# block 1

block_1/pdn.png
Scale bar: 50 um. Pins as bars on the die edge.
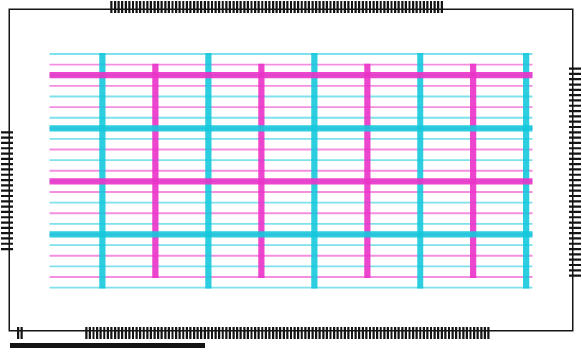

File: config.mk
export PLATFORM = sky130hd
export DESIGN_NAME = mem_port_arbiter
export DESIGN_NICKNAME = d
export VERILOG_FILES = /design/src/rtl/mem_port_arbiter_pkg.sv /design/src/rtl/mem_port_arbiter_starve_counter.sv /design/src/rtl/mem_port_arbiter.sv
export SDC_FILE = /design/constraint.sdc
export NUM_CORES = 1
export LEC_CHECK = 0
export CAP_MARGIN = 40
export CORE_ASPECT_RATIO = 0.5
export CORE_MARGIN = 10
export CORE_UTILIZATION = 23
export CTS_CLUSTER_DIAMETER = 200
export CTS_CLUSTER_SIZE = 24
export DETAILED_ROUTE_END_ITERATION = 16
export HOLD_SLACK_MARGIN = 0.15
export PLACE_DENSITY = 0.84
export SETUP_SLACK_MARGIN = 0.1
export SKIP_CTS_REPAIR_TIMING = 1
export SYNTH_ARGS = -nofsm -noshare
export SYNTH_HDL_FRONTEND = slang
export SYNTH_SLANG_ARGS = --single-unit
File: constraint.sdc
create_clock -name clk -period 1.7 [get_ports clk]
set_input_delay 0.255 -clock clk [delete_from_list [all_inputs] [get_ports clk]]
set_output_delay 0.255 -clock clk [all_outputs]
set_load 0.05 [all_outputs]
File: src/rtl/mem_port_arbiter_pkg.sv
// Shared definitions for the instruction/data memory port arbiter.
package mem_port_arbiter_pkg;

  typedef enum logic [1:0] {
    TAG_NONE  = 2'd0,
    TAG_IF_RD = 2'd1,
    TAG_D_RD  = 2'd2
  } resp_tag_e;

  localparam int STARVE_MAX_DEFAULT = 4;

endpackage

File: src/rtl/mem_port_arbiter_starve_counter.sv
// Saturating counter with synchronous clear, used to track consecutive fetch denials.
module starve_counter #(
  parameter int MAX = 4,
  parameter int W   = 3
) (
  input  logic         clk,
  input  logic         init_n,
  input  logic         inc,
  input  logic         clr,
  output logic [W-1:0] cnt,
  output logic         sat
);

  logic [W-1:0] cnt_reg;

  assign cnt = cnt_reg;
  assign sat = (cnt_reg == W'(MAX));

  always_ff @(posedge clk or negedge init_n) begin
    if (!init_n) begin
      cnt_reg <= '0;
    end else if (clr) begin
      cnt_reg <= '0;
    end else if (inc && !sat) begin
      cnt_reg <= cnt_reg + 1'b1;
    end
  end

endmodule

File: src/rtl/mem_port_arbiter.sv
// Arbitrates instruction fetch and data accesses onto one single-port synchronous RAM,
// routing the one-cycle-late read data back to whichever requester was granted.
module mem_port_arbiter
  import mem_port_arbiter_pkg::*;
#(
  parameter int ADDR_W     = 32,
  parameter int STARVE_MAX = STARVE_MAX_DEFAULT
) (
  input  logic              clk,
  input  logic              init_n,
  input  logic              if_req,
  input  logic [ADDR_W-1:0] if_addr,
  input  logic              if_kill,
  input  logic              d_req,
  input  logic              d_we,
  input  logic [ADDR_W-1:0] d_addr,
  input  logic [31:0]       d_wdata,
  output logic              if_gnt,
  output logic              if_rvalid,
  output logic [31:0]       if_rdata,
  output logic              d_gnt,
  output logic              d_rvalid,
  output logic [31:0]       d_rdata,
  output logic              d_misalign,
  output logic              stall_if,
  output logic              stall_mem,
  output logic              mem_cs,
  output logic              mem_we,
  output logic [ADDR_W-1:0] mem_addr,
  output logic [31:0]       mem_din,
  input  logic [31:0]       mem_dout
);

  localparam int CNT_W = (STARVE_MAX < 1) ? 1 : $clog2(STARVE_MAX + 1);
  localparam logic [ADDR_W-1:0] WORD_MASK = ~ADDR_W'(3);

  resp_tag_e        tag_reg;
  logic             misalign_reg;
  logic [CNT_W-1:0] starve_cnt;
  logic             starved;
  logic             aligned;
  logic             d_ok;

  assign aligned = (d_addr[1:0] == 2'b00);
  assign d_ok    = d_req & aligned;

  // Data normally wins; a fetch that has waited STARVE_MAX cycles takes the port once.
  assign if_gnt = init_n & if_req & ~if_kill & (~d_ok | starved);
  assign d_gnt  = init_n & d_ok & ~if_gnt;

  starve_counter #(
    .MAX (STARVE_MAX),
    .W   (CNT_W)
  ) u_starve_counter (
    .clk    (clk),
    .init_n (init_n),
    .inc    (if_req & ~if_gnt),
    .clr    (if_gnt | ~if_req),
    .cnt    (starve_cnt),
    .sat    (starved)
  );

  assign mem_cs   = if_gnt | d_gnt;
  assign mem_we   = d_we & d_gnt;
  assign mem_addr = if_gnt ? (if_addr & WORD_MASK) :
                    d_gnt  ? (d_addr & WORD_MASK)  : '0;
  assign mem_din  = mem_cs ? d_wdata : 32'd0;

  assign stall_if  = if_req & ~if_gnt & ~if_kill;
  assign stall_mem = d_req & ~d_gnt & aligned;

  // A kill in the response cycle discards the fetch data already on mem_dout.
  assign if_rvalid  = (tag_reg == TAG_IF_RD) & ~if_kill;
  assign d_rvalid   = (tag_reg == TAG_D_RD);
  assign if_rdata   = if_rvalid ? mem_dout : 32'd0;
  assign d_rdata    = d_rvalid ? mem_dout : 32'd0;
  assign d_misalign = misalign_reg;

  always_ff @(posedge clk or negedge init_n) begin
    if (!init_n) begin
      tag_reg      <= TAG_NONE;
      misalign_reg <= 1'b0;
    end else begin
      misalign_reg <= d_req & ~aligned;
      if (if_gnt) begin
        tag_reg <= TAG_IF_RD;
      end else if (d_gnt && !d_we) begin
        tag_reg <= TAG_D_RD;
      end else begin
        tag_reg <= TAG_NONE;
      end
    end
  end

endmodule

# block 2

### config.mk
export PLATFORM = sky130hd
export DESIGN_NAME = shift_sfr_ctrl
export DESIGN_NICKNAME = d
export VERILOG_FILES = /design/src/rtl/shift_sfr_ctrl.sv
export SDC_FILE = /design/constraint.sdc
export NUM_CORES = 1
export LEC_CHECK = 0
export ABC_AREA = 1
export CELL_PAD_IN_SITES_DETAIL_PLACEMENT = 1
export CELL_PAD_IN_SITES_GLOBAL_PLACEMENT = 2
export CORE_UTILIZATION = 22
export DETAILED_ROUTE_END_ITERATION = 10
export GPL_TIMING_DRIVEN = 1
export PLACE_DENSITY_LB_ADDON = 0.1
export SETUP_SLACK_MARGIN = 0.3
export SLEW_MARGIN = 20
export SYNTH_ARGS = -nofsm -noshare
export SYNTH_HDL_FRONTEND = slang
export SYNTH_SLANG_ARGS = --single-unit
### constraint.sdc
create_clock -name clk -period 3.24 [get_ports clk]
set_input_delay 0.648 -clock clk [delete_from_list [all_inputs] [get_ports clk]]
set_output_delay 0.648 -clock clk [all_outputs]
set_load 0.02 [all_outputs]
### src/rtl/shift_sfr_ctrl.sv
// shift_sfr_ctrl: sequencer for a left/right shift SFR.
// Accepts "load value, shift N positions in one direction", drives the
// SFR's ld/left/right/D pins cycle by cycle, captures Q after the last shift
// and returns it with a one-cycle done pulse.
// Optional feature: define SHIFT_SFR_CTRL_ABORT_EN to add an abort input that
// cancels a command while it is in LOAD or SHIFT.

module shift_sfr_ctrl #(
    parameter int SIZE = 32,
    parameter int AW   = $clog2(SIZE) + 1
) (
    input  logic            clk,
    input  logic            rst,
    input  logic            start,
    input  logic            dir,
    input  logic [AW-1:0]   amt,
    input  logic [SIZE-1:0] data_in,
`ifdef SHIFT_SFR_CTRL_ABORT_EN
    input  logic            abort,
`endif
    output logic            busy,
    output logic            done,
    output logic [SIZE-1:0] result,
    output logic            sfr_ld,
    output logic            sfr_left,
    output logic            sfr_right,
    output logic [SIZE-1:0] sfr_D,
    input  logic [SIZE-1:0] sfr_Q
);

    typedef enum logic [2:0] {
        IDLE,
        LOAD,
        SHIFT,
        CAPT,
        DONE
    } state_t;

    localparam logic [AW-1:0] SIZE_AW = AW'(SIZE);
    localparam logic [AW-1:0] ONE_AW  = AW'(1);

    state_t          state;
    state_t          state_nxt;
    logic            dir_q;
    logic [SIZE-1:0] data_q;
    logic [AW-1:0]   cnt;
    logic [AW-1:0]   amt_clamped;
    logic            abort_req;

    // Shifting more than SIZE places gives the same all-zero result as SIZE.
    assign amt_clamped = (amt > SIZE_AW) ? SIZE_AW : amt;

`ifdef SHIFT_SFR_CTRL_ABORT_EN
    assign abort_req = abort;
`else
    assign abort_req = 1'b0;
`endif

    // State register.
    always_ff @(posedge clk) begin
        if (rst) begin
            state <= IDLE;
        end else begin
            state <= state_nxt;
        end
    end

    // Next-state logic; the SFR control pins are pure decodes of the state.
    always_comb begin
        state_nxt = state;
        busy      = 1'b1;
        done      = 1'b0;
        sfr_ld    = 1'b0;
        sfr_left  = 1'b0;
        sfr_right = 1'b0;
        sfr_D     = '0;
        case (state)
            IDLE: begin
                busy = 1'b0;
                if (start) begin
                    state_nxt = LOAD;
                end
            end
            LOAD: begin
                sfr_ld    = 1'b1;
                sfr_D     = data_q;
                state_nxt = (cnt != '0) ? SHIFT : CAPT;
                if (abort_req) begin
                    state_nxt = IDLE;
                end
            end
            SHIFT: begin
                sfr_left  = ~dir_q;
                sfr_right = dir_q;
                if (cnt == ONE_AW) begin
                    state_nxt = CAPT;
                end
                if (abort_req) begin
                    state_nxt = IDLE;
                end
            end
            CAPT: begin
                state_nxt = DONE;
            end
            DONE: begin
                done      = 1'b1;
                state_nxt = IDLE;
            end
            default: begin
                state_nxt = IDLE;
            end
        endcase
    end

    // Command registers, shift counter and the captured result.
    always_ff @(posedge clk) begin
        if (rst) begin
            dir_q  <= 1'b0;
            data_q <= '0;
            cnt    <= '0;
            result <= '0;
        end else begin
            case (state)
                IDLE: begin
                    if (start) begin
                        dir_q  <= dir;
                        data_q <= data_in;
                        cnt    <= amt_clamped;
                    end
                end
                SHIFT: begin
                    cnt <= cnt - ONE_AW;
                end
                CAPT: begin
                    result <= sfr_Q;
                end
                default: begin
                end
            endcase
        end
    end

endmodule

# block 3

==> config.mk <==
export PLATFORM = sky130hd
export DESIGN_NAME = vram_arbiter_flat
export DESIGN_NICKNAME = d
export VERILOG_FILES = /design/src/rtl/vram_arbiter_if.sv /design/src/rtl/vram_arbiter.sv /design/src/flat_wrapper.sv
export SDC_FILE = /design/constraint.sdc
export NUM_CORES = 1
export LEC_CHECK = 0
export ABC_AREA = 1
export CAP_MARGIN = 25
export CORE_ASPECT_RATIO = 0.9
export CORE_UTILIZATION = 46
export DETAILED_ROUTE_END_ITERATION = 10
export PLACE_DENSITY = 0.81
export SLEW_MARGIN = 25
export SYNTH_ARGS = -nofsm -noshare
export SYNTH_HDL_FRONTEND = slang
export SYNTH_SLANG_ARGS = --single-unit
==> constraint.sdc <==
create_clock -name clk_pixel_in -period 2.25 [get_ports clk_pixel_in]
set_input_delay 0.225 -clock clk_pixel_in [delete_from_list [all_inputs] [get_ports clk_pixel_in]]
set_output_delay 0.225 -clock clk_pixel_in [all_outputs]
set_load 0.01 [all_outputs]
==> src/rtl/vram_arbiter_if.sv <==
// Writer-side handshake bundle for the VRAM arbiter: two independent
// valid/ready write channels (A and B) carrying a framebuffer address and pixel data.
interface vram_arbiter_if;
    logic        a_valid_in;
    logic [15:0] a_addr_in;
    logic [15:0] a_data_in;
    logic        a_ready_out;

    logic        b_valid_in;
    logic [15:0] b_addr_in;
    logic [15:0] b_data_in;
    logic        b_ready_out;

    modport master (
        output a_valid_in, a_addr_in, a_data_in,
        output b_valid_in, b_addr_in, b_data_in,
        input  a_ready_out, b_ready_out
    );

    modport slave (
        input  a_valid_in, a_addr_in, a_data_in,
        input  b_valid_in, b_addr_in, b_data_in,
        output a_ready_out, b_ready_out
    );
endinterface

==> src/rtl/vram_arbiter.sv <==
// Shares a single-port framebuffer RAM between video scan-out and two writers.
// Writes are granted only while the raster is in blanking, with round-robin tie-breaking.
module vram_arbiter #(
    parameter int H_ACTIVE = 1280,
    parameter int H_TOTAL  = 1650,
    parameter int V_ACTIVE = 720,
    parameter int V_TOTAL  = 750,
    parameter int GUARD    = 2,
    parameter int FB_WIDTH = 320
) (
    input  logic        clk_pixel_in,
    input  logic        rst_in,
    input  logic [10:0] hcount_in,
    input  logic [9:0]  vcount_in,
    input  logic        nf_in,
    vram_arbiter_if.slave wr,
    output logic [15:0] mem_addr_out,
    output logic [15:0] mem_data_out,
    output logic        mem_we_out,
    output logic [15:0] frame_writes_out
);

    localparam logic [10:0] H_ACT       = 11'(H_ACTIVE);
    localparam logic [10:0] H_GUARD_BEG = 11'(H_TOTAL - GUARD);
    localparam logic [9:0]  V_ACT       = 10'(V_ACTIVE);
    localparam logic [9:0]  V_ACT_M1    = 10'(V_ACTIVE - 1);
    localparam logic [9:0]  V_LAST      = 10'(V_TOTAL - 1);
    localparam logic [15:0] FB_W        = 16'(FB_WIDTH);

    typedef enum logic {
        DISP = 1'b0,
        OPEN = 1'b1
    } state_t;

    state_t      state_q, state_d;
    logic        window;
    logic [15:0] disp_addr;
    logic        a_ready, b_ready;
    logic        a_xfer, b_xfer, xfer;

    logic        mem_we_q, mem_we_d;
    logic [15:0] mem_addr_q, mem_addr_d;
    logic [15:0] mem_data_q, mem_data_d;
    logic        last_b_q, last_b_d;
    logic [15:0] cnt_q, cnt_d;
    logic [15:0] cnt_after;
    logic [15:0] frame_writes_q, frame_writes_d;

    // The guard band closes the window just before a line that will carry active video.
    always_comb begin
        window = (hcount_in >= H_ACT) || (vcount_in >= V_ACT);
        if ((hcount_in >= H_GUARD_BEG) &&
            ((vcount_in < V_ACT_M1) || (vcount_in == V_LAST))) begin
            window = 1'b0;
        end
    end

    // Scan-out address: the framebuffer is the screen downscaled by 4 in both axes.
    assign disp_addr = {8'd0, vcount_in[9:2]} * FB_W + {7'd0, hcount_in[10:2]};

    always_ff @(posedge clk_pixel_in) begin
        if (rst_in) begin
            state_q <= DISP;
        end else begin
            state_q <= state_d;
        end
    end

    always_comb begin
        state_d = window ? OPEN : DISP;
    end

    // Ready also needs the live window so a closing window blocks writes immediately.
    always_comb begin
        a_ready = 1'b0;
        b_ready = 1'b0;
        if (!rst_in && (state_q == OPEN) && window) begin
            if (wr.a_valid_in && wr.b_valid_in) begin
                if (last_b_q) begin
                    a_ready = 1'b1;
                end else begin
                    b_ready = 1'b1;
                end
            end else if (wr.a_valid_in) begin
                a_ready = 1'b1;
            end else if (wr.b_valid_in) begin
                b_ready = 1'b1;
            end
        end
    end

    assign wr.a_ready_out = a_ready;
    assign wr.b_ready_out = b_ready;
    assign a_xfer         = wr.a_valid_in & a_ready;
    assign b_xfer         = wr.b_valid_in & b_ready;
    assign xfer           = a_xfer | b_xfer;

    always_comb begin
        mem_we_d   = 1'b0;
        mem_addr_d = mem_addr_q;
        mem_data_d = mem_data_q;
        last_b_d   = last_b_q;
        if (state_q == DISP) begin
            mem_addr_d = disp_addr;
        end else if (a_xfer) begin
            mem_we_d   = 1'b1;
            mem_addr_d = wr.a_addr_in;
            mem_data_d = wr.a_data_in;
            last_b_d   = 1'b0;
        end else if (b_xfer) begin
            mem_we_d   = 1'b1;
            mem_addr_d = wr.b_addr_in;
            mem_data_d = wr.b_data_in;
            last_b_d   = 1'b1;
        end
    end

    // The frame snapshot includes a write granted in the same cycle as the new-frame pulse.
    always_comb begin
        cnt_after      = cnt_q;
        cnt_d          = cnt_q;
        frame_writes_d = frame_writes_q;
        if (xfer && (cnt_q != 16'hFFFF)) begin
            cnt_after = cnt_q + 16'd1;
        end
        if (nf_in) begin
            frame_writes_d = cnt_after;
            cnt_d          = xfer ? 16'd1 : 16'd0;
        end else begin
            cnt_d = cnt_after;
        end
    end

    always_ff @(posedge clk_pixel_in) begin
        if (rst_in) begin
            mem_we_q       <= 1'b0;
            mem_addr_q     <= 16'd0;
            mem_data_q     <= 16'd0;
            last_b_q       <= 1'b1;
            cnt_q          <= 16'd0;
            frame_writes_q <= 16'd0;
        end else begin
            mem_we_q       <= mem_we_d;
            mem_addr_q     <= mem_addr_d;
            mem_data_q     <= mem_data_d;
            last_b_q       <= last_b_d;
            cnt_q          <= cnt_d;
            frame_writes_q <= frame_writes_d;
        end
    end

    assign mem_we_out       = mem_we_q;
    assign mem_addr_out     = mem_addr_q;
    assign mem_data_out     = mem_data_q;
    assign frame_writes_out = frame_writes_q;

endmodule

==> src/flat_wrapper.sv <==
// flat-port wrapper written by rule: the top's interface ports become plain ports
module vram_arbiter_flat 
#(
    parameter int H_ACTIVE = 1280,
    parameter int H_TOTAL  = 1650,
    parameter int V_ACTIVE = 720,
    parameter int V_TOTAL  = 750,
    parameter int GUARD    = 2,
    parameter int FB_WIDTH = 320
)
  (clk_pixel_in, rst_in, hcount_in, vcount_in, nf_in, mem_addr_out, mem_data_out, mem_we_out, frame_writes_out, wr_a_valid_in, wr_a_addr_in, wr_a_data_in, wr_b_valid_in, wr_b_addr_in, wr_b_data_in, wr_a_ready_out, wr_b_ready_out);
  vram_arbiter_if wr_i ();
  input  logic clk_pixel_in;
  input  logic rst_in;
  input  logic [10:0] hcount_in;
  input  logic [9:0] vcount_in;
  input  logic nf_in;
  output logic [15:0] mem_addr_out;
  output logic [15:0] mem_data_out;
  output logic mem_we_out;
  output logic [15:0] frame_writes_out;
  input wire logic [$bits(wr_i.a_valid_in)-1:0] wr_a_valid_in;
  input wire logic [$bits(wr_i.a_addr_in)-1:0] wr_a_addr_in;
  input wire logic [$bits(wr_i.a_data_in)-1:0] wr_a_data_in;
  input wire logic [$bits(wr_i.b_valid_in)-1:0] wr_b_valid_in;
  input wire logic [$bits(wr_i.b_addr_in)-1:0] wr_b_addr_in;
  input wire logic [$bits(wr_i.b_data_in)-1:0] wr_b_data_in;
  output wire logic [$bits(wr_i.a_ready_out)-1:0] wr_a_ready_out;
  output wire logic [$bits(wr_i.b_ready_out)-1:0] wr_b_ready_out;
  assign wr_i.a_valid_in = wr_a_valid_in;
  assign wr_i.a_addr_in = wr_a_addr_in;
  assign wr_i.a_data_in = wr_a_data_in;
  assign wr_i.b_valid_in = wr_b_valid_in;
  assign wr_i.b_addr_in = wr_b_addr_in;
  assign wr_i.b_data_in = wr_b_data_in;
  assign wr_a_ready_out = wr_i.a_ready_out;
  assign wr_b_ready_out = wr_i.b_ready_out;
  vram_arbiter #(.H_ACTIVE(H_ACTIVE), .H_TOTAL(H_TOTAL), .V_ACTIVE(V_ACTIVE), .V_TOTAL(V_TOTAL), .GUARD(GUARD), .FB_WIDTH(FB_WIDTH)) u_core (.clk_pixel_in(clk_pixel_in), .rst_in(rst_in), .hcount_in(hcount_in), .vcount_in(vcount_in), .nf_in(nf_in), .wr(wr_i), .mem_addr_out(mem_addr_out), .mem_data_out(mem_data_out), .mem_we_out(mem_we_out), .frame_writes_out(frame_writes_out));
endmodule
# block 4

**src/rtl/mem_port_arbiter.sv**
```systemverilog
// Shares single-port ram1 between the RISC core (read/write) and the memory-dump port
// (read-only). Each access runs IDLE -> ISSUE -> [WAIT x RD_LAT] -> DONE -> IDLE. The dump
// port wins a contested grant once the CPU has taken STARVE_MAX grants in a row against it.
module mem_port_arbiter #(
  parameter int unsigned AW         = 8,
  parameter int unsigned DW         = 16,
  parameter int unsigned RD_LAT     = 1,
  parameter int unsigned STARVE_MAX = 4
) (
  input  logic          clock,
  input  logic          reset,
  input  logic          cpu_req,
  input  logic          cpu_we,
  input  logic [AW-1:0] cpu_addr,
  input  logic [DW-1:0] cpu_wdata,
  output logic          cpu_ack,
  output logic [DW-1:0] cpu_rdata,
  input  logic          dmp_req,
  input  logic [AW-1:0] dmp_addr,
  output logic          dmp_ack,
  output logic [DW-1:0] dmp_rdata,
  output logic          mem_we,
  output logic [AW-1:0] mem_addr,
  output logic [DW-1:0] mem_din,
  input  logic [DW-1:0] mem_dout,
  output logic          busy,
  output logic          grant_owner
);

  typedef enum logic [1:0] {StIdle, StIssue, StWait, StDone} state_e;

  localparam logic [3:0] StarveMax = 4'(STARVE_MAX);
  localparam logic [1:0] LastWait  = 2'(RD_LAT - 1);

  state_e        state_q, state_d;
  logic          owner_q, owner_d;      // 0 = CPU, 1 = dump
  logic          wr_q, wr_d;            // current grant is a CPU write
  logic [AW-1:0] addr_q, addr_d;
  logic [DW-1:0] din_q, din_d;
  logic [1:0]    wait_cnt_q, wait_cnt_d;
  logic [3:0]    starve_q, starve_d;    // consecutive CPU grants while dump waits
  logic [DW-1:0] cpu_rdata_q, cpu_rdata_d;
  logic [DW-1:0] dmp_rdata_q, dmp_rdata_d;

  // Next-state: arbitration in IDLE, read-latency count in WAIT, data capture on WAIT exit.
  always_comb begin
    state_d     = state_q;
    owner_d     = owner_q;
    wr_d        = wr_q;
    addr_d      = addr_q;
    din_d       = din_q;
    wait_cnt_d  = wait_cnt_q;
    starve_d    = starve_q;
    cpu_rdata_d = cpu_rdata_q;
    dmp_rdata_d = dmp_rdata_q;
    unique case (state_q)
      StIdle: begin
        if (!dmp_req) starve_d = '0;
        if (cpu_req || dmp_req) begin
          state_d = StIssue;
          din_d   = cpu_wdata;
          if (cpu_req && !(dmp_req && (starve_q == StarveMax))) begin
            owner_d = 1'b0;
            wr_d    = cpu_we;
            addr_d  = cpu_addr;
            if (dmp_req && (starve_q != StarveMax)) starve_d = starve_q + 4'd1;
          end else begin
            owner_d  = 1'b1;
            wr_d     = 1'b0;
            addr_d   = dmp_addr;
            starve_d = '0;
          end
        end
      end
      StIssue: begin
        wait_cnt_d = '0;
        state_d    = wr_q ? StDone : StWait;
      end
      StWait: begin
        if (wait_cnt_q == LastWait) begin
          state_d = StDone;
          if (owner_q) dmp_rdata_d = mem_dout;
          else         cpu_rdata_d = mem_dout;
        end else begin
          wait_cnt_d = wait_cnt_q + 2'd1;
        end
      end
      StDone: begin
        state_d = StIdle;
      end
      default: begin
        state_d = StIdle;
      end
    endcase
  end

  // State and datapath registers; reset aborts any transaction and clears read data.
  always_ff @(posedge clock or negedge reset) begin
    if (!reset) begin
      state_q     <= StIdle;
      owner_q     <= 1'b0;
      wr_q        <= 1'b0;
      addr_q      <= '0;
      din_q       <= '0;
      wait_cnt_q  <= '0;
      starve_q    <= '0;
      cpu_rdata_q <= '0;
      dmp_rdata_q <= '0;
    end else begin
      state_q     <= state_d;
      owner_q     <= owner_d;
      wr_q        <= wr_d;
      addr_q      <= addr_d;
      din_q       <= din_d;
      wait_cnt_q  <= wait_cnt_d;
      starve_q    <= starve_d;
      cpu_rdata_q <= cpu_rdata_d;
      dmp_rdata_q <= dmp_rdata_d;
    end
  end

  // Outputs decode from registered state, so an asynchronous reset drops mem_we at once.
  always_comb begin
    busy        = (state_q != StIdle);
    mem_we      = (state_q == StIssue) && wr_q;
    cpu_ack     = (state_q == StDone) && !owner_q;
    dmp_ack     = (state_q == StDone) && owner_q;
    mem_addr    = addr_q;
    mem_din     = din_q;
    grant_owner = owner_q;
    cpu_rdata   = cpu_rdata_q;
    dmp_rdata   = dmp_rdata_q;
  end

endmodule
```
**config.mk**
```make
export PLATFORM = sky130hd
export DESIGN_NAME = mem_port_arbiter
export DESIGN_NICKNAME = d
export VERILOG_FILES = /design/src/rtl/mem_port_arbiter.sv
export SDC_FILE = /design/constraint.sdc
export NUM_CORES = 1
export LEC_CHECK = 0
export ABC_AREA = 1
export CORE_ASPECT_RATIO = 1.2
export CORE_MARGIN = 2
export CORE_UTILIZATION = 44
export DETAILED_ROUTE_END_ITERATION = 7
export MAX_ROUTING_LAYER = met4
export PLACE_DENSITY = 0.82
export SETUP_SLACK_MARGIN = 0.15
export SLEW_MARGIN = 30
export SYNTH_ARGS = -nofsm -noshare
export SYNTH_HDL_FRONTEND = slang
export SYNTH_SLANG_ARGS = --single-unit
export TNS_END_PERCENT = 20
```
**constraint.sdc**
```tcl
create_clock -name clock -period 1.5 [get_ports clock]
set_input_delay 0.225 -clock clock [delete_from_list [all_inputs] [get_ports clock]]
set_output_delay 0.225 -clock clock [all_outputs]
set_load 0.1 [all_outputs]
```
block_1/metal_stack.png
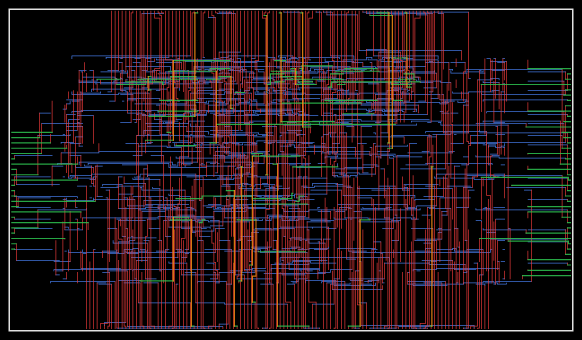
legend:
  red:
    layer: met2
    wire_length: 8880 um
  orange:
    layer: met4
    wire_length: 532 um
  blue:
    layer: met1
    wire_length: 5280 um
  green:
    layer: met3
    wire_length: 941 um
Tot GR Track Use: 0.192
per-cell routed wire length: 24.3 um

## Picture notes: block_1/pdn.png
legend:
  cyan:
    net: VSS
  magenta:
    net: VDD
signal pins: 271
met1 rails: 23
core footprint: 7400 um^2
Die Span Y: 82.0 um
Die X-Extent: 144 um

==> run_results.csv, block 1 <==
group,metric,value,unit
outcome,violations,"setup timing",
final_timing,fin_ws,-0.258,ns
logic_synthesis,top_area_cell,"and2_1",
final_layout,fin_area,6490,um^2
final_layout,clockNetworkAreaShare,0.0116,
final_timing,setup_viol,50,
grt,grt_pass1_wl,17.7,mm
worst_setup_path,critPathBufInv,5,
outcome,status,"complete, but fails checks",
worst_setup_path,crit_required,1.44,ns
grt,grtUsageMet1,0.186,
detailed_routing,dr.pass1.iters,6,
final_layout,nNetsFinal,684,
logic_synthesis,syn_avg_cell_area,6.88,um^2
final_layout,syn_to_final_growth,267,%
final_layout,final-comb-area,1790,um^2
detailed_routing,dr_wl_met2,8.88,mm
final_layout,num-fill-cells,299,
clock_tree,clk_path_buf_depth,2,
block 1: worst paths after layout:
| check | start | end | cells after the start |
|---|---|---|---|
| max | u_starve_counter.cnt[1] | mem_addr[22] | 8 |
| min | init_n | u_starve_counter.cnt[0] | 2 |
| max reg2reg | u_starve_counter.cnt[1] | tag_reg[0] | 8 |
| min reg2reg | u_starve_counter.cnt[0] | u_starve_counter.cnt[0] | 3 |
| max in group asynchronous | init_n | u_starve_counter.cnt[2] | 2 |
| min in group clk | d_req | d_misalign | 2 |
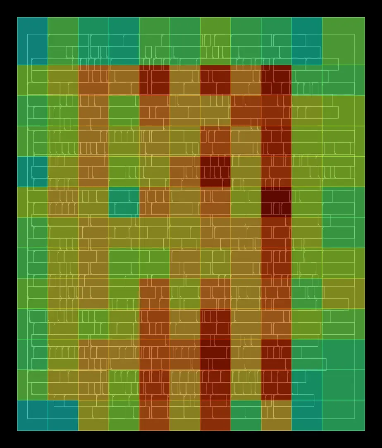
block_4/final_congestion.png
met2 usage: 0.427
fin util: 0.840
met3 usage: 0.0502

==> run_results.csv, block 4 <==
group,metric,value,unit
final_timing,setup_viol,30,
worst_setup_path,critical_path_cell_count,4,
worst_setup_path,slowest_stage,"dfrtp_2",
logic_synthesis,yosys.area.top_type_share,0.561,
logic_synthesis,syn-num-nets,392,
logic_synthesis,synthMuxAreaShare,0,
floorplanning,fp-utilization,0.457,
worst_setup_path,criticalPathCategory,"flip-flop to output pin",
worst_setup_path,rrSetupSlack,-0.07,ns
logic_synthesis,syn_avg_cell_area,8.86,um^2
final_layout,drive_gt1_frac,0.312,
outcome,status,"complete, but fails checks",
final_timing,fin_ws,-0.117,ns
outcome,violations,"setup timing",
-- block 4: flip-flops by register name, indices dropped and copies added (netlist names) --
signal,count
grant_owner,1
cpu_rdata,16
state_q,2
mem_addr,8
wr_q,1
mem_din,16
wait_cnt_q,2
dmp_rdata,16
starve_q,4
-- block 4: layer usage --
| metal | vias to the layer above | routed length (um) | GRT usage |
|---|---|---|---|
| met1 | 1333 | 3410 | 0.275 |
| li1 | 1291 | - | - |
| met5 | - | 0 | - |
| met2 | 91 | 5020 | 0.427 |
| met4 | 0 | 278 | 0.113 |
| met3 | 21 | 373 | 0.0502 |
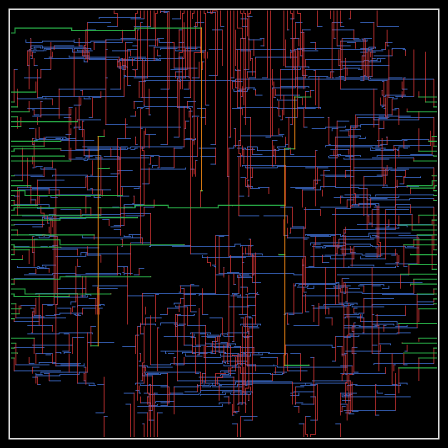
block_2/metal_stack.png
legend:
  orange:
    layer: met4
    wire_length: 177 um
  green:
    layer: met3
    wire_length: 765 um
  blue:
    layer: met1
    wire_length: 4340 um
  red:
    layer: met2
    wire_length: 4130 um
Detailed Route WL: 9.42 mm
via count: 3059
Tot GR Track Use: 0.140
per-cell routed wire length: 13.0 um

==> run_results.csv, block 2 <==
group,metric,value,unit
logic_synthesis,synth_top_cell_by_count,"nor2_1",
final_timing,whs,0.454,ns
final_timing,tns,0,ns
final_layout,bufAreaShareNonClock,0.304,
final_timing,drv_slew,0,
outcome,status,"finished, final reports clean",
logic_synthesis,syn_avg_cell_area,7.25,um^2
min_path,min-delay-start,"data_q[4]",
detailed_routing,ant_nets,0,
placed_design,gp_congestion,0.708,
final_layout,comb.multi_input.count,263,
final_timing,fin_ws,0.633,ns
worst_setup_path,cp_slowest_stage_delay,0.62,ns
detailed_routing,dr.pass1.iters,4,
final_layout,sh_comb_area,0.248,
final_timing,tightest_slew,0.627,ns
final_layout,seq_cells,74,
placed_design,dp_cells,710,
logic_synthesis,simple_gate_area_frac,0.192,
worst_setup_path,slowest_stage,"clkdlybuf4s50_1",
logic_synthesis,synthAdderAreaFrac,0.0126,
placed_design,pre_cts_slack,0.882,ns
grt,grt_pass1_wl,15.3,mm
floorplanning,fp-utilization,0.225,
logic_synthesis,ys_sh_aoi,0.193,
min_path,hp-class,"flip-flop to flip-flop",
clock_tree,clk_path_buf_depth,2,
final_timing,slew_headroom,0.582,
worst_setup_path,worstSetupStartpoint,"state[1]",
worst_setup_path,worstPathCellList,"nor2_1, nand2_1, buf_4, nor2_1, clkdlybuf4s50_1",
logic_synthesis,edf_count,0,
floorplanning,die-area,14000,um^2
final_layout,nClkBuffers,11,
logic_synthesis,syn-cell-area,2970,um^2
grt,antenna_found_initial,0,
logic_synthesis,yosys_warnings,0,
clock_tree,numCtsBuffers,9,
logic_synthesis,synth_seq_share,0.499,
grt,grt_max_degree,70,
-- block 2: metal layers --
| layer | up-vias | track usage | wire length (um) |
|---|---|---|---|
| met1 | 1386 | 0.169 | 4340 |
| met4 | 0 | 0.0649 | 176 |
| li1 | 1567 | - | - |
| met5 | - | 0 | 0 |
| met2 | 94 | 0.217 | 4130 |
| met3 | 12 | 0.0541 | 765 |
-- block 2: state kept, by name, indices dropped and copies added (netlist names) --
register	cells
cnt	6
data_q	32
dir_q	1
result	32
state	3
block_3/pdn.png
Scale bar: 20 um. Pins as bars on the die edge.
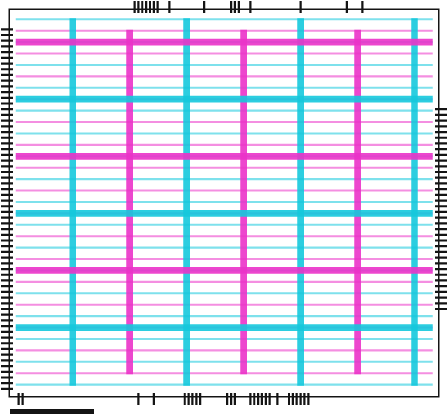
legend:
  cyan:
    net: VSS
  magenta:
    net: VDD
met5 straps: 6
met1 rails: 33
signal pins: 141
rows: 32
met4 straps: 7

==> run_results.csv, block 3 <==
group,metric,value,unit
clock_tree,cts.sinks,67,
clock_tree,cts.hold.buffers_added,0,
grt,antenna_found_initial,0,
worst_setup_path,slowest_stage,"clkdlybuf4s50_1",
logic_synthesis,yosys.area.top_type_share,0.324,
logic_synthesis,common_cells,"205 x nand2_1, 78 x inv_1, 67 x dfxtp_1",
floorplanning,core-area,8650,um^2
clock_tree,numCtsBuffers,9,
logic_synthesis,syn_avg_cell_area,6.57,um^2
logic_synthesis,top_area_cell,"dfxtp_1",
logic_synthesis,syn-instance-count,630,
logic_synthesis,edf_count,0,
logic_synthesis,ys_cells,630,
clock_tree,post_cts_resized,12,
logic_synthesis,logic_family,"simple AND/OR/NAND/NOR gates",
outcome,status,"finished, final reports clean",
logic_synthesis,ys_sh_aoi,0.0965,
worst_setup_path,rrSetupSlack,0.32,ns
final_timing,fin_crit,2.20,ns
detailed_routing,dr_total_vias,4669,
detailed_routing,viasPerCell,5.00,
worst_setup_path,cpMostUsedCell,"nand3_1",
placed_design,hpwl,9.39,mm
final_layout,syn_to_final_growth,52.6,%
logic_synthesis,simple_gate_area_frac,0.377,
floorplanning,die_h,92.0,um
worst_setup_path,worstReg2RegStart,"u_core.cnt_q[2]",
logic_synthesis,numSynthFlops,67,
worst_setup_path,r2r-end,"u_core.frame_writes_out[13]",
-- block 3: layer usage --
layer / GRT usage / wire, um
met1: 0.356 / 5540
met2: 0.446 / 5800
met3: 0.0724 / 1140
met4: 0.0750 / 153
met5: 0 / 0
-- block 3: final cells by class --
class	instances	area [um^2]
Clock buffer	11	151
Clock inverter	5	36.3
Fill cell	676	2330
Inverter	80	300
Multi-Input combinational cell	458	2500
Sequential cell	67	1340
Tap cell	119	149
Timing Repair Buffer	193	1830

# block 5

block_5/pdn.png
Scale bar: 20 um. Pins as bars on the die edge.
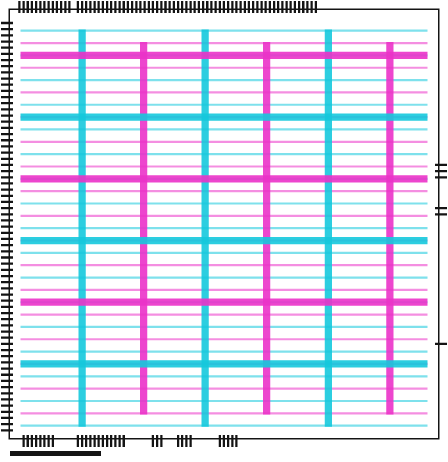

$ cat config.mk
export PLATFORM = sky130hd
export DESIGN_NAME = display_scheduler
export DESIGN_NICKNAME = d
export VERILOG_FILES = /design/src/rtl/display_sched_pkg.sv /design/src/rtl/display_scheduler_rr_pick.sv /design/src/rtl/display_scheduler.sv
export SDC_FILE = /design/constraint.sdc
export NUM_CORES = 1
export LEC_CHECK = 0
export ABC_CLOCK_PERIOD_IN_PS = 6250
export CAP_MARGIN = 20
export CORE_MARGIN = 2
export CORE_UTILIZATION = 44
export DETAILED_ROUTE_END_ITERATION = 8
export PLACE_DENSITY = 0.86
export SETUP_SLACK_MARGIN = 0.3
export SYNTH_ARGS = -nofsm -noshare
export SYNTH_HDL_FRONTEND = slang
export SYNTH_SLANG_ARGS = --single-unit
$ cat constraint.sdc
create_clock -name clk -period 6.25 [get_ports clk]
set_input_delay 1.5625 -clock clk [delete_from_list [all_inputs] [get_ports clk]]
set_output_delay 1.5625 -clock clk [all_outputs]
set_load 0.05 [all_outputs]
$ cat src/rtl/display_sched_pkg.sv
// Shared types and helpers for the display scheduler: FSM state encoding,
// source-index width helper and a one-hot encoder (up to 8 sources).
package display_sched_pkg;

    localparam int MAX_SRC = 8;

    typedef enum logic [1:0] {
        IDLE   = 2'd0,
        SHOW   = 2'd1,
        MANUAL = 2'd2
    } state_t;

    function automatic int src_w(input int n);
        return (n < 2) ? 1 : $clog2(n);
    endfunction

    function automatic logic [MAX_SRC-1:0] onehot(input logic [2:0] idx);
        logic [MAX_SRC-1:0] v;
        v      = '0;
        v[idx] = 1'b1;
        return v;
    endfunction

endpackage

$ cat src/rtl/display_scheduler_rr_pick.sv
// Combinational round-robin picker: first set bit of req searching upward
// from start (inclusive), wrapping at N.
module rr_pick #(
    parameter int N = 4,
    parameter int W = 2
) (
    input  logic [N-1:0] req,
    input  logic [W-1:0] start,
    output logic [W-1:0] idx,
    output logic         found
);

    logic [W-1:0] j;

    // Walk offsets from farthest to nearest so the nearest requester wins.
    always_comb begin
        idx   = '0;
        found = 1'b0;
        j     = '0;
        for (int k = N - 1; k >= 0; k--) begin
            j = W'((int'(start) + k) % N);
            if (req[j]) begin
                idx   = j;
                found = 1'b1;
            end
        end
    end

endmodule

$ cat src/rtl/display_scheduler.sv
// Round-robin sharing of the seven-segment display among NUM_SRC requesters
// with switch override. Define DISP_PAGE_EN to show each value as two 16-bit pages.
module display_scheduler
    import display_sched_pkg::*;
#(
    parameter int NUM_SRC     = 4,
    parameter int HOLD_CYCLES = 50_000_000,
    parameter int DATA_W      = 32,
    localparam int SRC_W      = src_w(NUM_SRC)
) (
    input  logic                      clk,
    input  logic                      reset_n,
    input  logic [NUM_SRC-1:0]        src_req,
    input  logic [NUM_SRC*DATA_W-1:0] src_data,
    output logic [NUM_SRC-1:0]        src_gnt,
    input  logic                      manual_en,
    input  logic [SRC_W-1:0]          manual_sel,
    output logic [DATA_W-1:0]         disp_data,
    output logic [SRC_W-1:0]          disp_src,
    output logic                      disp_valid
);

    localparam int CNT_W = (HOLD_CYCLES < 2) ? 1 : $clog2(HOLD_CYCLES);
    localparam int HALF  = DATA_W / 2;

    state_t             state, state_n;
    logic [CNT_W-1:0]   hold_cnt, hold_n;
    logic [SRC_W-1:0]   last_ptr, ptr_n;
    logic [SRC_W-1:0]   idx_n;
    logic               valid_n;
    logic               advance;
    logic               expire;
    logic [SRC_W-1:0]   sel_eff;
    logic [SRC_W-1:0]   start;
    logic [SRC_W-1:0]   pick_idx;
    logic               pick_found;
    logic [DATA_W-1:0]  data_arr [NUM_SRC];
    logic [DATA_W-1:0]  data_sel;
    logic [DATA_W-1:0]  disp_n;
`ifdef DISP_PAGE_EN
    logic               page, page_n;
`endif

    for (genvar i = 0; i < NUM_SRC; i++) begin : g_unpack
        assign data_arr[i] = src_data[i*DATA_W +: DATA_W];
    end

    assign sel_eff = (int'(manual_sel) >= NUM_SRC) ? '0 : manual_sel;
    assign start   = (int'(last_ptr) == NUM_SRC - 1) ? '0 : last_ptr + 1'b1;
    assign expire  = (hold_cnt == CNT_W'(HOLD_CYCLES - 1));

    rr_pick #(.N(NUM_SRC), .W(SRC_W)) u_pick (
        .req   (src_req),
        .start (start),
        .idx   (pick_idx),
        .found (pick_found)
    );

    always_comb begin
        state_n = state;
        hold_n  = hold_cnt;
        ptr_n   = last_ptr;
        idx_n   = disp_src;
        valid_n = disp_valid;
        advance = 1'b0;
`ifdef DISP_PAGE_EN
        page_n  = page;
`endif
        if (manual_en) begin
            state_n = MANUAL;
            idx_n   = sel_eff;
            ptr_n   = sel_eff;
            hold_n  = '0;
            valid_n = 1'b1;
`ifdef DISP_PAGE_EN
            page_n  = 1'b0;
`endif
        end else begin
            unique case (state)
                SHOW: begin
                    if (!src_req[disp_src]) begin
                        advance = 1'b1;
                    end else if (expire) begin
`ifdef DISP_PAGE_EN
                        if (!page) begin
                            page_n = 1'b1;
                            hold_n = '0;
                        end else begin
                            advance = 1'b1;
                        end
`else
                        advance = 1'b1;
`endif
                    end else begin
                        hold_n = hold_cnt + 1'b1;
                    end
                end
                // IDLE, and MANUAL after the switch is released, both search afresh.
                default: advance = 1'b1;
            endcase

            if (advance) begin
                hold_n = '0;
`ifdef DISP_PAGE_EN
                page_n = 1'b0;
`endif
                if (pick_found) begin
                    state_n = SHOW;
                    idx_n   = pick_idx;
                    ptr_n   = pick_idx;
                    valid_n = 1'b1;
                end else begin
                    state_n = IDLE;
                    idx_n   = '0;
                    valid_n = 1'b0;
                end
            end
        end
    end

    assign data_sel = data_arr[idx_n];
`ifdef DISP_PAGE_EN
    assign disp_n = page_n ? DATA_W'(data_sel[DATA_W-1:HALF]) : DATA_W'(data_sel[HALF-1:0]);
`else
    assign disp_n = data_sel;
`endif

    always_ff @(posedge clk or negedge reset_n) begin
        if (!reset_n) begin
            state      <= IDLE;
            hold_cnt   <= '0;
            last_ptr   <= SRC_W'(NUM_SRC - 1);
            src_gnt    <= '0;
            disp_src   <= '0;
            disp_data  <= '0;
            disp_valid <= 1'b0;
`ifdef DISP_PAGE_EN
            page       <= 1'b0;
`endif
        end else begin
            state      <= state_n;
            hold_cnt   <= hold_n;
            last_ptr   <= ptr_n;
            src_gnt    <= valid_n ? NUM_SRC'(onehot(3'(idx_n))) : '0;
            disp_src   <= idx_n;
            disp_data  <= valid_n ? disp_n : '0;
            disp_valid <= valid_n;
`ifdef DISP_PAGE_EN
            page       <= page_n;
`endif
        end
    end

endmodule

# block 6

--- src/rtl/controle_busca_pkg.sv ---
// Shared definitions for the instruction-fetch controller: state encoding,
// opcode constants and default widths.
package controle_busca_pkg;

  localparam int ADDR_W_PADRAO = 32;
  localparam int DATA_W_PADRAO = 32;

  localparam logic [4:0] OPC_HALT = 5'd18;
  localparam logic [4:0] OPC_JUMP = 5'd16;

  typedef enum logic [1:0] {
    OCIOSO  = 2'b00,
    EXECUTA = 2'b01,
    PARADO  = 2'b10,
    ERRO    = 2'b11
  } estado_t;

  function automatic logic opcode_igual(input logic [31:0] palavra, input logic [4:0] opc);
    return palavra[31:27] == opc;
  endfunction

endpackage

--- src/rtl/mux_memoria_instr.sv ---
// Memory port mux: loader owns the port while not running, fetch owns it while running.
module mux_memoria_instr #(
  parameter int          ADDR_W    = 32,
  parameter int          DATA_W    = 32,
  parameter int unsigned MEM_DEPTH = 151
) (
  input  logic              i_executando,
  input  logic              i_carga_valid,
  input  logic [ADDR_W-1:0] i_carga_endereco,
  input  logic [DATA_W-1:0] i_carga_dado,
  input  logic [ADDR_W-1:0] i_pc_prox,
  output logic              o_carga_ready,
  output logic [ADDR_W-1:0] o_mem_endereco,
  output logic              o_mem_escrita,
  output logic [DATA_W-1:0] o_mem_dado
);

  logic w_endereco_ok;

  assign w_endereco_ok  = i_carga_endereco < ADDR_W'(MEM_DEPTH);
  assign o_carga_ready  = ~i_executando;
  assign o_mem_endereco = i_executando ? i_pc_prox : i_carga_endereco;
  assign o_mem_dado     = i_executando ? '0 : i_carga_dado;
  // Out-of-range loader writes are accepted (ready) but silently dropped.
  assign o_mem_escrita  = i_carga_valid & o_carga_ready & w_endereco_ok;

endmodule

--- src/rtl/controle_busca.sv ---
// Fetch sequencer: owns the PC, arbitrates the instruction memory between loader
// and fetch, and handles jumps, stalls, HALT and out-of-range PC trapping.
module controle_busca
  import controle_busca_pkg::*;
#(
  parameter int                ADDR_W    = controle_busca_pkg::ADDR_W_PADRAO,
  parameter int                DATA_W    = controle_busca_pkg::DATA_W_PADRAO,
  parameter int unsigned       MEM_DEPTH = 151,
  parameter logic [ADDR_W-1:0] RESET_PC  = ADDR_W'(1),
  parameter logic [4:0]        OPC_HALT  = controle_busca_pkg::OPC_HALT
) (
  input  logic              clock,
  input  logic              reset,
  input  logic              carga_valid,
  input  logic [ADDR_W-1:0] carga_endereco,
  input  logic [DATA_W-1:0] carga_dado,
  output logic              carga_ready,
  input  logic              iniciar,
  input  logic              parar,
  input  logic              desvio_valid,
  input  logic [ADDR_W-1:0] desvio_alvo,
  output logic [ADDR_W-1:0] mem_endereco,
  output logic              mem_escrita,
  output logic [DATA_W-1:0] mem_dado,
  input  logic [DATA_W-1:0] mem_instrucao,
  output logic [DATA_W-1:0] instrucao,
  output logic              instrucao_valid,
  output logic [ADDR_W-1:0] pc,
  output logic [1:0]        estado,
  output logic              erro
);

  // Loader handshake: a write transfers on a rising edge when carga_valid and
  // carga_ready are both high; carga_ready depends only on state, never on carga_valid.
  estado_t           r_estado;
  logic [ADDR_W-1:0] r_pc_prox;
  logic [ADDR_W-1:0] r_pc;
  logic [DATA_W-1:0] r_instrucao;
  logic              r_instrucao_valid;
  logic              r_erro;
  logic              w_executando;
  logic              w_fora_faixa;
  logic              w_eh_halt;

  assign w_executando = (r_estado == EXECUTA);
  assign w_fora_faixa = r_pc_prox >= ADDR_W'(MEM_DEPTH);
  assign w_eh_halt    = opcode_igual(32'(mem_instrucao), OPC_HALT);

  mux_memoria_instr #(
    .ADDR_W    (ADDR_W),
    .DATA_W    (DATA_W),
    .MEM_DEPTH (MEM_DEPTH)
  ) u_mux (
    .i_executando     (w_executando),
    .i_carga_valid    (carga_valid),
    .i_carga_endereco (carga_endereco),
    .i_carga_dado     (carga_dado),
    .i_pc_prox        (r_pc_prox),
    .o_carga_ready    (carga_ready),
    .o_mem_endereco   (mem_endereco),
    .o_mem_escrita    (mem_escrita),
    .o_mem_dado       (mem_dado)
  );

  always_ff @(posedge clock or negedge reset) begin
    if (!reset) begin
      r_estado          <= OCIOSO;
      r_pc_prox         <= RESET_PC;
      r_pc              <= '0;
      r_instrucao       <= '0;
      r_instrucao_valid <= 1'b0;
      r_erro            <= 1'b0;
    end else begin
      case (r_estado)
        EXECUTA: begin
          if (w_fora_faixa) begin
            r_instrucao_valid <= 1'b0;
            r_erro            <= 1'b1;
            r_estado          <= ERRO;
          end else if (desvio_valid) begin
            // The word read this cycle belongs to the wrong path: squash it.
            r_pc_prox         <= desvio_alvo;
            r_instrucao_valid <= 1'b0;
          end else if (parar) begin
            r_instrucao_valid <= 1'b0;
          end else begin
            r_instrucao       <= mem_instrucao;
            r_pc              <= r_pc_prox;
            r_instrucao_valid <= 1'b1;
            r_pc_prox         <= r_pc_prox + ADDR_W'(1);
            if (w_eh_halt) r_estado <= PARADO;
          end
        end
        default: begin
          r_instrucao_valid <= 1'b0;
          if (iniciar) begin
            r_estado  <= EXECUTA;
            r_pc_prox <= RESET_PC;
            r_erro    <= 1'b0;
          end
        end
      endcase
    end
  end

  assign instrucao       = r_instrucao;
  assign instrucao_valid = r_instrucao_valid;
  assign pc              = r_pc;
  assign estado          = r_estado;
  assign erro            = r_erro;

endmodule

--- config.mk ---
export PLATFORM = sky130hd
export DESIGN_NAME = controle_busca
export DESIGN_NICKNAME = d
export VERILOG_FILES = /design/src/rtl/controle_busca_pkg.sv /design/src/rtl/mux_memoria_instr.sv /design/src/rtl/controle_busca.sv
export SDC_FILE = /design/constraint.sdc
export NUM_CORES = 1
export LEC_CHECK = 0
export CAP_MARGIN = 20
export CORE_MARGIN = 2
export CORE_UTILIZATION = 44
export CTS_BUF_LIST = sky130_fd_sc_hd__clkbuf_8
export DETAILED_ROUTE_END_ITERATION = 8
export PLACE_DENSITY = 0.89
export SYNTH_ARGS = -nofsm -noshare
export SYNTH_HDL_FRONTEND = slang
export SYNTH_SLANG_ARGS = --single-unit
--- constraint.sdc ---
create_clock -name clock -period 3.75 [get_ports clock]
set_input_delay 0.9375 -clock clock [delete_from_list [all_inputs] [get_ports clock]]
set_output_delay 0.9375 -clock clock [all_outputs]
set_load 0.01 [all_outputs]
# block 7

<file path="src/rtl/inst_fetch_unit_pkg.sv">
`default_nettype none
// ============================================================================
// Module      : inst_fetch_unit_pkg
// Description : Shared constants and types for the instruction fetch unit.
//               INST_CACHE_OFFSET is the default fetch PC out of reset.
//               INST_WORD_BYTES is the PC increment per fetched word.
//               FETCH_QUEUE_DEPTH is the default fetch queue depth.
//               fetch_entry_t is one queue entry: {pc, instruction}.
// Revision    : 1.0 - initial release
// ============================================================================
package inst_fetch_unit_pkg;

    localparam logic [31:0] INST_CACHE_OFFSET = 32'h0000_0400;
    localparam int          INST_WORD_BYTES   = 4;
    localparam int          FETCH_QUEUE_DEPTH = 4;

    typedef struct packed {
        logic [31:0] pc;
        logic [31:0] inst;
    } fetch_entry_t;

endpackage : inst_fetch_unit_pkg
`default_nettype wire

</file>
<file path="src/rtl/inst_fetch_unit_fetch_queue.sv">
`default_nettype none
// ============================================================================
// Module      : inst_fetch_unit_fetch_queue
// Description : Synchronous in-order FIFO for fetched {pc, inst} entries.
//               Flush has priority over push and pop. The head is read
//               combinationally from the current read slot. It reads as 0
//               while the FIFO is empty.
// Ports       : clk   - clock
//               rst   - synchronous active-low reset
//               flush - clear pointers and occupancy
//               push  - write din at the tail (caller guarantees space)
//               pop   - retire the head (caller guarantees non-empty)
//               din   - entry to write
//               head  - current head entry, 0 when empty
//               count - current occupancy
// Revision    : 1.0 - initial release
// ============================================================================
module inst_fetch_unit_fetch_queue #(
    parameter int DEPTH = 4,
    parameter int PTR_W = 2,
    parameter int WIDTH = 64
) (
    input  logic             clk,
    input  logic             rst,
    input  logic             flush,
    input  logic             push,
    input  logic             pop,
    input  logic [WIDTH-1:0] din,
    output logic [WIDTH-1:0] head,
    output logic [PTR_W:0]   count
);

    localparam logic [PTR_W-1:0] PTR_ONE = PTR_W'(1);
    localparam logic [PTR_W:0]   CNT_ONE = (PTR_W + 1)'(1);

    logic [WIDTH-1:0] r_mem [DEPTH];
    logic [PTR_W-1:0] r_rd_ptr;
    logic [PTR_W-1:0] r_wr_ptr;
    logic [PTR_W:0]   r_count;

    // Storage carries no reset; stale contents are never visible because
    // the head is gated by occupancy.
    always_ff @(posedge clk) begin
        if (push && !flush) begin
            r_mem[r_wr_ptr] <= din;
        end
    end

    always_ff @(posedge clk) begin
        if (!rst) begin
            r_rd_ptr <= '0;
            r_wr_ptr <= '0;
            r_count  <= '0;
        end else if (flush) begin
            r_rd_ptr <= '0;
            r_wr_ptr <= '0;
            r_count  <= '0;
        end else begin
            // Pointers wrap naturally since DEPTH == 2**PTR_W.
            if (push) begin
                r_wr_ptr <= r_wr_ptr + PTR_ONE;
            end
            if (pop) begin
                r_rd_ptr <= r_rd_ptr + PTR_ONE;
            end
            case ({push, pop})
                2'b10:   r_count <= r_count + CNT_ONE;
                2'b01:   r_count <= r_count - CNT_ONE;
                default: r_count <= r_count;
            endcase
        end
    end

    assign head  = (r_count != '0) ? r_mem[r_rd_ptr] : '0;
    assign count = r_count;

endmodule : inst_fetch_unit_fetch_queue
`default_nettype wire

</file>
<file path="src/rtl/inst_fetch_unit.sv">
`default_nettype none
// ============================================================================
// Module      : inst_fetch_unit
// Description : Requester side of the instruction cache read port. Holds
//               the fetch PC and captures combinational cache read data into
//               an in-order queue. Presents {pc, inst} to decode with a
//               valid/ready handshake. A redirect flushes the queue and
//               reloads the PC.
// Ports       : clk            - clock
//               rst            - synchronous active-low reset
//               fetch_enable   - allow PC advance and queue push
//               redirect_valid - load redirect_pc and flush the queue
//               redirect_pc    - redirect target (bits [1:0] ignored)
//               mem_address    - cache address (the fetch PC)
//               mem_op_type    - always read (0)
//               mem_i_val      - always 0
//               mem_rdata      - cache data for mem_address, same cycle
//               out_valid      - queue head valid
//               out_ready      - decode accepts the head
//               out_inst       - head instruction, 0 when empty
//               out_pc         - head PC, 0 when empty
//               q_count        - queue occupancy
// Revision    : 1.0 - initial release
// ============================================================================
module inst_fetch_unit
    import inst_fetch_unit_pkg::*;
#(
    parameter logic [31:0] RESET_PC    = INST_CACHE_OFFSET,
    parameter int          QUEUE_DEPTH = FETCH_QUEUE_DEPTH,
    parameter int          QPTR_W      = 2
) (
    input  logic              clk,
    input  logic              rst,
    input  logic              fetch_enable,
    input  logic              redirect_valid,
    input  logic [31:0]       redirect_pc,
    output logic [31:0]       mem_address,
    output logic              mem_op_type,
    output logic [31:0]       mem_i_val,
    input  logic [31:0]       mem_rdata,
    output logic              out_valid,
    input  logic              out_ready,
    output logic [31:0]       out_inst,
    output logic [31:0]       out_pc,
    output logic [QPTR_W:0]   q_count
);

    localparam logic [QPTR_W:0] C_DEPTH_CNT = (QPTR_W + 1)'(QUEUE_DEPTH);
    localparam logic [31:0]     C_PC_STEP   = 32'(INST_WORD_BYTES);

    logic [31:0]     r_pc;
    logic            w_pop;
    logic            w_push;
    fetch_entry_t    w_din;
    fetch_entry_t    w_head;
    logic [QPTR_W:0] w_count;
    logic            unused_redirect_lsbs;

    // A redirect cycle neither consumes the head nor captures data. A full
    // queue may still push when the head leaves in the same cycle.
    assign w_pop  = out_valid && out_ready && !redirect_valid;
    assign w_push = fetch_enable && !redirect_valid &&
                    ((w_count < C_DEPTH_CNT) || w_pop);

    always_ff @(posedge clk) begin
        if (!rst) begin
            r_pc <= RESET_PC;
        end else if (redirect_valid) begin
            r_pc <= {redirect_pc[31:2], 2'b00};
        end else if (w_push) begin
            r_pc <= r_pc + C_PC_STEP;
        end
    end

    assign w_din.pc   = r_pc;
    assign w_din.inst = mem_rdata;

    inst_fetch_unit_fetch_queue #(
        .DEPTH (QUEUE_DEPTH),
        .PTR_W (QPTR_W),
        .WIDTH ($bits(fetch_entry_t))
    ) u_fetch_queue (
        .clk   (clk),
        .rst   (rst),
        .flush (redirect_valid),
        .push  (w_push),
        .pop   (w_pop),
        .din   (w_din),
        .head  (w_head),
        .count (w_count)
    );

    assign mem_address = r_pc;
    assign mem_op_type = 1'b0;
    assign mem_i_val   = 32'h0;

    assign out_valid = (w_count != '0);
    assign out_inst  = w_head.inst;
    assign out_pc    = w_head.pc;
    assign q_count   = w_count;

    assign unused_redirect_lsbs = &{1'b0, redirect_pc[1:0]};

endmodule : inst_fetch_unit
`default_nettype wire

</file>
<file path="config.mk">
export PLATFORM = sky130hd
export DESIGN_NAME = inst_fetch_unit
export DESIGN_NICKNAME = d
export VERILOG_FILES = /design/src/rtl/inst_fetch_unit_pkg.sv /design/src/rtl/inst_fetch_unit_fetch_queue.sv /design/src/rtl/inst_fetch_unit.sv
export SDC_FILE = /design/constraint.sdc
export NUM_CORES = 1
export LEC_CHECK = 0
export ABC_AREA = 1
export CELL_PAD_IN_SITES_DETAIL_PLACEMENT = 0
export CELL_PAD_IN_SITES_GLOBAL_PLACEMENT = 1
export CORE_ASPECT_RATIO = 0.8
export CORE_MARGIN = 5
export CORE_UTILIZATION = 38
export DETAILED_ROUTE_END_ITERATION = 10
export PLACE_DENSITY = 0.76
export SLEW_MARGIN = 10
export SYNTH_ARGS = -nofsm -noshare
export SYNTH_HDL_FRONTEND = slang
export SYNTH_SLANG_ARGS = --single-unit
export TNS_END_PERCENT = 20
</file>
<file path="constraint.sdc">
create_clock -name clk -period 4.1 [get_ports clk]
set_input_delay 0.82 -clock clk [delete_from_list [all_inputs] [get_ports clk]]
set_output_delay 0.82 -clock clk [all_outputs]
set_load 0.02 [all_outputs]
</file>
# block 8

===== config.mk =====
export PLATFORM = sky130hd
export DESIGN_NAME = mem_wb_stage
export DESIGN_NICKNAME = d
export VERILOG_FILES = /design/src/rtl/mem_wb_stage.sv
export SDC_FILE = /design/constraint.sdc
export NUM_CORES = 1
export LEC_CHECK = 0
export ABC_AREA = 1
export CAP_MARGIN = 15
export CORE_MARGIN = 1.5
export CORE_UTILIZATION = 43
export DETAILED_ROUTE_END_ITERATION = 10
export PLACE_DENSITY = 0.78
export SETUP_SLACK_MARGIN = 0.4
export SLEW_MARGIN = 20
export SYNTH_ARGS = -nofsm -noshare
export SYNTH_HDL_FRONTEND = slang
export SYNTH_SLANG_ARGS = --single-unit
export TNS_END_PERCENT = 30

===== constraint.sdc =====
create_clock -name clk -period 1.55 [get_ports clk]
set_input_delay 0.155 -clock clk [delete_from_list [all_inputs] [get_ports clk]]
set_output_delay 0.155 -clock clk [all_outputs]
set_load 0.03 [all_outputs]

===== src/rtl/mem_wb_stage.sv =====
// mem_wb_stage
//   MEM/WB pipeline register plus writeback-data alignment. Registers the
//   memory-stage result and control fields. Load data returned by the
//   synchronous data SRAM one cycle after the access is then aligned and
//   sign/zero-extended.
//
// Optional feature macro: MEM_WB_LOAD_HOLD_EN
//   Defined     : a hold buffer captures DM_out on the first stalled edge.
//                 Load data then stays correct across stalls of any length.
//   Not defined : raw load data is always DM_out. The memory stage must
//                 keep the SRAM idle during stalls so DM_out stays stable.
//
// Ports
//   clk, rst                  clock and synchronous active-high reset
//   stall, flush              hold all registers / insert a bubble
//   MEM_rd_data               non-load result from the memory stage
//   MEM_ALU_off               byte offset of the load address
//   MEM_funct3                load type
//   MEM_WB_data_sel           1 = writeback takes load data
//   MEM_WB_rd_addr            destination register
//   MEM_WB_reg_file_write     integer register-file write enable
//   MEM_WB_reg_file_FP_write  FP register-file write enable
//   DM_out                    SRAM read data, valid the cycle after the access
//   WB_rd_addr                registered destination register
//   WB_reg_file_write         registered integer write enable
//   WB_reg_file_FP_write      registered FP write enable
//   WB_rd_data                final writeback/forwarding data
//   WB_valid                  stage holds a live instruction

`ifndef DATA_WIDTH
`define DATA_WIDTH 32
`endif

module mem_wb_stage #(
  parameter int DATA_WIDTH = `DATA_WIDTH
) (
  input  logic                  clk,
  input  logic                  rst,
  input  logic                  stall,
  input  logic                  flush,
  input  logic [DATA_WIDTH-1:0] MEM_rd_data,
  input  logic [1:0]            MEM_ALU_off,
  input  logic [2:0]            MEM_funct3,
  input  logic                  MEM_WB_data_sel,
  input  logic [4:0]            MEM_WB_rd_addr,
  input  logic                  MEM_WB_reg_file_write,
  input  logic                  MEM_WB_reg_file_FP_write,
  input  logic [DATA_WIDTH-1:0] DM_out,
  output logic [4:0]            WB_rd_addr,
  output logic                  WB_reg_file_write,
  output logic                  WB_reg_file_FP_write,
  output logic [DATA_WIDTH-1:0] WB_rd_data,
  output logic                  WB_valid
);

  logic [DATA_WIDTH-1:0] rd_data_q, rd_data_d;
  logic [1:0]            off_q, off_d;
  logic [2:0]            funct3_q, funct3_d;
  logic                  data_sel_q, data_sel_d;
  logic [4:0]            rd_addr_q, rd_addr_d;
  logic                  we_q, we_d;
  logic                  fp_we_q, fp_we_d;
  logic                  valid_q, valid_d;

  logic [DATA_WIDTH-1:0] raw;
  logic [7:0]            load_byte;
  logic [15:0]           load_half;
  logic [DATA_WIDTH-1:0] load_data;

  // Stall wins over flush; flush only clears the control fields and
  // leaves the data fields as they were.
  always_comb begin
    rd_data_d  = rd_data_q;
    off_d      = off_q;
    funct3_d   = funct3_q;
    data_sel_d = data_sel_q;
    rd_addr_d  = rd_addr_q;
    we_d       = we_q;
    fp_we_d    = fp_we_q;
    valid_d    = valid_q;
    if (!stall) begin
      if (flush) begin
        we_d    = 1'b0;
        fp_we_d = 1'b0;
        valid_d = 1'b0;
      end else begin
        rd_data_d  = MEM_rd_data;
        off_d      = MEM_ALU_off;
        funct3_d   = MEM_funct3;
        data_sel_d = MEM_WB_data_sel;
        rd_addr_d  = MEM_WB_rd_addr;
        we_d       = MEM_WB_reg_file_write;
        fp_we_d    = MEM_WB_reg_file_FP_write;
        valid_d    = 1'b1;
      end
    end
  end

  always_ff @(posedge clk) begin
    if (rst) begin
      rd_data_q  <= '0;
      off_q      <= '0;
      funct3_q   <= '0;
      data_sel_q <= 1'b0;
      rd_addr_q  <= '0;
      we_q       <= 1'b0;
      fp_we_q    <= 1'b0;
      valid_q    <= 1'b0;
    end else begin
      rd_data_q  <= rd_data_d;
      off_q      <= off_d;
      funct3_q   <= funct3_d;
      data_sel_q <= data_sel_d;
      rd_addr_q  <= rd_addr_d;
      we_q       <= we_d;
      fp_we_q    <= fp_we_d;
      valid_q    <= valid_d;
    end
  end

`ifdef MEM_WB_LOAD_HOLD_EN
  logic [DATA_WIDTH-1:0] hold_q, hold_d;
  logic                  hold_valid_q, hold_valid_d;

  // DM_out is only guaranteed during the first WB cycle, so latch it on
  // the first stalled edge and keep it until the stall releases.
  always_comb begin
    hold_d       = hold_q;
    hold_valid_d = hold_valid_q;
    if (stall) begin
      if (!hold_valid_q) begin
        hold_d       = DM_out;
        hold_valid_d = 1'b1;
      end
    end else begin
      hold_valid_d = 1'b0;
    end
  end

  always_ff @(posedge clk) begin
    if (rst) begin
      hold_q       <= '0;
      hold_valid_q <= 1'b0;
    end else begin
      hold_q       <= hold_d;
      hold_valid_q <= hold_valid_d;
    end
  end

  assign raw = hold_valid_q ? hold_q : DM_out;
`else
  assign raw = DM_out;
`endif

  // Halfwords ignore off[0]; misaligned accesses are not trapped here.
  assign load_byte = raw[{off_q, 3'b000} +: 8];
  assign load_half = raw[{off_q[1], 4'b0000} +: 16];

  always_comb begin
    load_data = '0;
    case (funct3_q)
      3'b000:  load_data = {{(DATA_WIDTH-8){load_byte[7]}}, load_byte};
      3'b001:  load_data = {{(DATA_WIDTH-16){load_half[15]}}, load_half};
      3'b010:  load_data = raw;
      3'b100:  load_data = {{(DATA_WIDTH-8){1'b0}}, load_byte};
      3'b101:  load_data = {{(DATA_WIDTH-16){1'b0}}, load_half};
      default: load_data = '0;
    endcase
  end

  assign WB_rd_data           = data_sel_q ? load_data : rd_data_q;
  assign WB_rd_addr           = rd_addr_q;
  assign WB_reg_file_write    = we_q;
  assign WB_reg_file_FP_write = fp_we_q;
  assign WB_valid             = valid_q;

endmodule


block_6/final_congestion.png
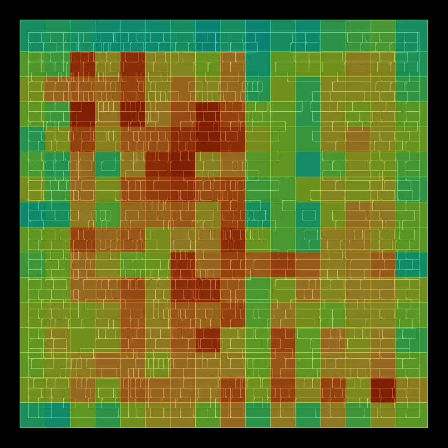
met3 usage: 0.0481
per-cell routed wire length: 18.3 um
Tot GR Track Use: 0.267
met2 usage: 0.440

==> run_results.csv, block 6 <==
group,metric,value,unit
outcome,status,"finished, final reports clean",
logic_synthesis,syn-num-nets,664,
pwr,finalPower,5.62,mW
final_layout,n_all_buffers,276,
worst_setup_path,worst_setup_path_start_kind,"flip-flop",
clock_tree,clock_latency,0.37,ns
logic_synthesis,top_area_cell,"dfrtp_1",
final_layout,nNetsFinal,915,
worst_setup_path,ff2ff_path_depth,5,
worst_setup_path,arrival,2.62,ns
logic_synthesis,synthMuxAreaShare,0.0872,
final_layout,diodes,0,
final_layout,syn_to_final_growth,57.7,%
clock_tree,cts_setup_buffers,0,
pwr,power_leakage,3.43,nW
grt,top_usage_layer,"met2",
floorplanning,die_h,112,um
grt,grt-ovfl-total,0,
grt,antenna_found_initial,0,
final_layout,seq_share,0.308,
detailed_routing,routed_wl,17.0,mm
floorplanning,fp-row-count,39,
final_layout,utilization,0.712,
final_layout,area_dominant_class,"buffers",
placed_design,port_buffers,267,
min_path,hold_end,"pc[20]",
floorplanning,ios,268,
logic_synthesis,synth.distinct_cells,55,
worst_setup_path,r2r-end,"r_pc_prox[22]",
final_timing,whs,0.493,ns
-- block 6: power breakdown --
group | total (mW) | switching, mW | leakage [nW] | internal [mW]
Sequential | 1.78 | 0.348 | 1.32 | 1.43
Combinational | 3.18 | 1.57 | 2.02 | 1.61
Clock | 0.662 | 0.391 | 0.0996 | 0.272
-- block 6: critical path, cell delays in order (launching register included) --
cell	delay, ns
dfrtp_1	0.40
nor2b_4	0.46
clkinvlp_4	0.36
buf_12	0.25
o21ai_0	0.20
clkdlybuf4s50_1	0.57
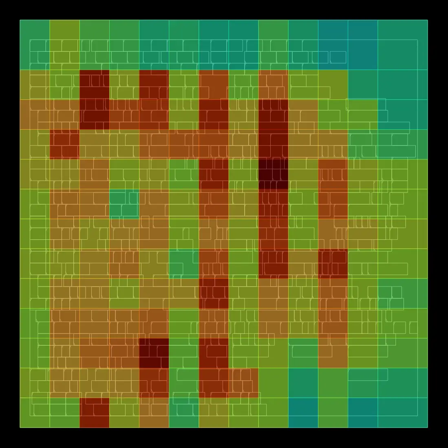
block_5/final_congestion.png
GRT busiest layer: met2
met2 usage: 0.480
per-cell routed wire length: 19.1 um
met3 usage: 0.116
Tot GR Track Use: 0.280

Notes on block_5/pdn.png above:
legend:
  cyan:
    net: VSS
  magenta:
    net: VDD
met5 straps: 6
met1 rails: 33
met4 straps: 6
signal pins: 176
rows: 32

==> run_results.csv, block 5 <==
group,metric,value,unit
outcome,status,"finished, final reports clean",
logic_synthesis,ys_async_sr_fraction,1.00,
logic_synthesis,synthAdderAreaFrac,0.00697,
placed_design,hpwl,8.98,mm
final_layout,nClkBuffers,12,
pwr,p_clk_frac,0.216,
pwr,pwr-share-comb,0.429,
logic_synthesis,ys.flop_type,"dfrtp_1",
detailed_routing,routed_wl,12.3,mm
clock_tree,cts_root_buf,"clkbuf_8",
worst_setup_path,cp_slowest_stage_delay,0.63,ns
run,openroad.warnings,26,
grt,grtUsageMet1,0.301,
clock_tree,clk_path_buf_depth,2,
final_timing,fin_skew,0.0116,ns
final_layout,seq_cells,69,
grt,grt_pass1_vias,3933,
final_layout,comb.multi_input.count,270,
final_layout,layout_top_cell,"clkdlybuf4s50_1",
logic_synthesis,xor_share,0.0537,
logic_synthesis,syn-cell-area,3590,um^2
logic_synthesis,syn_avg_cell_area,9.65,um^2
logic_synthesis,top_area_cell,"dfrtp_1",
grt,grt_pass1_wl,18.9,mm
worst_setup_path,crit_family,"AND-OR/OR-AND gates",
detailed_routing,initialDrtViolationCount,183,
grt,grt-ovfl-total,0,
worst_setup_path,worstSetupEndpoint,"disp_data[3]",
logic_synthesis,yosys-top-cells-area,"dfrtp_1 47%, a221o_1 8.9%, nand3_1 6.0%, o21ai_0 5.6%, a21oi_1 5.2%",
worst_setup_path,r2r-end,"disp_data[3]",
detailed_routing,ant_nets,0,
final_timing,whs,0.504,ns
logic_synthesis,yosys_warnings,0,
logic_synthesis,synth.distinct_cells,45,
detailed_routing,dr_wl_met2,6.35,mm
final_layout,regArea,1730,um^2
logic_synthesis,ys_sh_aoi,0.223,
[block 5: state kept, by name, indices dropped and copies added (netlist names)]
name / cells
disp_src: 2
state: 2
hold_cnt: 26
disp_data: 32
src_gnt: 4
disp_valid: 1
last_ptr: 2
[block 5: Yosys cell counts, drive strengths merged, types with 2 or more instances]
master,count
nor2,31
dfrtp,67
nor3,2
nor4bb,2
o22ai,2
xnor2,6
nand2,15
clkbuf,21
and4,2
and3,7
dfstp,2
nor4,3
mux2,2
buf,8
or3,2
ha,2
inv,4
nor2b,4
nand4,5
nand3,43
a21oi,39
o21ai,41
a221o,32
xor2,16
o21a,2
block_8/pdn.png
Scale bar: 20 um. Pins as bars on the die edge.
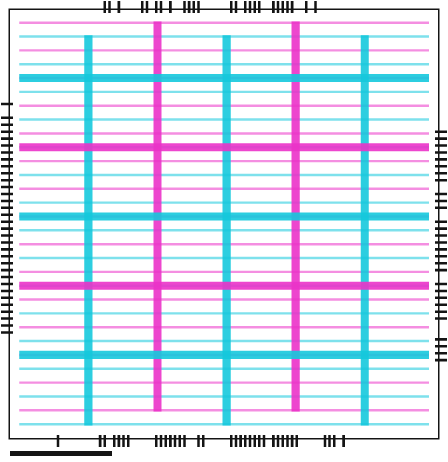
legend:
  magenta:
    net: VDD
  cyan:
    net: VSS
signal pins: 121
met1 rails: 30
rows: 29
met4 straps: 5
met5 straps: 5
Die X-Extent: 84.1 um
core footprint: 6350 um^2
Die Span Y: 84.1 um

==> run_results.csv, block 8 <==
group,metric,value,unit
final_timing,fin_ws,-0.297,ns
logic_synthesis,simple_gate_area_frac,0.475,
logic_synthesis,synthAdderAreaFrac,0,
final_layout,drive_gt1_frac,0.274,
clock_tree,clock_latency,0.30,ns
grt,met3_usage,0.0593,
floorplanning,nWellTaps,77,
worst_setup_path,worstPathCellList,"buf_12, nor3_4, buf_6, nand2_1, nand3_1, nand2_1, nand2_2, buf_6",
worst_setup_path,arrival,1.69,ns
worst_setup_path,crit_family,"simple AND/OR/NAND/NOR gates",
final_timing,setup_viol,32,
final_layout,largest_reg_flops,32,
worst_setup_path,cp_slowest_stage_delay,0.35,ns
outcome,violations,"setup timing",
grt,grt_max_degree,34,
outcome,status,"complete, but fails checks",
logic_synthesis,synthMuxAreaShare,0,
logic_synthesis,logic_family,"simple AND/OR/NAND/NOR gates",
==> block 8: through the flow <==
step	setup slack [ns]	cells	utilization	hold slack (ns)	power [mW]
6_report	-0.297	719	0.778	0.219	3.70
5_1_grt	-0.338	719	0.778	0.222	3.85
4_1_cts	-0.157	708	0.752	0.395	3.58
3_5_place_dp	-0.193	693	0.686	0.451	2.52
3_3_place_gp	-0.161	693	0.686	0.446	2.50
2_1_floorplan	0.233	505	-	0.295	2.01
==> block 8: power breakdown <==
group / switching [mW] / internal (mW)
combinational: 0.830 / 0.672
sequential: 0.0425 / 1.24
clock: 0.432 / 0.482
block_7/pdn.png
Scale bar: 50 um. Pins as bars on the die edge.
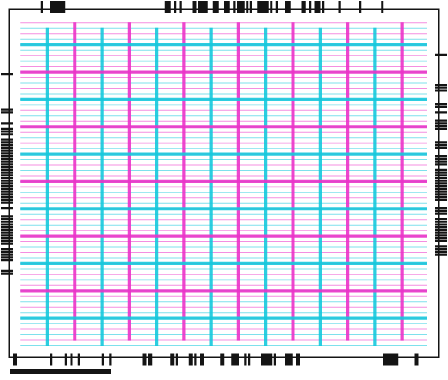
legend:
  magenta:
    net: VDD
  cyan:
    net: VSS
met1 rails: 60
met4 straps: 14
Die X-Extent: 213 um
core footprint: 32500 um^2
Die Span Y: 172 um
Max IR drop VDD: 0.250 mV

block_7/final_congestion.png
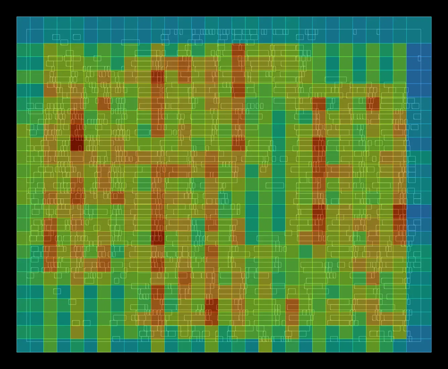
met2 usage: 0.266
fin util: 0.473
Tot GR Track Use: 0.161
GRT busiest layer: met2
per-cell routed wire length: 17.0 um

==> run_results.csv, block 7 <==
group,metric,value,unit
final_timing,hold_viol_final,0,
placed_design,hpwl,18.4,mm
logic_synthesis,syn-cell-area,12500,um^2
logic_synthesis,yosys-top-cells-area,"edfxtp_1 60%, nor2_1 8.6%, dfxtp_1 6.2%, o21ai_0 6.1%, a21oi_1 3.6%",
final_layout,n_all_buffers,180,
final_layout,syn_to_final_growth,22.7,%
placed_design,pre_cts_slack,0.880,ns
clock_tree,cts_setup_buffers,0,
logic_synthesis,syn-instance-count,1194,
worst_setup_path,cp-end-kind,"output pin",
worst_setup_path,critPathBufInv,2,
final_timing,tns,0,ns
detailed_routing,ant_nets,0,
placed_design,gp_congestion,0.791,
final_timing,rsz0062_at_grt,"no",
grt,grt_pass1_wl,46.2,mm
final_layout,inverters,72,
final_timing,fmax,266,MHz
logic_synthesis,ys.flop_type,"edfxtp_1",
clock_tree,numCtsBuffers,28,
logic_synthesis,ys_cells,1194,
pwr,pwr_density_cell,409,nW/um^2
grt,met3_usage,0.0290,
final_layout,comb.multi_input.count,776,
outcome,status,"finished, final reports clean",
final_timing,period_used_share,0.916,
worst_setup_path,cp_slowest_stage_delay,0.68,ns
clock_tree,clk_path_buf_depth,3,
final_layout,regArea,8240,um^2
detailed_routing,drc,0,
logic_synthesis,edf_count,248,
logic_synthesis,synthAdderAreaFrac,0.00760,
logic_synthesis,top_area_cell,"edfxtp_1",
placed_design,place_area,14500,um^2
final_layout,layout_top_cell,"nor2_1",
worst_setup_path,worstPathCellList,"buf_4, nor2_1, nor2_1, o21ai_0, a21oi_1, clkdlybuf4s50_1",
final_layout,bufAreaShareNonClock,0.117,
logic_synthesis,logic_family,"simple AND/OR/NAND/NOR gates",
final_timing,fin_skew,0.00876,ns
final_timing,tightest_slew,0.871,ns
detailed_routing,routed_wl,30.5,mm
run,openroad.warnings,32,
==> block 7: path summary, 6_finish.rpt <==
path	start	cells past startpoint	slack (ns)	endpoint
max	flip-flop	6	0.34	out_pc[9]
max reg2reg	u_fetch_queue.count[2]	10	1.95	u_fetch_queue.count[2]
min	u_fetch_queue.r_rd_ptr[1]	2	0.47	flip-flop
min reg2reg	u_fetch_queue.r_rd_ptr[1]	2	0.47	flip-flop
==> block 7: report_power, final <==
group          internal [mW]  leakage, nW  switching (mW)
clock network           1.43        0.436            1.03
logic                  0.204         2.29           0.301
registers               3.24         2.60          0.0681

# block 9

==> config.mk <==
export PLATFORM = sky130hd
export DESIGN_NAME = hidden_layer_mac_flat
export DESIGN_NICKNAME = d
export VERILOG_FILES = /design/src/rtl/hidden_layer_mac_pkg.sv /design/src/rtl/hidden_layer_mac_if.sv /design/src/rtl/hidden_layer_mac_mac_unit.sv /design/src/rtl/hidden_layer_mac.sv /design/src/flat_wrapper.sv
export SDC_FILE = /design/constraint.sdc
export NUM_CORES = 1
export LEC_CHECK = 0
export CAP_MARGIN = 20
export CORE_ASPECT_RATIO = 0.6
export CORE_MARGIN = 5
export CORE_UTILIZATION = 25
export CTS_BUF_LIST = sky130_fd_sc_hd__clkbuf_16
export DETAILED_ROUTE_END_ITERATION = 7
export PLACE_DENSITY = 0.4
export SYNTH_ARGS = -nofsm -noshare
export SYNTH_HDL_FRONTEND = slang
export SYNTH_SLANG_ARGS = --single-unit
==> constraint.sdc <==
create_clock -name clk -period 17.4 [get_ports clk]
set_clock_uncertainty 0.2 [all_clocks]
set_input_delay 5.22 -clock clk [delete_from_list [all_inputs] [get_ports clk]]
set_output_delay 5.22 -clock clk [all_outputs]
set_load 0.02 [all_outputs]
==> src/rtl/hidden_layer_mac_pkg.sv <==
// Shared types and helpers for the layer-1 hidden-neuron MAC engine:
// FSM state encoding, index-width helper and ReLU/requantise/saturate.
package hidden_layer_pkg;

  typedef enum logic [2:0] {
    IDLE  = 3'd0,
    RUN   = 3'd1,
    DRAIN = 3'd2,
    EMIT  = 3'd3,
    DONE  = 3'd4
  } state_e;

  // Index width with a floor of one bit, so a single-entry range still has a port.
  function automatic int idx_width(input int n);
    return (n > 1) ? $clog2(n) : 1;
  endfunction

  // ReLU, arithmetic right shift, then clamp to an unsigned dw-bit range.
  function automatic logic [63:0] relu_requant(input logic signed [63:0] acc,
                                               input int unsigned shift,
                                               input int unsigned dw);
    logic signed [63:0] shifted;
    logic        [63:0] max_v;
    max_v   = (64'd1 << dw) - 64'd1;
    shifted = acc >>> shift;
    if (acc < 0)                     return '0;
    else if ($unsigned(shifted) > max_v) return max_v;
    else                             return $unsigned(shifted);
  endfunction

endpackage

==> src/rtl/hidden_layer_mac_if.sv <==
// Control, memory read ports and activation stream of the hidden-layer MAC.
// The engine connects through slave; the surrounding system through master.
interface hidden_layer_mac_if #(
  parameter int INPUT_SIZE  = 4096,
  parameter int HIDDEN_SIZE = 128,
  parameter int DATA_WIDTH  = 8
);
  localparam int XA_W = hidden_layer_pkg::idx_width(INPUT_SIZE);
  localparam int WA_W = hidden_layer_pkg::idx_width(INPUT_SIZE * HIDDEN_SIZE);
  localparam int HI_W = hidden_layer_pkg::idx_width(HIDDEN_SIZE);

  logic                  start;
  logic                  busy;
  logic                  done;
  logic                  rd_en;
  logic [XA_W-1:0]       x_addr;
  logic [WA_W-1:0]       w_addr;
  logic [DATA_WIDTH-1:0] x_data;
  logic [DATA_WIDTH-1:0] w_data;
  logic                  h_valid;
  logic                  h_ready;
  logic [DATA_WIDTH-1:0] h_data;
  logic [HI_W-1:0]       h_index;

  modport slave (
    input  start, x_data, w_data, h_ready,
    output busy, done, rd_en, x_addr, w_addr, h_valid, h_data, h_index
  );

  modport master (
    output start, x_data, w_data, h_ready,
    input  busy, done, rd_en, x_addr, w_addr, h_valid, h_data, h_index
  );
endinterface

==> src/rtl/hidden_layer_mac_mac_unit.sv <==
// Registered signed multiply-accumulate: unsigned pixel times signed weight,
// with synchronous clear taking priority over enable.
module mac_unit #(
  parameter int DATA_WIDTH = 8,
  parameter int ACC_WIDTH  = 32
) (
  input  logic                        clk,
  input  logic                        rst,
  input  logic                        clr_i,
  input  logic                        en_i,
  input  logic [DATA_WIDTH-1:0]       a_i,
  input  logic [DATA_WIDTH-1:0]       b_i,
  output logic signed [ACC_WIDTH-1:0] acc_o
);
  localparam int PW = 2 * DATA_WIDTH + 1;

  logic signed [PW-1:0]        a_ext, b_ext, prod;
  logic signed [ACC_WIDTH-1:0] acc_q, acc_d;

  assign a_ext = $signed({{(DATA_WIDTH + 1){1'b0}}, a_i});
  assign b_ext = $signed({{(DATA_WIDTH + 1){b_i[DATA_WIDTH-1]}}, b_i});
  assign prod  = a_ext * b_ext;

  always_comb begin
    // NOTE: default assignment first, so every path drives acc_d and no latch is inferred.
    acc_d = acc_q;
    if (clr_i)     acc_d = '0;
    else if (en_i) acc_d = acc_q + ACC_WIDTH'(prod);
  end

  always_ff @(posedge clk) begin
    // NOTE: non-blocking assignments, so every register samples pre-edge values.
    if (rst) acc_q <= '0;
    else     acc_q <= acc_d;
  end

  assign acc_o = acc_q;
endmodule

==> src/rtl/hidden_layer_mac.sv <==
// Layer-1 compute stage: one neuron at a time, one MAC per cycle over all
// pixels, then ReLU/shift/saturate and hand the activation to layer 2.
module hidden_layer_mac
  import hidden_layer_pkg::*;
#(
  parameter int INPUT_SIZE  = 4096,
  parameter int HIDDEN_SIZE = 128,
  parameter int DATA_WIDTH  = 8,
  parameter int ACC_WIDTH   = 32,
  parameter int SHIFT       = 7
) (
  input logic               clk,
  input logic               rst,
  hidden_layer_mac_if.slave bus
);
  localparam int XA_W = idx_width(INPUT_SIZE);
  localparam int WA_W = idx_width(INPUT_SIZE * HIDDEN_SIZE);
  localparam int HI_W = idx_width(HIDDEN_SIZE);

  state_e                      state_q, state_d;
  logic [XA_W-1:0]             k_q, k_d;
  logic [HI_W-1:0]             n_q, n_d;
  logic                        mac_en_q;
  logic                        acc_clr;
  logic signed [ACC_WIDTH-1:0] acc;

  always_comb begin
    state_d = state_q;
    k_d     = k_q;
    n_d     = n_q;
    acc_clr = 1'b0;
    unique case (state_q)
      IDLE: if (bus.start) begin
        state_d = RUN;
        k_d     = '0;
        n_d     = '0;
        acc_clr = 1'b1;
      end
      RUN: begin
        k_d = k_q + XA_W'(1);
        if (k_q == XA_W'(INPUT_SIZE - 1)) begin
          k_d     = '0;
          state_d = DRAIN;
        end
      end
      DRAIN: state_d = EMIT;
      EMIT: if (bus.h_ready) begin
        acc_clr = 1'b1;
        k_d     = '0;
        if (n_q == HI_W'(HIDDEN_SIZE - 1)) begin
          state_d = DONE;
        end else begin
          n_d     = n_q + HI_W'(1);
          state_d = RUN;
        end
      end
      DONE:    state_d = IDLE;
      default: state_d = IDLE;
    endcase
  end

  // mac_en_q tracks the one-cycle read latency; dropping it on reset discards in-flight data.
  always_ff @(posedge clk) begin
    if (rst) begin
      state_q  <= IDLE;
      k_q      <= '0;
      n_q      <= '0;
      mac_en_q <= 1'b0;
    end else begin
      state_q  <= state_d;
      k_q      <= k_d;
      n_q      <= n_d;
      mac_en_q <= (state_q == RUN);
    end
  end

  mac_unit #(
    .DATA_WIDTH(DATA_WIDTH),
    .ACC_WIDTH (ACC_WIDTH)
  ) u_mac (
    .clk  (clk),
    .rst  (rst),
    .clr_i(acc_clr),
    .en_i (mac_en_q),
    .a_i  (bus.x_data),
    .b_i  (bus.w_data),
    .acc_o(acc)
  );

  assign bus.busy    = (state_q != IDLE);
  assign bus.done    = (state_q == DONE);
  assign bus.rd_en   = (state_q == RUN);
  assign bus.x_addr  = (state_q == RUN) ? k_q : '0;
  assign bus.w_addr  = (state_q == RUN)
                     ? WA_W'(k_q) * WA_W'(HIDDEN_SIZE) + WA_W'(n_q) : '0;
  // acc and n are frozen throughout EMIT, so data/index hold steady under backpressure.
  assign bus.h_valid = (state_q == EMIT);
  assign bus.h_index = (state_q == EMIT) ? n_q : '0;
  assign bus.h_data  = (state_q == EMIT)
                     ? DATA_WIDTH'(relu_requant(64'($signed(acc)), SHIFT, DATA_WIDTH)) : '0;
endmodule

==> src/flat_wrapper.sv <==
// flat-port wrapper written by rule: the top's interface ports become plain ports
module hidden_layer_mac_flat import hidden_layer_pkg::*;
#(
  parameter int INPUT_SIZE  = 4096,
  parameter int HIDDEN_SIZE = 128,
  parameter int DATA_WIDTH  = 8,
  parameter int ACC_WIDTH   = 32,
  parameter int SHIFT       = 7
)
  (clk, rst, bus_start, bus_x_data, bus_w_data, bus_h_ready, bus_busy, bus_done, bus_rd_en, bus_x_addr, bus_w_addr, bus_h_valid, bus_h_data, bus_h_index);
  hidden_layer_mac_if #(.INPUT_SIZE(INPUT_SIZE), .HIDDEN_SIZE(HIDDEN_SIZE), .DATA_WIDTH(DATA_WIDTH)) bus_i ();
  input logic clk;
  input logic rst;
  input wire logic [$bits(bus_i.start)-1:0] bus_start;
  input wire logic [$bits(bus_i.x_data)-1:0] bus_x_data;
  input wire logic [$bits(bus_i.w_data)-1:0] bus_w_data;
  input wire logic [$bits(bus_i.h_ready)-1:0] bus_h_ready;
  output wire logic [$bits(bus_i.busy)-1:0] bus_busy;
  output wire logic [$bits(bus_i.done)-1:0] bus_done;
  output wire logic [$bits(bus_i.rd_en)-1:0] bus_rd_en;
  output wire logic [$bits(bus_i.x_addr)-1:0] bus_x_addr;
  output wire logic [$bits(bus_i.w_addr)-1:0] bus_w_addr;
  output wire logic [$bits(bus_i.h_valid)-1:0] bus_h_valid;
  output wire logic [$bits(bus_i.h_data)-1:0] bus_h_data;
  output wire logic [$bits(bus_i.h_index)-1:0] bus_h_index;
  assign bus_i.start = bus_start;
  assign bus_i.x_data = bus_x_data;
  assign bus_i.w_data = bus_w_data;
  assign bus_i.h_ready = bus_h_ready;
  assign bus_busy = bus_i.busy;
  assign bus_done = bus_i.done;
  assign bus_rd_en = bus_i.rd_en;
  assign bus_x_addr = bus_i.x_addr;
  assign bus_w_addr = bus_i.w_addr;
  assign bus_h_valid = bus_i.h_valid;
  assign bus_h_data = bus_i.h_data;
  assign bus_h_index = bus_i.h_index;
  hidden_layer_mac #(.INPUT_SIZE(INPUT_SIZE), .HIDDEN_SIZE(HIDDEN_SIZE), .DATA_WIDTH(DATA_WIDTH), .ACC_WIDTH(ACC_WIDTH), .SHIFT(SHIFT)) u_core (.clk(clk), .rst(rst), .bus(bus_i));
endmodule
# block 10

[config.mk]
export PLATFORM = sky130hd
export DESIGN_NAME = uart_rx_cmd_router
export DESIGN_NICKNAME = d
export VERILOG_FILES = /design/src/rtl/uart_rx_cmd_router.sv
export SDC_FILE = /design/constraint.sdc
export NUM_CORES = 1
export LEC_CHECK = 0
export ABC_AREA = 1
export CAP_MARGIN = 20
export CELL_PAD_IN_SITES_DETAIL_PLACEMENT = 1
export CELL_PAD_IN_SITES_GLOBAL_PLACEMENT = 1
export CORE_ASPECT_RATIO = 0.8
export CORE_MARGIN = 4
export CORE_UTILIZATION = 45
export CTS_CLUSTER_DIAMETER = 60
export DETAILED_ROUTE_END_ITERATION = 8
export PLACE_DENSITY_LB_ADDON = 0.25
export SYNTH_ARGS = -nofsm -noshare
export SYNTH_HDL_FRONTEND = slang
export SYNTH_SLANG_ARGS = --single-unit
[constraint.sdc]
create_clock -name clk -period 5.8 [get_ports clk]
set_clock_uncertainty 0.2 [all_clocks]
set_input_delay 0.58 -clock clk [delete_from_list [all_inputs] [get_ports clk]]
set_output_delay 0.58 -clock clk [all_outputs]
set_load 0.005 [all_outputs]
[src/rtl/uart_rx_cmd_router.sv]
// UART receive router: loopback FIFO feed or single-letter command lines
// decoded into one-cycle command pulses for the selected application.
module uart_rx_cmd_router #(
  parameter int TIMEOUT_CYC = 100_000_000,
  parameter int CNT_W       = 27
) (
  input  logic       clk,
  input  logic       reset,
  input  logic [2:0] sw,
  input  logic [7:0] rx_data,
  input  logic       rx_done,
  input  logic       rx_full,
  output logic [7:0] lb_data,
  output logic       lb_push,
  output logic       lb_overflow,
  output logic [4:0] cmd_run,
  output logic [4:0] cmd_clear,
  output logic [4:0] cmd_up,
  output logic [4:0] cmd_down,
  output logic [4:0] cmd_send,
  output logic       cmd_err
);

  typedef enum logic [1:0] {IDLE, GOT_CMD, DISCARD} state_t;

  state_t           state, cur_st;
  logic [CNT_W-1:0] cnt, cur_cnt;
  logic [2:0]       sw_s1, mode, mode_q;
  logic [7:0]       cmd, rx_up;
  logic [4:0]       dest;
  logic             loopback, term, sensor, timeout;

  // Letters are folded to uppercase; other bytes pass unchanged
  assign rx_up    = (rx_data >= "a" && rx_data <= "z") ?
                    (rx_data & 8'hDF) : rx_data;
  assign term     = (rx_data == 8'h0D) || (rx_data == 8'h0A);
  assign loopback = (mode == 3'b000);
  assign sensor   = dest[3] | dest[4];

  always_comb begin
    dest = '0;
    case (mode)
      3'b001:        dest[0] = 1'b1;
      3'b010:        dest[1] = 1'b1;
      3'b011:        dest[2] = 1'b1;
      3'b100, 3'b110: dest[3] = 1'b1;
      3'b101, 3'b111: dest[4] = 1'b1;
      default:       dest = '0;
    endcase
  end

  // A mode change restarts the parser in the same cycle
  always_comb begin
    cur_st  = state;
    cur_cnt = cnt;
    if (mode != mode_q) begin
      cur_st  = IDLE;
      cur_cnt = '0;
    end
  end

  assign timeout = (cur_cnt == CNT_W'(TIMEOUT_CYC - 1));

  always_ff @(posedge clk or posedge reset) begin
    if (reset) begin
      sw_s1       <= '0;
      mode        <= '0;
      mode_q      <= '0;
      state       <= IDLE;
      cnt         <= '0;
      cmd         <= '0;
      lb_data     <= '0;
      lb_push     <= 1'b0;
      lb_overflow <= 1'b0;
      cmd_run     <= '0;
      cmd_clear   <= '0;
      cmd_up      <= '0;
      cmd_down    <= '0;
      cmd_send    <= '0;
      cmd_err     <= 1'b0;
    end else begin
      sw_s1       <= sw;
      mode        <= sw_s1;
      mode_q      <= mode;
      lb_push     <= 1'b0;
      lb_overflow <= 1'b0;
      cmd_run     <= '0;
      cmd_clear   <= '0;
      cmd_up      <= '0;
      cmd_down    <= '0;
      cmd_send    <= '0;
      cmd_err     <= 1'b0;
      if (loopback) begin
        state <= IDLE;
        cnt   <= '0;
        if (rx_done) begin
          if (rx_full) begin
            lb_overflow <= 1'b1;
          end else begin
            lb_data <= rx_data;
            lb_push <= 1'b1;
          end
        end
      end else if (rx_done) begin
        cnt <= '0;
        case (cur_st)
          IDLE: begin
            state <= IDLE;
            if (!term) begin
              cmd   <= rx_up;
              state <= GOT_CMD;
            end
          end
          GOT_CMD: begin
            if (term) begin
              state <= IDLE;
              case (cmd)
                "R":     cmd_run  <= dest;
                "G":     cmd_send <= dest;
                "C":     if (sensor) cmd_err <= 1'b1;
                         else cmd_clear <= dest;
                "U":     if (sensor) cmd_err <= 1'b1;
                         else cmd_up <= dest;
                "D":     if (sensor) cmd_err <= 1'b1;
                         else cmd_down <= dest;
                default: cmd_err <= 1'b1;
              endcase
            end else begin
              cmd_err <= 1'b1;
              state   <= DISCARD;
            end
          end
          default: state <= term ? IDLE : DISCARD;
        endcase
      end else if (cur_st == IDLE || timeout) begin
        state <= IDLE;
        cnt   <= '0;
      end else begin
        state <= cur_st;
        cnt   <= cur_cnt + 1'b1;
      end
    end
  end

endmodule

# block 11

**config.mk**
```make
export PLATFORM = sky130hd
export DESIGN_NAME = ysyx_22041207_pipe_stage
export DESIGN_NICKNAME = d
export VERILOG_FILES = /design/src/rtl/ysyx_22041207_pipe_pkg.sv /design/src/rtl/ysyx_22041207_pipe_stage.sv
export SDC_FILE = /design/constraint.sdc
export NUM_CORES = 1
export LEC_CHECK = 0
export ABC_AREA = 1
export ABC_CLOCK_PERIOD_IN_PS = 1600
export CORE_UTILIZATION = 28
export DETAILED_ROUTE_END_ITERATION = 8
export HOLD_SLACK_MARGIN = 0.05
export PLACE_DENSITY_LB_ADDON = 0.1
export SETUP_SLACK_MARGIN = 0.15
export SYNTH_ARGS = -nofsm -noshare
export SYNTH_HDL_FRONTEND = slang
export SYNTH_SLANG_ARGS = --single-unit
export TNS_END_PERCENT = 100
```
**constraint.sdc**
```tcl
create_clock -name clk -period 1.6 [get_ports clk]
set_clock_uncertainty 0.2 [all_clocks]
set_input_delay 0.32 -clock clk [delete_from_list [all_inputs] [get_ports clk]]
set_output_delay 0.32 -clock clk [all_outputs]
set_load 0.1 [all_outputs]
```
**src/rtl/ysyx_22041207_pipe_pkg.sv**
```systemverilog
`default_nettype none
// ============================================================================
// Module   : ysyx_22041207_pipe_pkg
// Brief    : Shared constants for the NPC inter-stage pipeline registers.
// Revision : 1.0 - initial release
// ============================================================================
package ysyx_22041207_pipe_pkg;

    // Skid-mode FSM encoding; the encoding doubles as the occupancy count.
    localparam logic [1:0] ST_EMPTY = 2'd0;
    localparam logic [1:0] ST_BUSY  = 2'd1;
    localparam logic [1:0] ST_FULL  = 2'd2;

    // Decoded control bundle carried from ID onwards.
    localparam int CTRL_REG_WEN_BIT = 0;
    localparam int CTRL_MEM_REN_BIT = 1;
    localparam int CTRL_MEM_WEN_BIT = 2;
    localparam int CTRL_ALU_OP_LSB  = 3;
    localparam int CTRL_ALU_OP_W    = 4;
    localparam int CTRL_W           = CTRL_ALU_OP_LSB + CTRL_ALU_OP_W;

    // Stage payload widths (pc, instruction, operands, results, rd index).
    localparam int IF_ID_W  = 64 + 32;
    localparam int ID_EX_W  = 64 + 32 + 64 + 64 + 64 + 5 + CTRL_W;
    localparam int EX_MEM_W = 64 + 64 + 64 + 5 + CTRL_W;
    localparam int MEM_WB_W = 64 + 64 + 5 + 1;

endpackage
`default_nettype wire

```
**src/rtl/ysyx_22041207_pipe_stage.sv**
```systemverilog
`default_nettype none
// ============================================================================
// Module   : ysyx_22041207_pipe_stage
// Brief    : Parametrised valid/ready pipeline register with flush and skid.
// Revision : 1.0 - initial release
// ============================================================================
module ysyx_22041207_pipe_stage
    import ysyx_22041207_pipe_pkg::*;
#(
    parameter int              DATA_W         = 64,
    parameter int              SKID           = 1,
    parameter int              CLEAR_ON_FLUSH = 1,
    parameter logic [DATA_W-1:0] RESET_DATA   = '0
) (
    input  logic              clk,
    input  logic              rst,
    input  logic              flush,
    input  logic              in_valid,
    output logic              in_ready,
    input  logic [DATA_W-1:0] in_data,
    output logic              out_valid,
    input  logic              out_ready,
    output logic [DATA_W-1:0] out_data,
    output logic [1:0]        occupancy
);

    logic w_accept;
    logic w_send;

    assign w_accept = in_valid & in_ready;
    assign w_send   = out_valid & out_ready;

    generate
        if (SKID == 0) begin : g_single
            logic              r_valid;
            logic [DATA_W-1:0] r_main;

            always_ff @(posedge clk) begin
                if (rst) begin
                    r_valid <= 1'b0;
                    r_main  <= RESET_DATA;
                end else if (flush) begin
                    r_valid <= 1'b0;
                    if (CLEAR_ON_FLUSH != 0) r_main <= '0;
                end else if (w_accept) begin
                    r_valid <= 1'b1;
                    r_main  <= in_data;
                end else if (w_send) begin
                    r_valid <= 1'b0;
                end
            end

            assign in_ready  = ~r_valid | out_ready;
            assign out_valid = r_valid;
            assign out_data  = r_main;
            assign occupancy = {1'b0, r_valid};
        end else begin : g_skid
            logic [1:0]        r_state;
            logic [1:0]        w_state_nxt;
            logic              r_in_ready;
            logic [DATA_W-1:0] r_main;
            logic [DATA_W-1:0] r_skid;
            logic              w_load_main_in;
            logic              w_load_main_skid;
            logic              w_load_skid;

            // in_ready is precomputed from the next state so it never
            // depends combinationally on out_ready.
            always_ff @(posedge clk) begin
                if (rst || flush) begin
                    r_state    <= ST_EMPTY;
                    r_in_ready <= 1'b1;
                end else begin
                    r_state    <= w_state_nxt;
                    r_in_ready <= (w_state_nxt != ST_FULL);
                end
            end

            always_comb begin
                w_state_nxt = r_state;
                case (r_state)
                    ST_EMPTY: if (w_accept) w_state_nxt = ST_BUSY;
                    ST_BUSY: begin
                        if (w_accept && !w_send)      w_state_nxt = ST_FULL;
                        else if (!w_accept && w_send) w_state_nxt = ST_EMPTY;
                    end
                    ST_FULL:  if (w_send) w_state_nxt = ST_BUSY;
                    default:  w_state_nxt = ST_EMPTY;
                endcase
            end

            always_comb begin
                w_load_main_in   = 1'b0;
                w_load_main_skid = 1'b0;
                w_load_skid      = 1'b0;
                case (r_state)
                    ST_EMPTY: w_load_main_in   = w_accept;
                    ST_BUSY: begin
                        w_load_main_in     = w_accept & w_send;
                        w_load_skid        = w_accept & ~w_send;
                    end
                    ST_FULL:  w_load_main_skid = w_send;
                    default: ;
                endcase
            end

            always_ff @(posedge clk) begin
                if (rst) begin
                    r_main <= RESET_DATA;
                    r_skid <= RESET_DATA;
                end else if (flush) begin
                    if (CLEAR_ON_FLUSH != 0) begin
                        r_main <= '0;
                        r_skid <= '0;
                    end
                end else begin
                    if (w_load_main_in)        r_main <= in_data;
                    else if (w_load_main_skid) r_main <= r_skid;
                    if (w_load_skid)           r_skid <= in_data;
                end
            end

            assign in_ready  = r_in_ready;
            assign out_valid = (r_state != ST_EMPTY);
            assign out_data  = r_main;
            assign occupancy = r_state;

`ifndef SYNTHESIS
            a_full_blocks_input: assert property (@(posedge clk) disable iff (rst)
                !((r_state == ST_FULL) && r_in_ready));
`endif
        end
    endgenerate

`ifndef SYNTHESIS
    a_occupancy_range: assert property (@(posedge clk) disable iff (rst)
        occupancy != 2'd3);
    a_stall_stable: assert property (@(posedge clk) disable iff (rst)
        (out_valid && !out_ready && !flush) |=> (out_valid && $stable(out_data)));
`endif

endmodule
`default_nettype wire

```
block_9/final_congestion.png
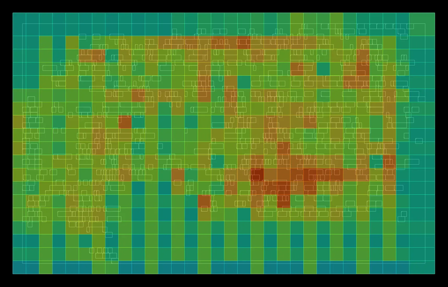
met3 usage: 0.0356
Tot GR Track Use: 0.131
GRT busiest layer: met1

==> run_results.csv, block 9 <==
group,metric,value,unit
final_timing,rsz0062_at_grt,"no",
pwr,max-vdd-ir-drop,0.0460,mV
final_layout,num-fill-cells,2862,
final_layout,seq_share,0.142,
logic_synthesis,yosys-top-cells-area,"ha_1 21%, dfxtp_1 17%, fa_1 15%, and2_1 5.5%, inv_1 4.4%",
pwr,p_int,0.359,mW
logic_synthesis,synth.distinct_cells,62,
outcome,status,"finished, final reports clean",
final_timing,fmax,92.0,MHz
final_layout,fin_area,7740,um^2
logic_synthesis,edf_count,0,
min_path,worstHoldPathCells,2,
clock_tree,cts.hold.buffers_added,0,
final_layout,sh_comb_area,0.651,
worst_setup_path,crit_family,"adder cells",
final_layout,nClkBuffers,5,
worst_setup_path,rrSetupSlack,12.06,ns
floorplanning,die-area,30000,um^2
[block 9: sequential cells by signal, summed over array words and instances (netlist names)]
signal	flops
u_core.mac_en_q	1
u_core.k_q	12
u_core.state_q	3
u_core.n_q	7
u_core.u_mac.acc_o	32
[block 9: stage by stage]
stage | setup slack [ns] | power [mW]
3_3_place_gp | 6.25 | 0.573
4_1_cts | 6.51 | 0.678
5_1_grt | 6.19 | 0.739
6_report | 6.53 | 0.666
3_5_place_dp | 6.19 | 0.565
2_1_floorplan | 7.29 | 0.455
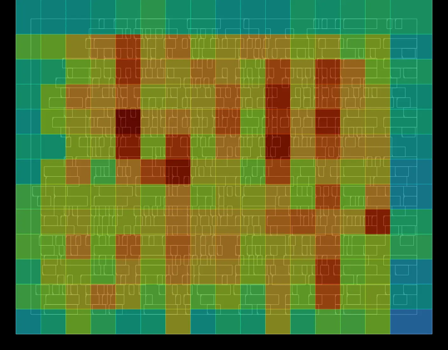
block_10/final_congestion.png
GRT busiest layer: met2
Tot GR Track Use: 0.226
met2 usage: 0.380
per-cell routed wire length: 16.9 um

==> run_results.csv, block 10 <==
group,metric,value,unit
final_layout,reg_top3,"cnt: 27 flops, cmd: 8 flops, lb_data: 8 flops",
final_layout,final-comb-area,1780,um^2
worst_setup_path,arrival,3.06,ns
final_layout,seq_cells,82,
floorplanning,nWellTaps,112,
floorplanning,core-area,8710,um^2
logic_synthesis,synth_seq_share,0.497,
logic_synthesis,syn-cell-area,4130,um^2
final_layout,clockNetworkAreaShare,0.0569,
worst_setup_path,crit_required,5.82,ns
logic_synthesis,synth.distinct_cells,37,
logic_synthesis,yosys-top-cells-area,"dfrtp_1 50%, nand2_1 9.2%, nor2_1 6.7%, inv_1 5.4%, nand3_1 4.8%",
detailed_routing,viasPerCell,5.24,
grt,antenna_found_initial,0,
logic_synthesis,edf_count,0,
final_layout,regArea,2050,um^2
detailed_routing,ant_nets,0,
min_path,hp-class,"flip-flop to flip-flop",
final_layout,syn_to_final_growth,22.0,%
clock_tree,cts.sinks,82,
final_timing,tns,0,ns
final_timing,period_used_share,0.524,
floorplanning,fp-utilization,0.474,
clock_tree,clk_path_buf_depth,2,
grt,grt_pass1_vias,3904,
final_layout,bufAreaShareNonClock,0.106,
final_timing,fin_crit,3.04,ns
outcome,status,"finished, final reports clean",
worst_setup_path,critPathBufInv,1,
pwr,max-vdd-ir-drop,0.225,mV
logic_synthesis,ys_sh_aoi,0.0409,
floorplanning,die_h,93.7,um
worst_setup_path,worstPathCellList,"xnor2_4, nand2_4, nor2_1, ha_1, nand3_1, nor2_1, nand2_2, nor2_4, nor2_4, inv_6, nor2_1",
logic_synthesis,ys_cells,497,
floorplanning,ios,51,
run,openroad.warnings,26,
placed_design,gp_congestion,0.835,
floorplanning,die-area,10800,um^2
worst_setup_path,slowest_stage,"dfrtp_1",
worst_setup_path,cp_slowest_stage_delay,0.54,ns
worst_setup_path,critical_path_cell_count,11,
detailed_routing,dr_total_vias,3519,
grt,grt-ovfl-total,0,
## block 10: layer usage
layer | routed length [um] | share of wire | GRT usage | up-vias
li1 | - | - | - | 1677
met1 | 5030 | 0.44 | 0.286 | 1745
met2 | 5620 | 0.49 | 0.380 | 75
met3 | 504 | 0.044 | 0.0534 | 22
met4 | 233 | 0.020 | 0.0762 | 0
met5 | 0 | 0 | 0 | -
## block 10: power groups by stage
stage	clock network [mW]	registers [mW]	logic, mW
after global placement	0	0.629	0.121
final	0.568	0.621	0.129
after floorplan	0	0.626	0.0705
after CTS	0.575	0.622	0.129
after global routing	0.600	0.625	0.144
after detailed placement	0	0.631	0.127
block_11/clock_map.png
Scale bar: 50 um.
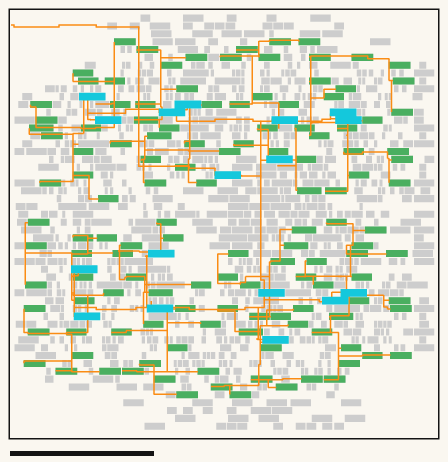
legend:
  orange:
    item: clock wires
    length: 1930 um
  cyan:
    item: cells driving clock nets
    count: 17
  green:
    item: flip-flops
    count: 131
routed clock nets: 18
clock latency on the worst-skew pair: 0.41 ns
clock power share: 0.410
clk pwr: 3.88 mW

block_11/cell_classes.png
Scale bar: 50 um.
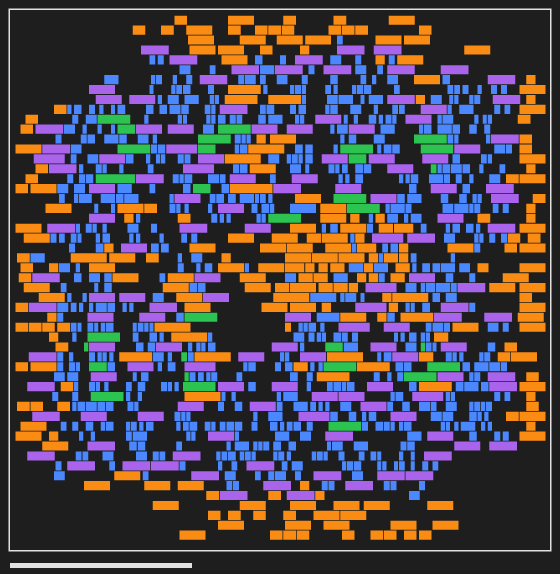
legend:
  orange:
    class: other buffers and delay cells
    cells: 236
    share_of_their_area: 34%
  purple:
    class: flip-flops
    cells: 131
    share_of_their_area: 26%
  green:
    class: clock drivers and dummy loads
    cells: 30
    share_of_their_area: 5.5%
  blue:
    class: all other logic
    cells: 665
    share_of_their_area: 35%

==> run_results.csv, block 11 <==
group,metric,value,unit
final_timing,fin_crit,1.80,ns
grt,met3_usage,0.0482,
final_layout,nNetsFinal,1120,
pwr,seq_power_share,0.364,
grt,met2_usage,0.323,
grt,top_usage_layer,"met2",
outcome,violations,"setup timing",
pwr,max-vdd-ir-drop,0.751,mV
grt,grt_pass1_wl,34.1,mm
clock_tree,clk_path_buf_depth,2,
final_layout,comb.multi_input.count,594,
clock_tree,cts.hold.buffers_added,0,
outcome,status,"complete, but fails checks",
worst_setup_path,r2r-end,"g_skid.r_skid[22]",
detailed_routing,routed_wl,23.3,mm
logic_synthesis,common_cells,"134 x nand2_1, 132 x nor2_1, 131 x dfxtp_1",
logic_synthesis,synth_seq_share,0.437,
pwr,p_comb,2.14,mW
grt,grtUsageMet1,0.258,
final_layout,area_dominant_class,"buffers",
worst_setup_path,critical_path_cell_count,10,
pwr,pg_seq,3.45,mW
min_path,hold_end,"occupancy[1]",
pwr,finalPower,9.47,mW
clock_tree,cts_tree,"done",
floorplanning,nWellTaps,275,
final_timing,drv_slew,0,
final_layout,nClkBuffers,27,
floorplanning,fp-row-count,53,
final_timing,period_used_share,1.13,
logic_synthesis,yosys_warnings,0,
clock_tree,cts_root_buf,"clkbuf_16",
min_path,worstHoldPathCells,4,
final_timing,whs,0.113,ns
final_timing,fin_ws,-0.204,ns
run,openroad.warnings,29,
final_layout,fin_cells,1337,
final_layout,clockNetworkAreaShare,0.0533,
floorplanning,die_h,148,um
grt,grt-ovfl-total,0,
final_layout,regArea,2730,um^2
logic_synthesis,syn-instance-count,876,
floorplanning,fp-utilization,0.285,
final_timing,setup_viol,132,
-- block 11: cell families (layout without fill, tap and decap cells) --
group / after synthesis / count (layout) / synth area share
and+or+nand+nor: 463 / 464 / 0.346
AOI/OAI and AO/OA: 130 / 130 / 0.109
DFF: 131 / 131 / 0.437
buffers and inverters: 152 / 337 / 0.109
-- block 11: sequential cells by signal, summed over array words and instances, names as in the netlist --
register / flops
occupancy: 2
in_ready: 1
g_skid.r_skid: 64
out_data: 64

# block 12

block_12/pdn.png
Scale bar: 50 um. Pins as bars on the die edge.
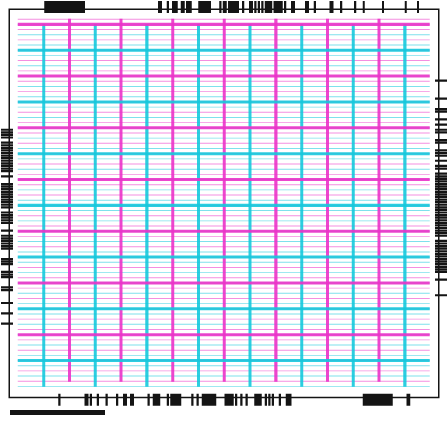
block_12/cell_classes.png
Scale bar: 50 um.
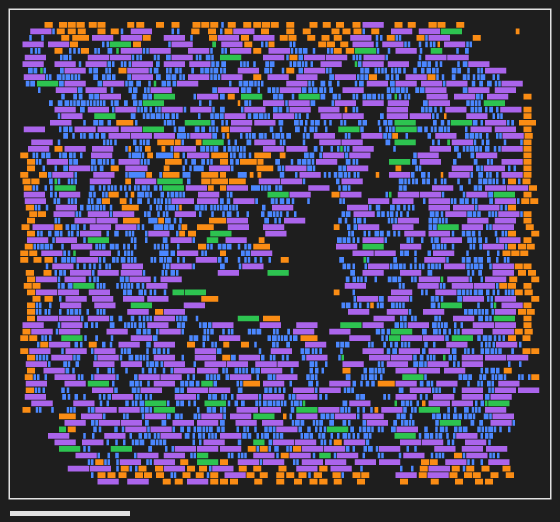
block_12/clock_map.png
Scale bar: 50 um.
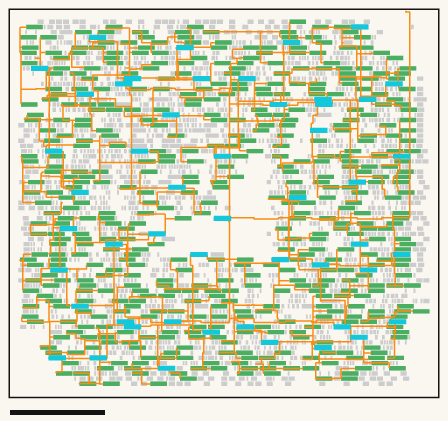
`src/rtl/qkd_pkg.sv`:
```
// Shared constants and types for the BB84 streaming frame loader.
package qkd_pkg;

    localparam int QKD_N     = 80;
    localparam int QKD_CNT_W = 7;

    localparam int SMP_ABIT  = 2;
    localparam int SMP_ABASE = 1;
    localparam int SMP_BBASE = 0;

    typedef enum logic {
        FILL  = 1'b0,
        STALL = 1'b1
    } loader_state_e;

endpackage

```
`src/rtl/qkd_frame_buf.sv`:
```
// N-entry, 3-bit-wide shadow register file: one indexed write port and a
// full-width parallel read split into the three sample fields.
module qkd_frame_buf
    import qkd_pkg::*;
#(
    parameter int N     = QKD_N,
    parameter int CNT_W = QKD_CNT_W
) (
    input  logic             clk,
    input  logic             rst,
    input  logic             wr_en_i,
    input  logic [CNT_W-1:0] wr_idx_i,
    input  logic [2:0]       wr_data_i,
    output logic [N-1:0]     abit_o,
    output logic [N-1:0]     abase_o,
    output logic [N-1:0]     bbase_o
);

    logic [N-1:0] abit_q;
    logic [N-1:0] abase_q;
    logic [N-1:0] bbase_q;

    always_ff @(posedge clk or negedge rst) begin
        if (!rst) begin
            abit_q  <= '0;
            abase_q <= '0;
            bbase_q <= '0;
        end else if (wr_en_i) begin
            abit_q[wr_idx_i]  <= wr_data_i[SMP_ABIT];
            abase_q[wr_idx_i] <= wr_data_i[SMP_ABASE];
            bbase_q[wr_idx_i] <= wr_data_i[SMP_BBASE];
        end
    end

    assign abit_o  = abit_q;
    assign abase_o = abase_q;
    assign bbase_o = bbase_q;

endmodule

```
`src/rtl/qkd_frame_loader.sv`:
```
// Streaming sample-to-frame loader for the BB84 core, double-buffered via a
// shadow buffer. Optional match counter: define QKD_LOADER_MATCH_CNT_EN.
module qkd_frame_loader
    import qkd_pkg::*;
#(
    parameter int N     = QKD_N,
    parameter int CNT_W = QKD_CNT_W
) (
    input  logic             clk,
    input  logic             rst,
    input  logic             s_valid,
    output logic             s_ready,
    input  logic [2:0]       s_data,
    output logic [N-1:0]     alice_bits,
    output logic [N-1:0]     alice_bases,
    output logic [N-1:0]     bob_bases,
    output logic             frame_valid,
    input  logic             frame_ack,
    output logic [CNT_W-1:0] fill_count
`ifdef QKD_LOADER_MATCH_CNT_EN
    ,
    output logic [CNT_W-1:0] match_count
`endif
);

    localparam logic [CNT_W-1:0] LAST_IDX = CNT_W'(N - 1);
    localparam logic [CNT_W-1:0] FULL_CNT = CNT_W'(N);

    loader_state_e    state_q;
    logic [CNT_W-1:0] fill_q;
    logic             fv_q;
    logic [N-1:0]     abit_q;
    logic [N-1:0]     abase_q;
    logic [N-1:0]     bbase_q;

    logic             accept;
    logic             last;
    logic             copy;
    logic [N-1:0]     buf_abit;
    logic [N-1:0]     buf_abase;
    logic [N-1:0]     buf_bbase;
    logic [N-1:0]     abit_d;
    logic [N-1:0]     abase_d;
    logic [N-1:0]     bbase_d;

    assign s_ready = (state_q == FILL);
    assign accept  = s_valid && s_ready;
    assign last    = accept && (fill_q == LAST_IDX);
    assign copy    = (last && (!fv_q || frame_ack)) || ((state_q == STALL) && frame_ack);

    qkd_frame_buf #(
        .N     (N),
        .CNT_W (CNT_W)
    ) u_buf (
        .clk       (clk),
        .rst       (rst),
        .wr_en_i   (accept),
        .wr_idx_i  (fill_q),
        .wr_data_i (s_data),
        .abit_o    (buf_abit),
        .abase_o   (buf_abase),
        .bbase_o   (buf_bbase)
    );

    // The N-th sample is still in flight on a FILL-state copy, so merge it in.
    always_comb begin
        abit_d  = buf_abit;
        abase_d = buf_abase;
        bbase_d = buf_bbase;
        if (accept) begin
            abit_d[fill_q]  = s_data[SMP_ABIT];
            abase_d[fill_q] = s_data[SMP_ABASE];
            bbase_d[fill_q] = s_data[SMP_BBASE];
        end
    end

    always_ff @(posedge clk or negedge rst) begin
        if (!rst) begin
            state_q <= FILL;
            fill_q  <= '0;
            fv_q    <= 1'b0;
            abit_q  <= '0;
            abase_q <= '0;
            bbase_q <= '0;
        end else if (copy) begin
            state_q <= FILL;
            fill_q  <= '0;
            fv_q    <= 1'b1;
            abit_q  <= abit_d;
            abase_q <= abase_d;
            bbase_q <= bbase_d;
        end else begin
            if (last) begin
                state_q <= STALL;
                fill_q  <= FULL_CNT;
            end else if (accept) begin
                fill_q  <= fill_q + CNT_W'(1);
            end
            if (frame_ack && fv_q) begin
                fv_q <= 1'b0;
            end
        end
    end

    assign alice_bits  = abit_q;
    assign alice_bases = abase_q;
    assign bob_bases   = bbase_q;
    assign frame_valid = fv_q;
    assign fill_count  = fill_q;

`ifdef QKD_LOADER_MATCH_CNT_EN
    logic [CNT_W-1:0] shadow_match_q;
    logic [CNT_W-1:0] shadow_match_d;
    logic [CNT_W-1:0] match_q;

    // A sample accepted on a copy cycle is the last one of the copied frame,
    // so the shadow count always restarts from zero.
    assign shadow_match_d = shadow_match_q
                          + CNT_W'(accept && (s_data[SMP_ABASE] == s_data[SMP_BBASE]));

    always_ff @(posedge clk or negedge rst) begin
        if (!rst) begin
            shadow_match_q <= '0;
            match_q        <= '0;
        end else if (copy) begin
            match_q        <= shadow_match_d;
            shadow_match_q <= '0;
        end else begin
            shadow_match_q <= shadow_match_d;
        end
    end

    assign match_count = match_q;
`endif

endmodule

```
`config.mk`:
```
export PLATFORM = sky130hd
export DESIGN_NAME = qkd_frame_loader
export DESIGN_NICKNAME = d
export VERILOG_FILES = /design/src/rtl/qkd_pkg.sv /design/src/rtl/qkd_frame_buf.sv /design/src/rtl/qkd_frame_loader.sv
export SDC_FILE = /design/constraint.sdc
export NUM_CORES = 1
export LEC_CHECK = 0
export ABC_AREA = 1
export ABC_CLOCK_PERIOD_IN_PS = 2700
export CAP_MARGIN = 0
export CORE_ASPECT_RATIO = 0.9
export CORE_MARGIN = 4
export CORE_UTILIZATION = 50
export CTS_CLUSTER_SIZE = 12
export DETAILED_ROUTE_END_ITERATION = 8
export PLACE_DENSITY = 0.7
export RECOVER_POWER = 100
export REMOVE_ABC_BUFFERS = 1
export SETUP_SLACK_MARGIN = 0.4
export SYNTH_ARGS = -nofsm -noshare
export SYNTH_HDL_FRONTEND = slang
export SYNTH_SLANG_ARGS = --single-unit
```
`constraint.sdc`:
```
create_clock -name clk -period 2.7 [get_ports clk]
set_input_delay 0.675 -clock clk [delete_from_list [all_inputs] [get_ports clk]]
set_output_delay 0.675 -clock clk [all_outputs]
set_load 0.005 [all_outputs]
```
==> run_results.csv <==
group,metric,value,unit
clock_tree,cts_max_level,2,
min_path,worstHoldPathCells,2,
grt,grt_max_degree,114,
final_timing,setup_viol,0,
worst_setup_path,worst_setup_path_start_kind,"input port",
run,cap_violations,1,
logic_synthesis,syn-cell-area,21200,um^2
pwr,p_comb,6.82,mW
logic_synthesis,ys_async_sr_fraction,1.00,
worst_setup_path,slowest_stage,"clkbuf_1",
logic_synthesis,syn_avg_cell_area,8.63,um^2
logic_synthesis,synthAdderAreaFrac,0.000590,
logic_synthesis,logic_family,"simple AND/OR/NAND/NOR gates",
grt,top_usage_layer,"met2",
worst_setup_path,critical_path_cell_count,8,
grt,grt-ovfl-total,0,
detailed_routing,initialDrtViolationCount,1392,
logic_synthesis,yosys-top-cells-area,"dfrtp_1 58%, nand2_1 15%, nand3_1 9.3%, and2_1 6.4%, inv_1 4.0%",
final_timing,period_used_share,0.873,
final_timing,slew_headroom,-0.451,
outcome,violations,"capacitance limit, slew limit",
final_timing,drv_slew,71,
final_layout,bufAreaShareNonClock,0.127,
final_layout,fin_cells,3278,
final_timing,whs,0.472,ns
worst_setup_path,crit_family,"buffers and inverters",
placed_design,pre_cts_slack,0.200,ns
detailed_routing,wl_met3,3.04,mm
final_layout,comb.multi_input.count,1600,
placed_design,place_area,24500,um^2
placed_design,dp_cells,3189,
placed_design,port_buffers,255,
final_timing,tns,0,ns
final_layout,n_all_buffers,321,
detailed_routing,dr.pass1.iters,8,
floorplanning,nWellTaps,547,
final_timing,fin_skew,0.0203,ns
worst_setup_path,cp_slowest_stage_delay,0.62,ns
clock_tree,cts.sinks,489,
grt,met3_usage,0.0445,
worst_setup_path,worstPathCellList,"clkdlybuf4s50_1, nand2_1, clkbuf_1, nor2_4, clkbuf_2, nand2_1, nand2_1, and2_0",
outcome,status,"complete, but fails checks",
Notes on block_12/pdn.png above:
legend:
  cyan:
    net: VSS
  magenta:
    net: VDD
met1 rails: 72
rows: 71
signal pins: 256
met5 straps: 14

Notes on block_12/cell_classes.png above:
legend:
  blue:
    class: all other logic
    cells: 1838
    share_of_their_area: 32%
  purple:
    class: flip-flops
    cells: 489
    share_of_their_area: 48%
  green:
    class: clock drivers and dummy loads
    cells: 83
    share_of_their_area: 6.2%
  orange:
    class: other buffers and delay cells
    cells: 321
    share_of_their_area: 13%
core footprint: 41800 um^2
Placement Rows: 71
flop share of the area: 0.471
fin util: 0.622
Design Area, Final: 26000 um^2

Notes on block_12/clock_map.png above:
legend:
  orange:
    item: clock wires
    length: 6110 um
  green:
    item: flip-flops
    count: 489
  cyan:
    item: cells driving clock nets
    count: 50
flops lie: spread over the die
routed clock nets: 51

-- repair_timing --
action	CTS	global route
hold buffers	0	0
gates cloned	0	0
setup buffers	4	2
gates resized	9	2
setup endpoints to repair	8	20
-- worst paths after layout --
path                               startpoint               end  slack [ns]
worst max-delay path                  s_valid  u_buf.abit_o[41]        0.34
worst min-delay path            bob_bases[53]     bob_bases[53]        0.47
worst max register to register  fill_count[1]     alice_bits[6]        0.39
worst min register to register  bob_bases[53]     bob_bases[53]        0.47
max in group asynchronous                 rst    alice_bits[77]        0.54
min in group asynchronous                 rst  u_buf.abase_o[1]        0.73


==> gallery <==
Routed clock nets over the placement.
panel A
Scale bar: 50 um.
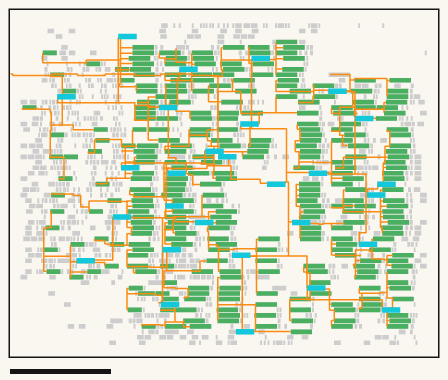
panel B
Scale bar: 20 um.
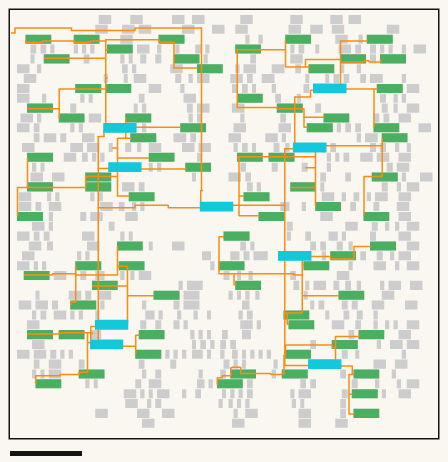
panel C
Scale bar: 50 um.
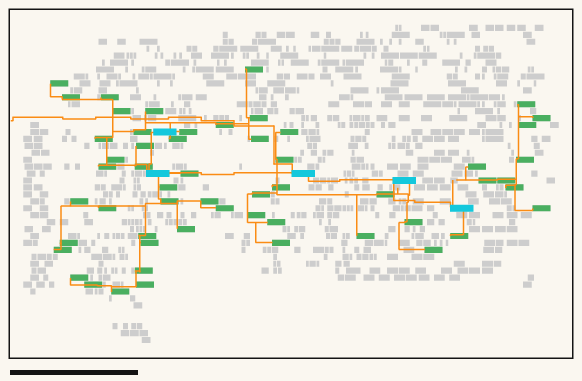
panel D
Scale bar: 50 um.
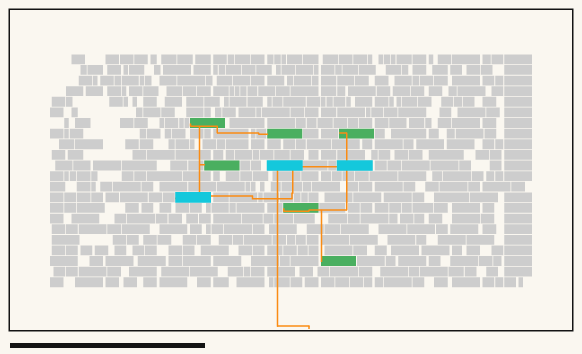
panel E
Scale bar: 20 um.
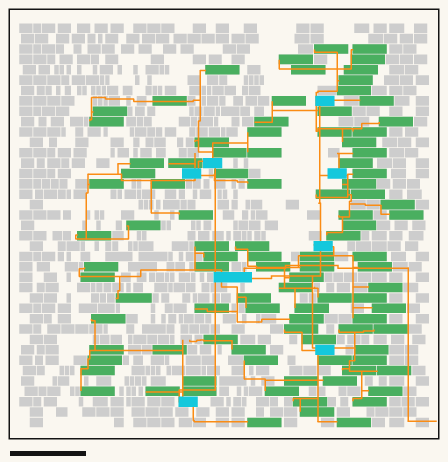
panel F
Scale bar: 20 um.
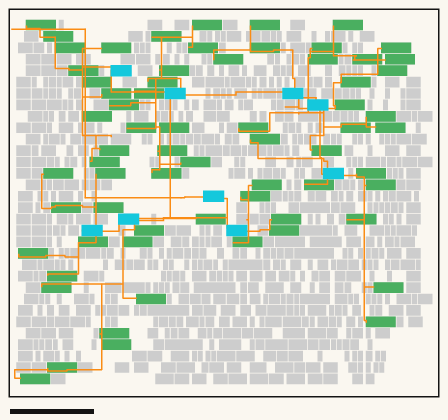
Panel D comes from block 1.
Panel F comes from block 3.
Panel C comes from block 9.
Panel B comes from block 2.
Panel A comes from block 7.
Panel E comes from block 6.


==> screenshots <==
Routing congestion.
picture 1
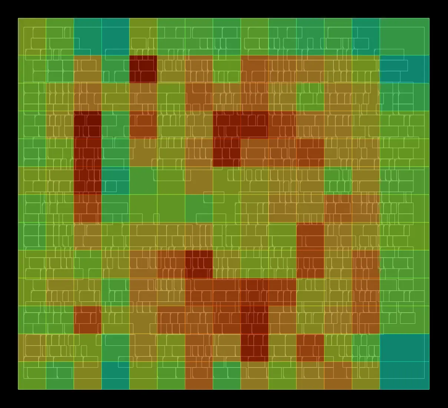
picture 2
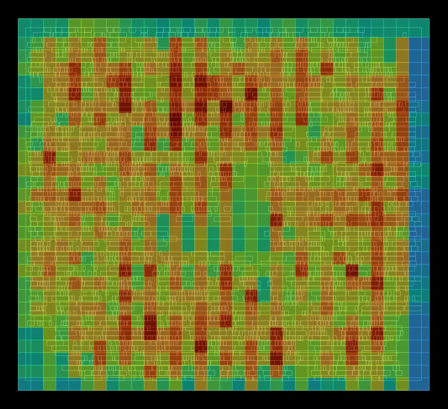
picture 3
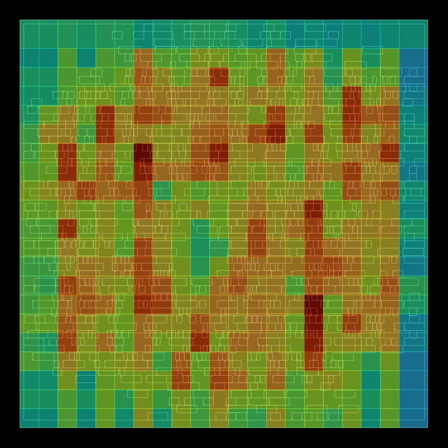
picture 4
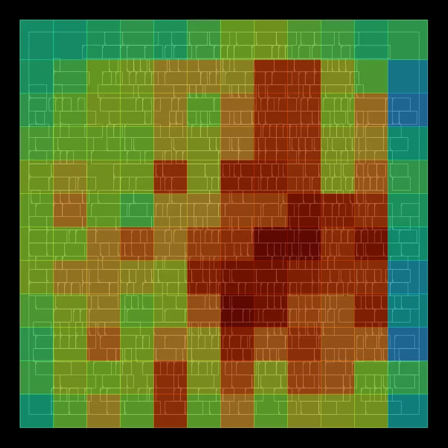
picture 5
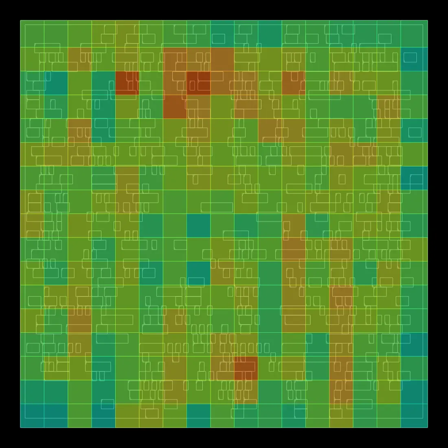
picture 6
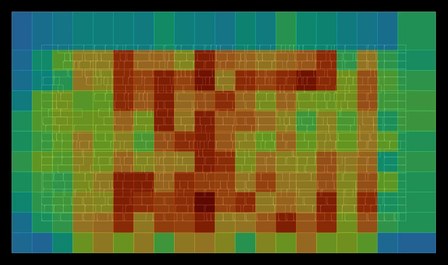
Picture 5 is block 2.
Picture 4 is block 8.
Picture 3 is block 11.
Picture 1 is block 3.
Picture 2 is block 12.
Picture 6 is block 1.

Power is estimated from default activity; no workload was simulated.
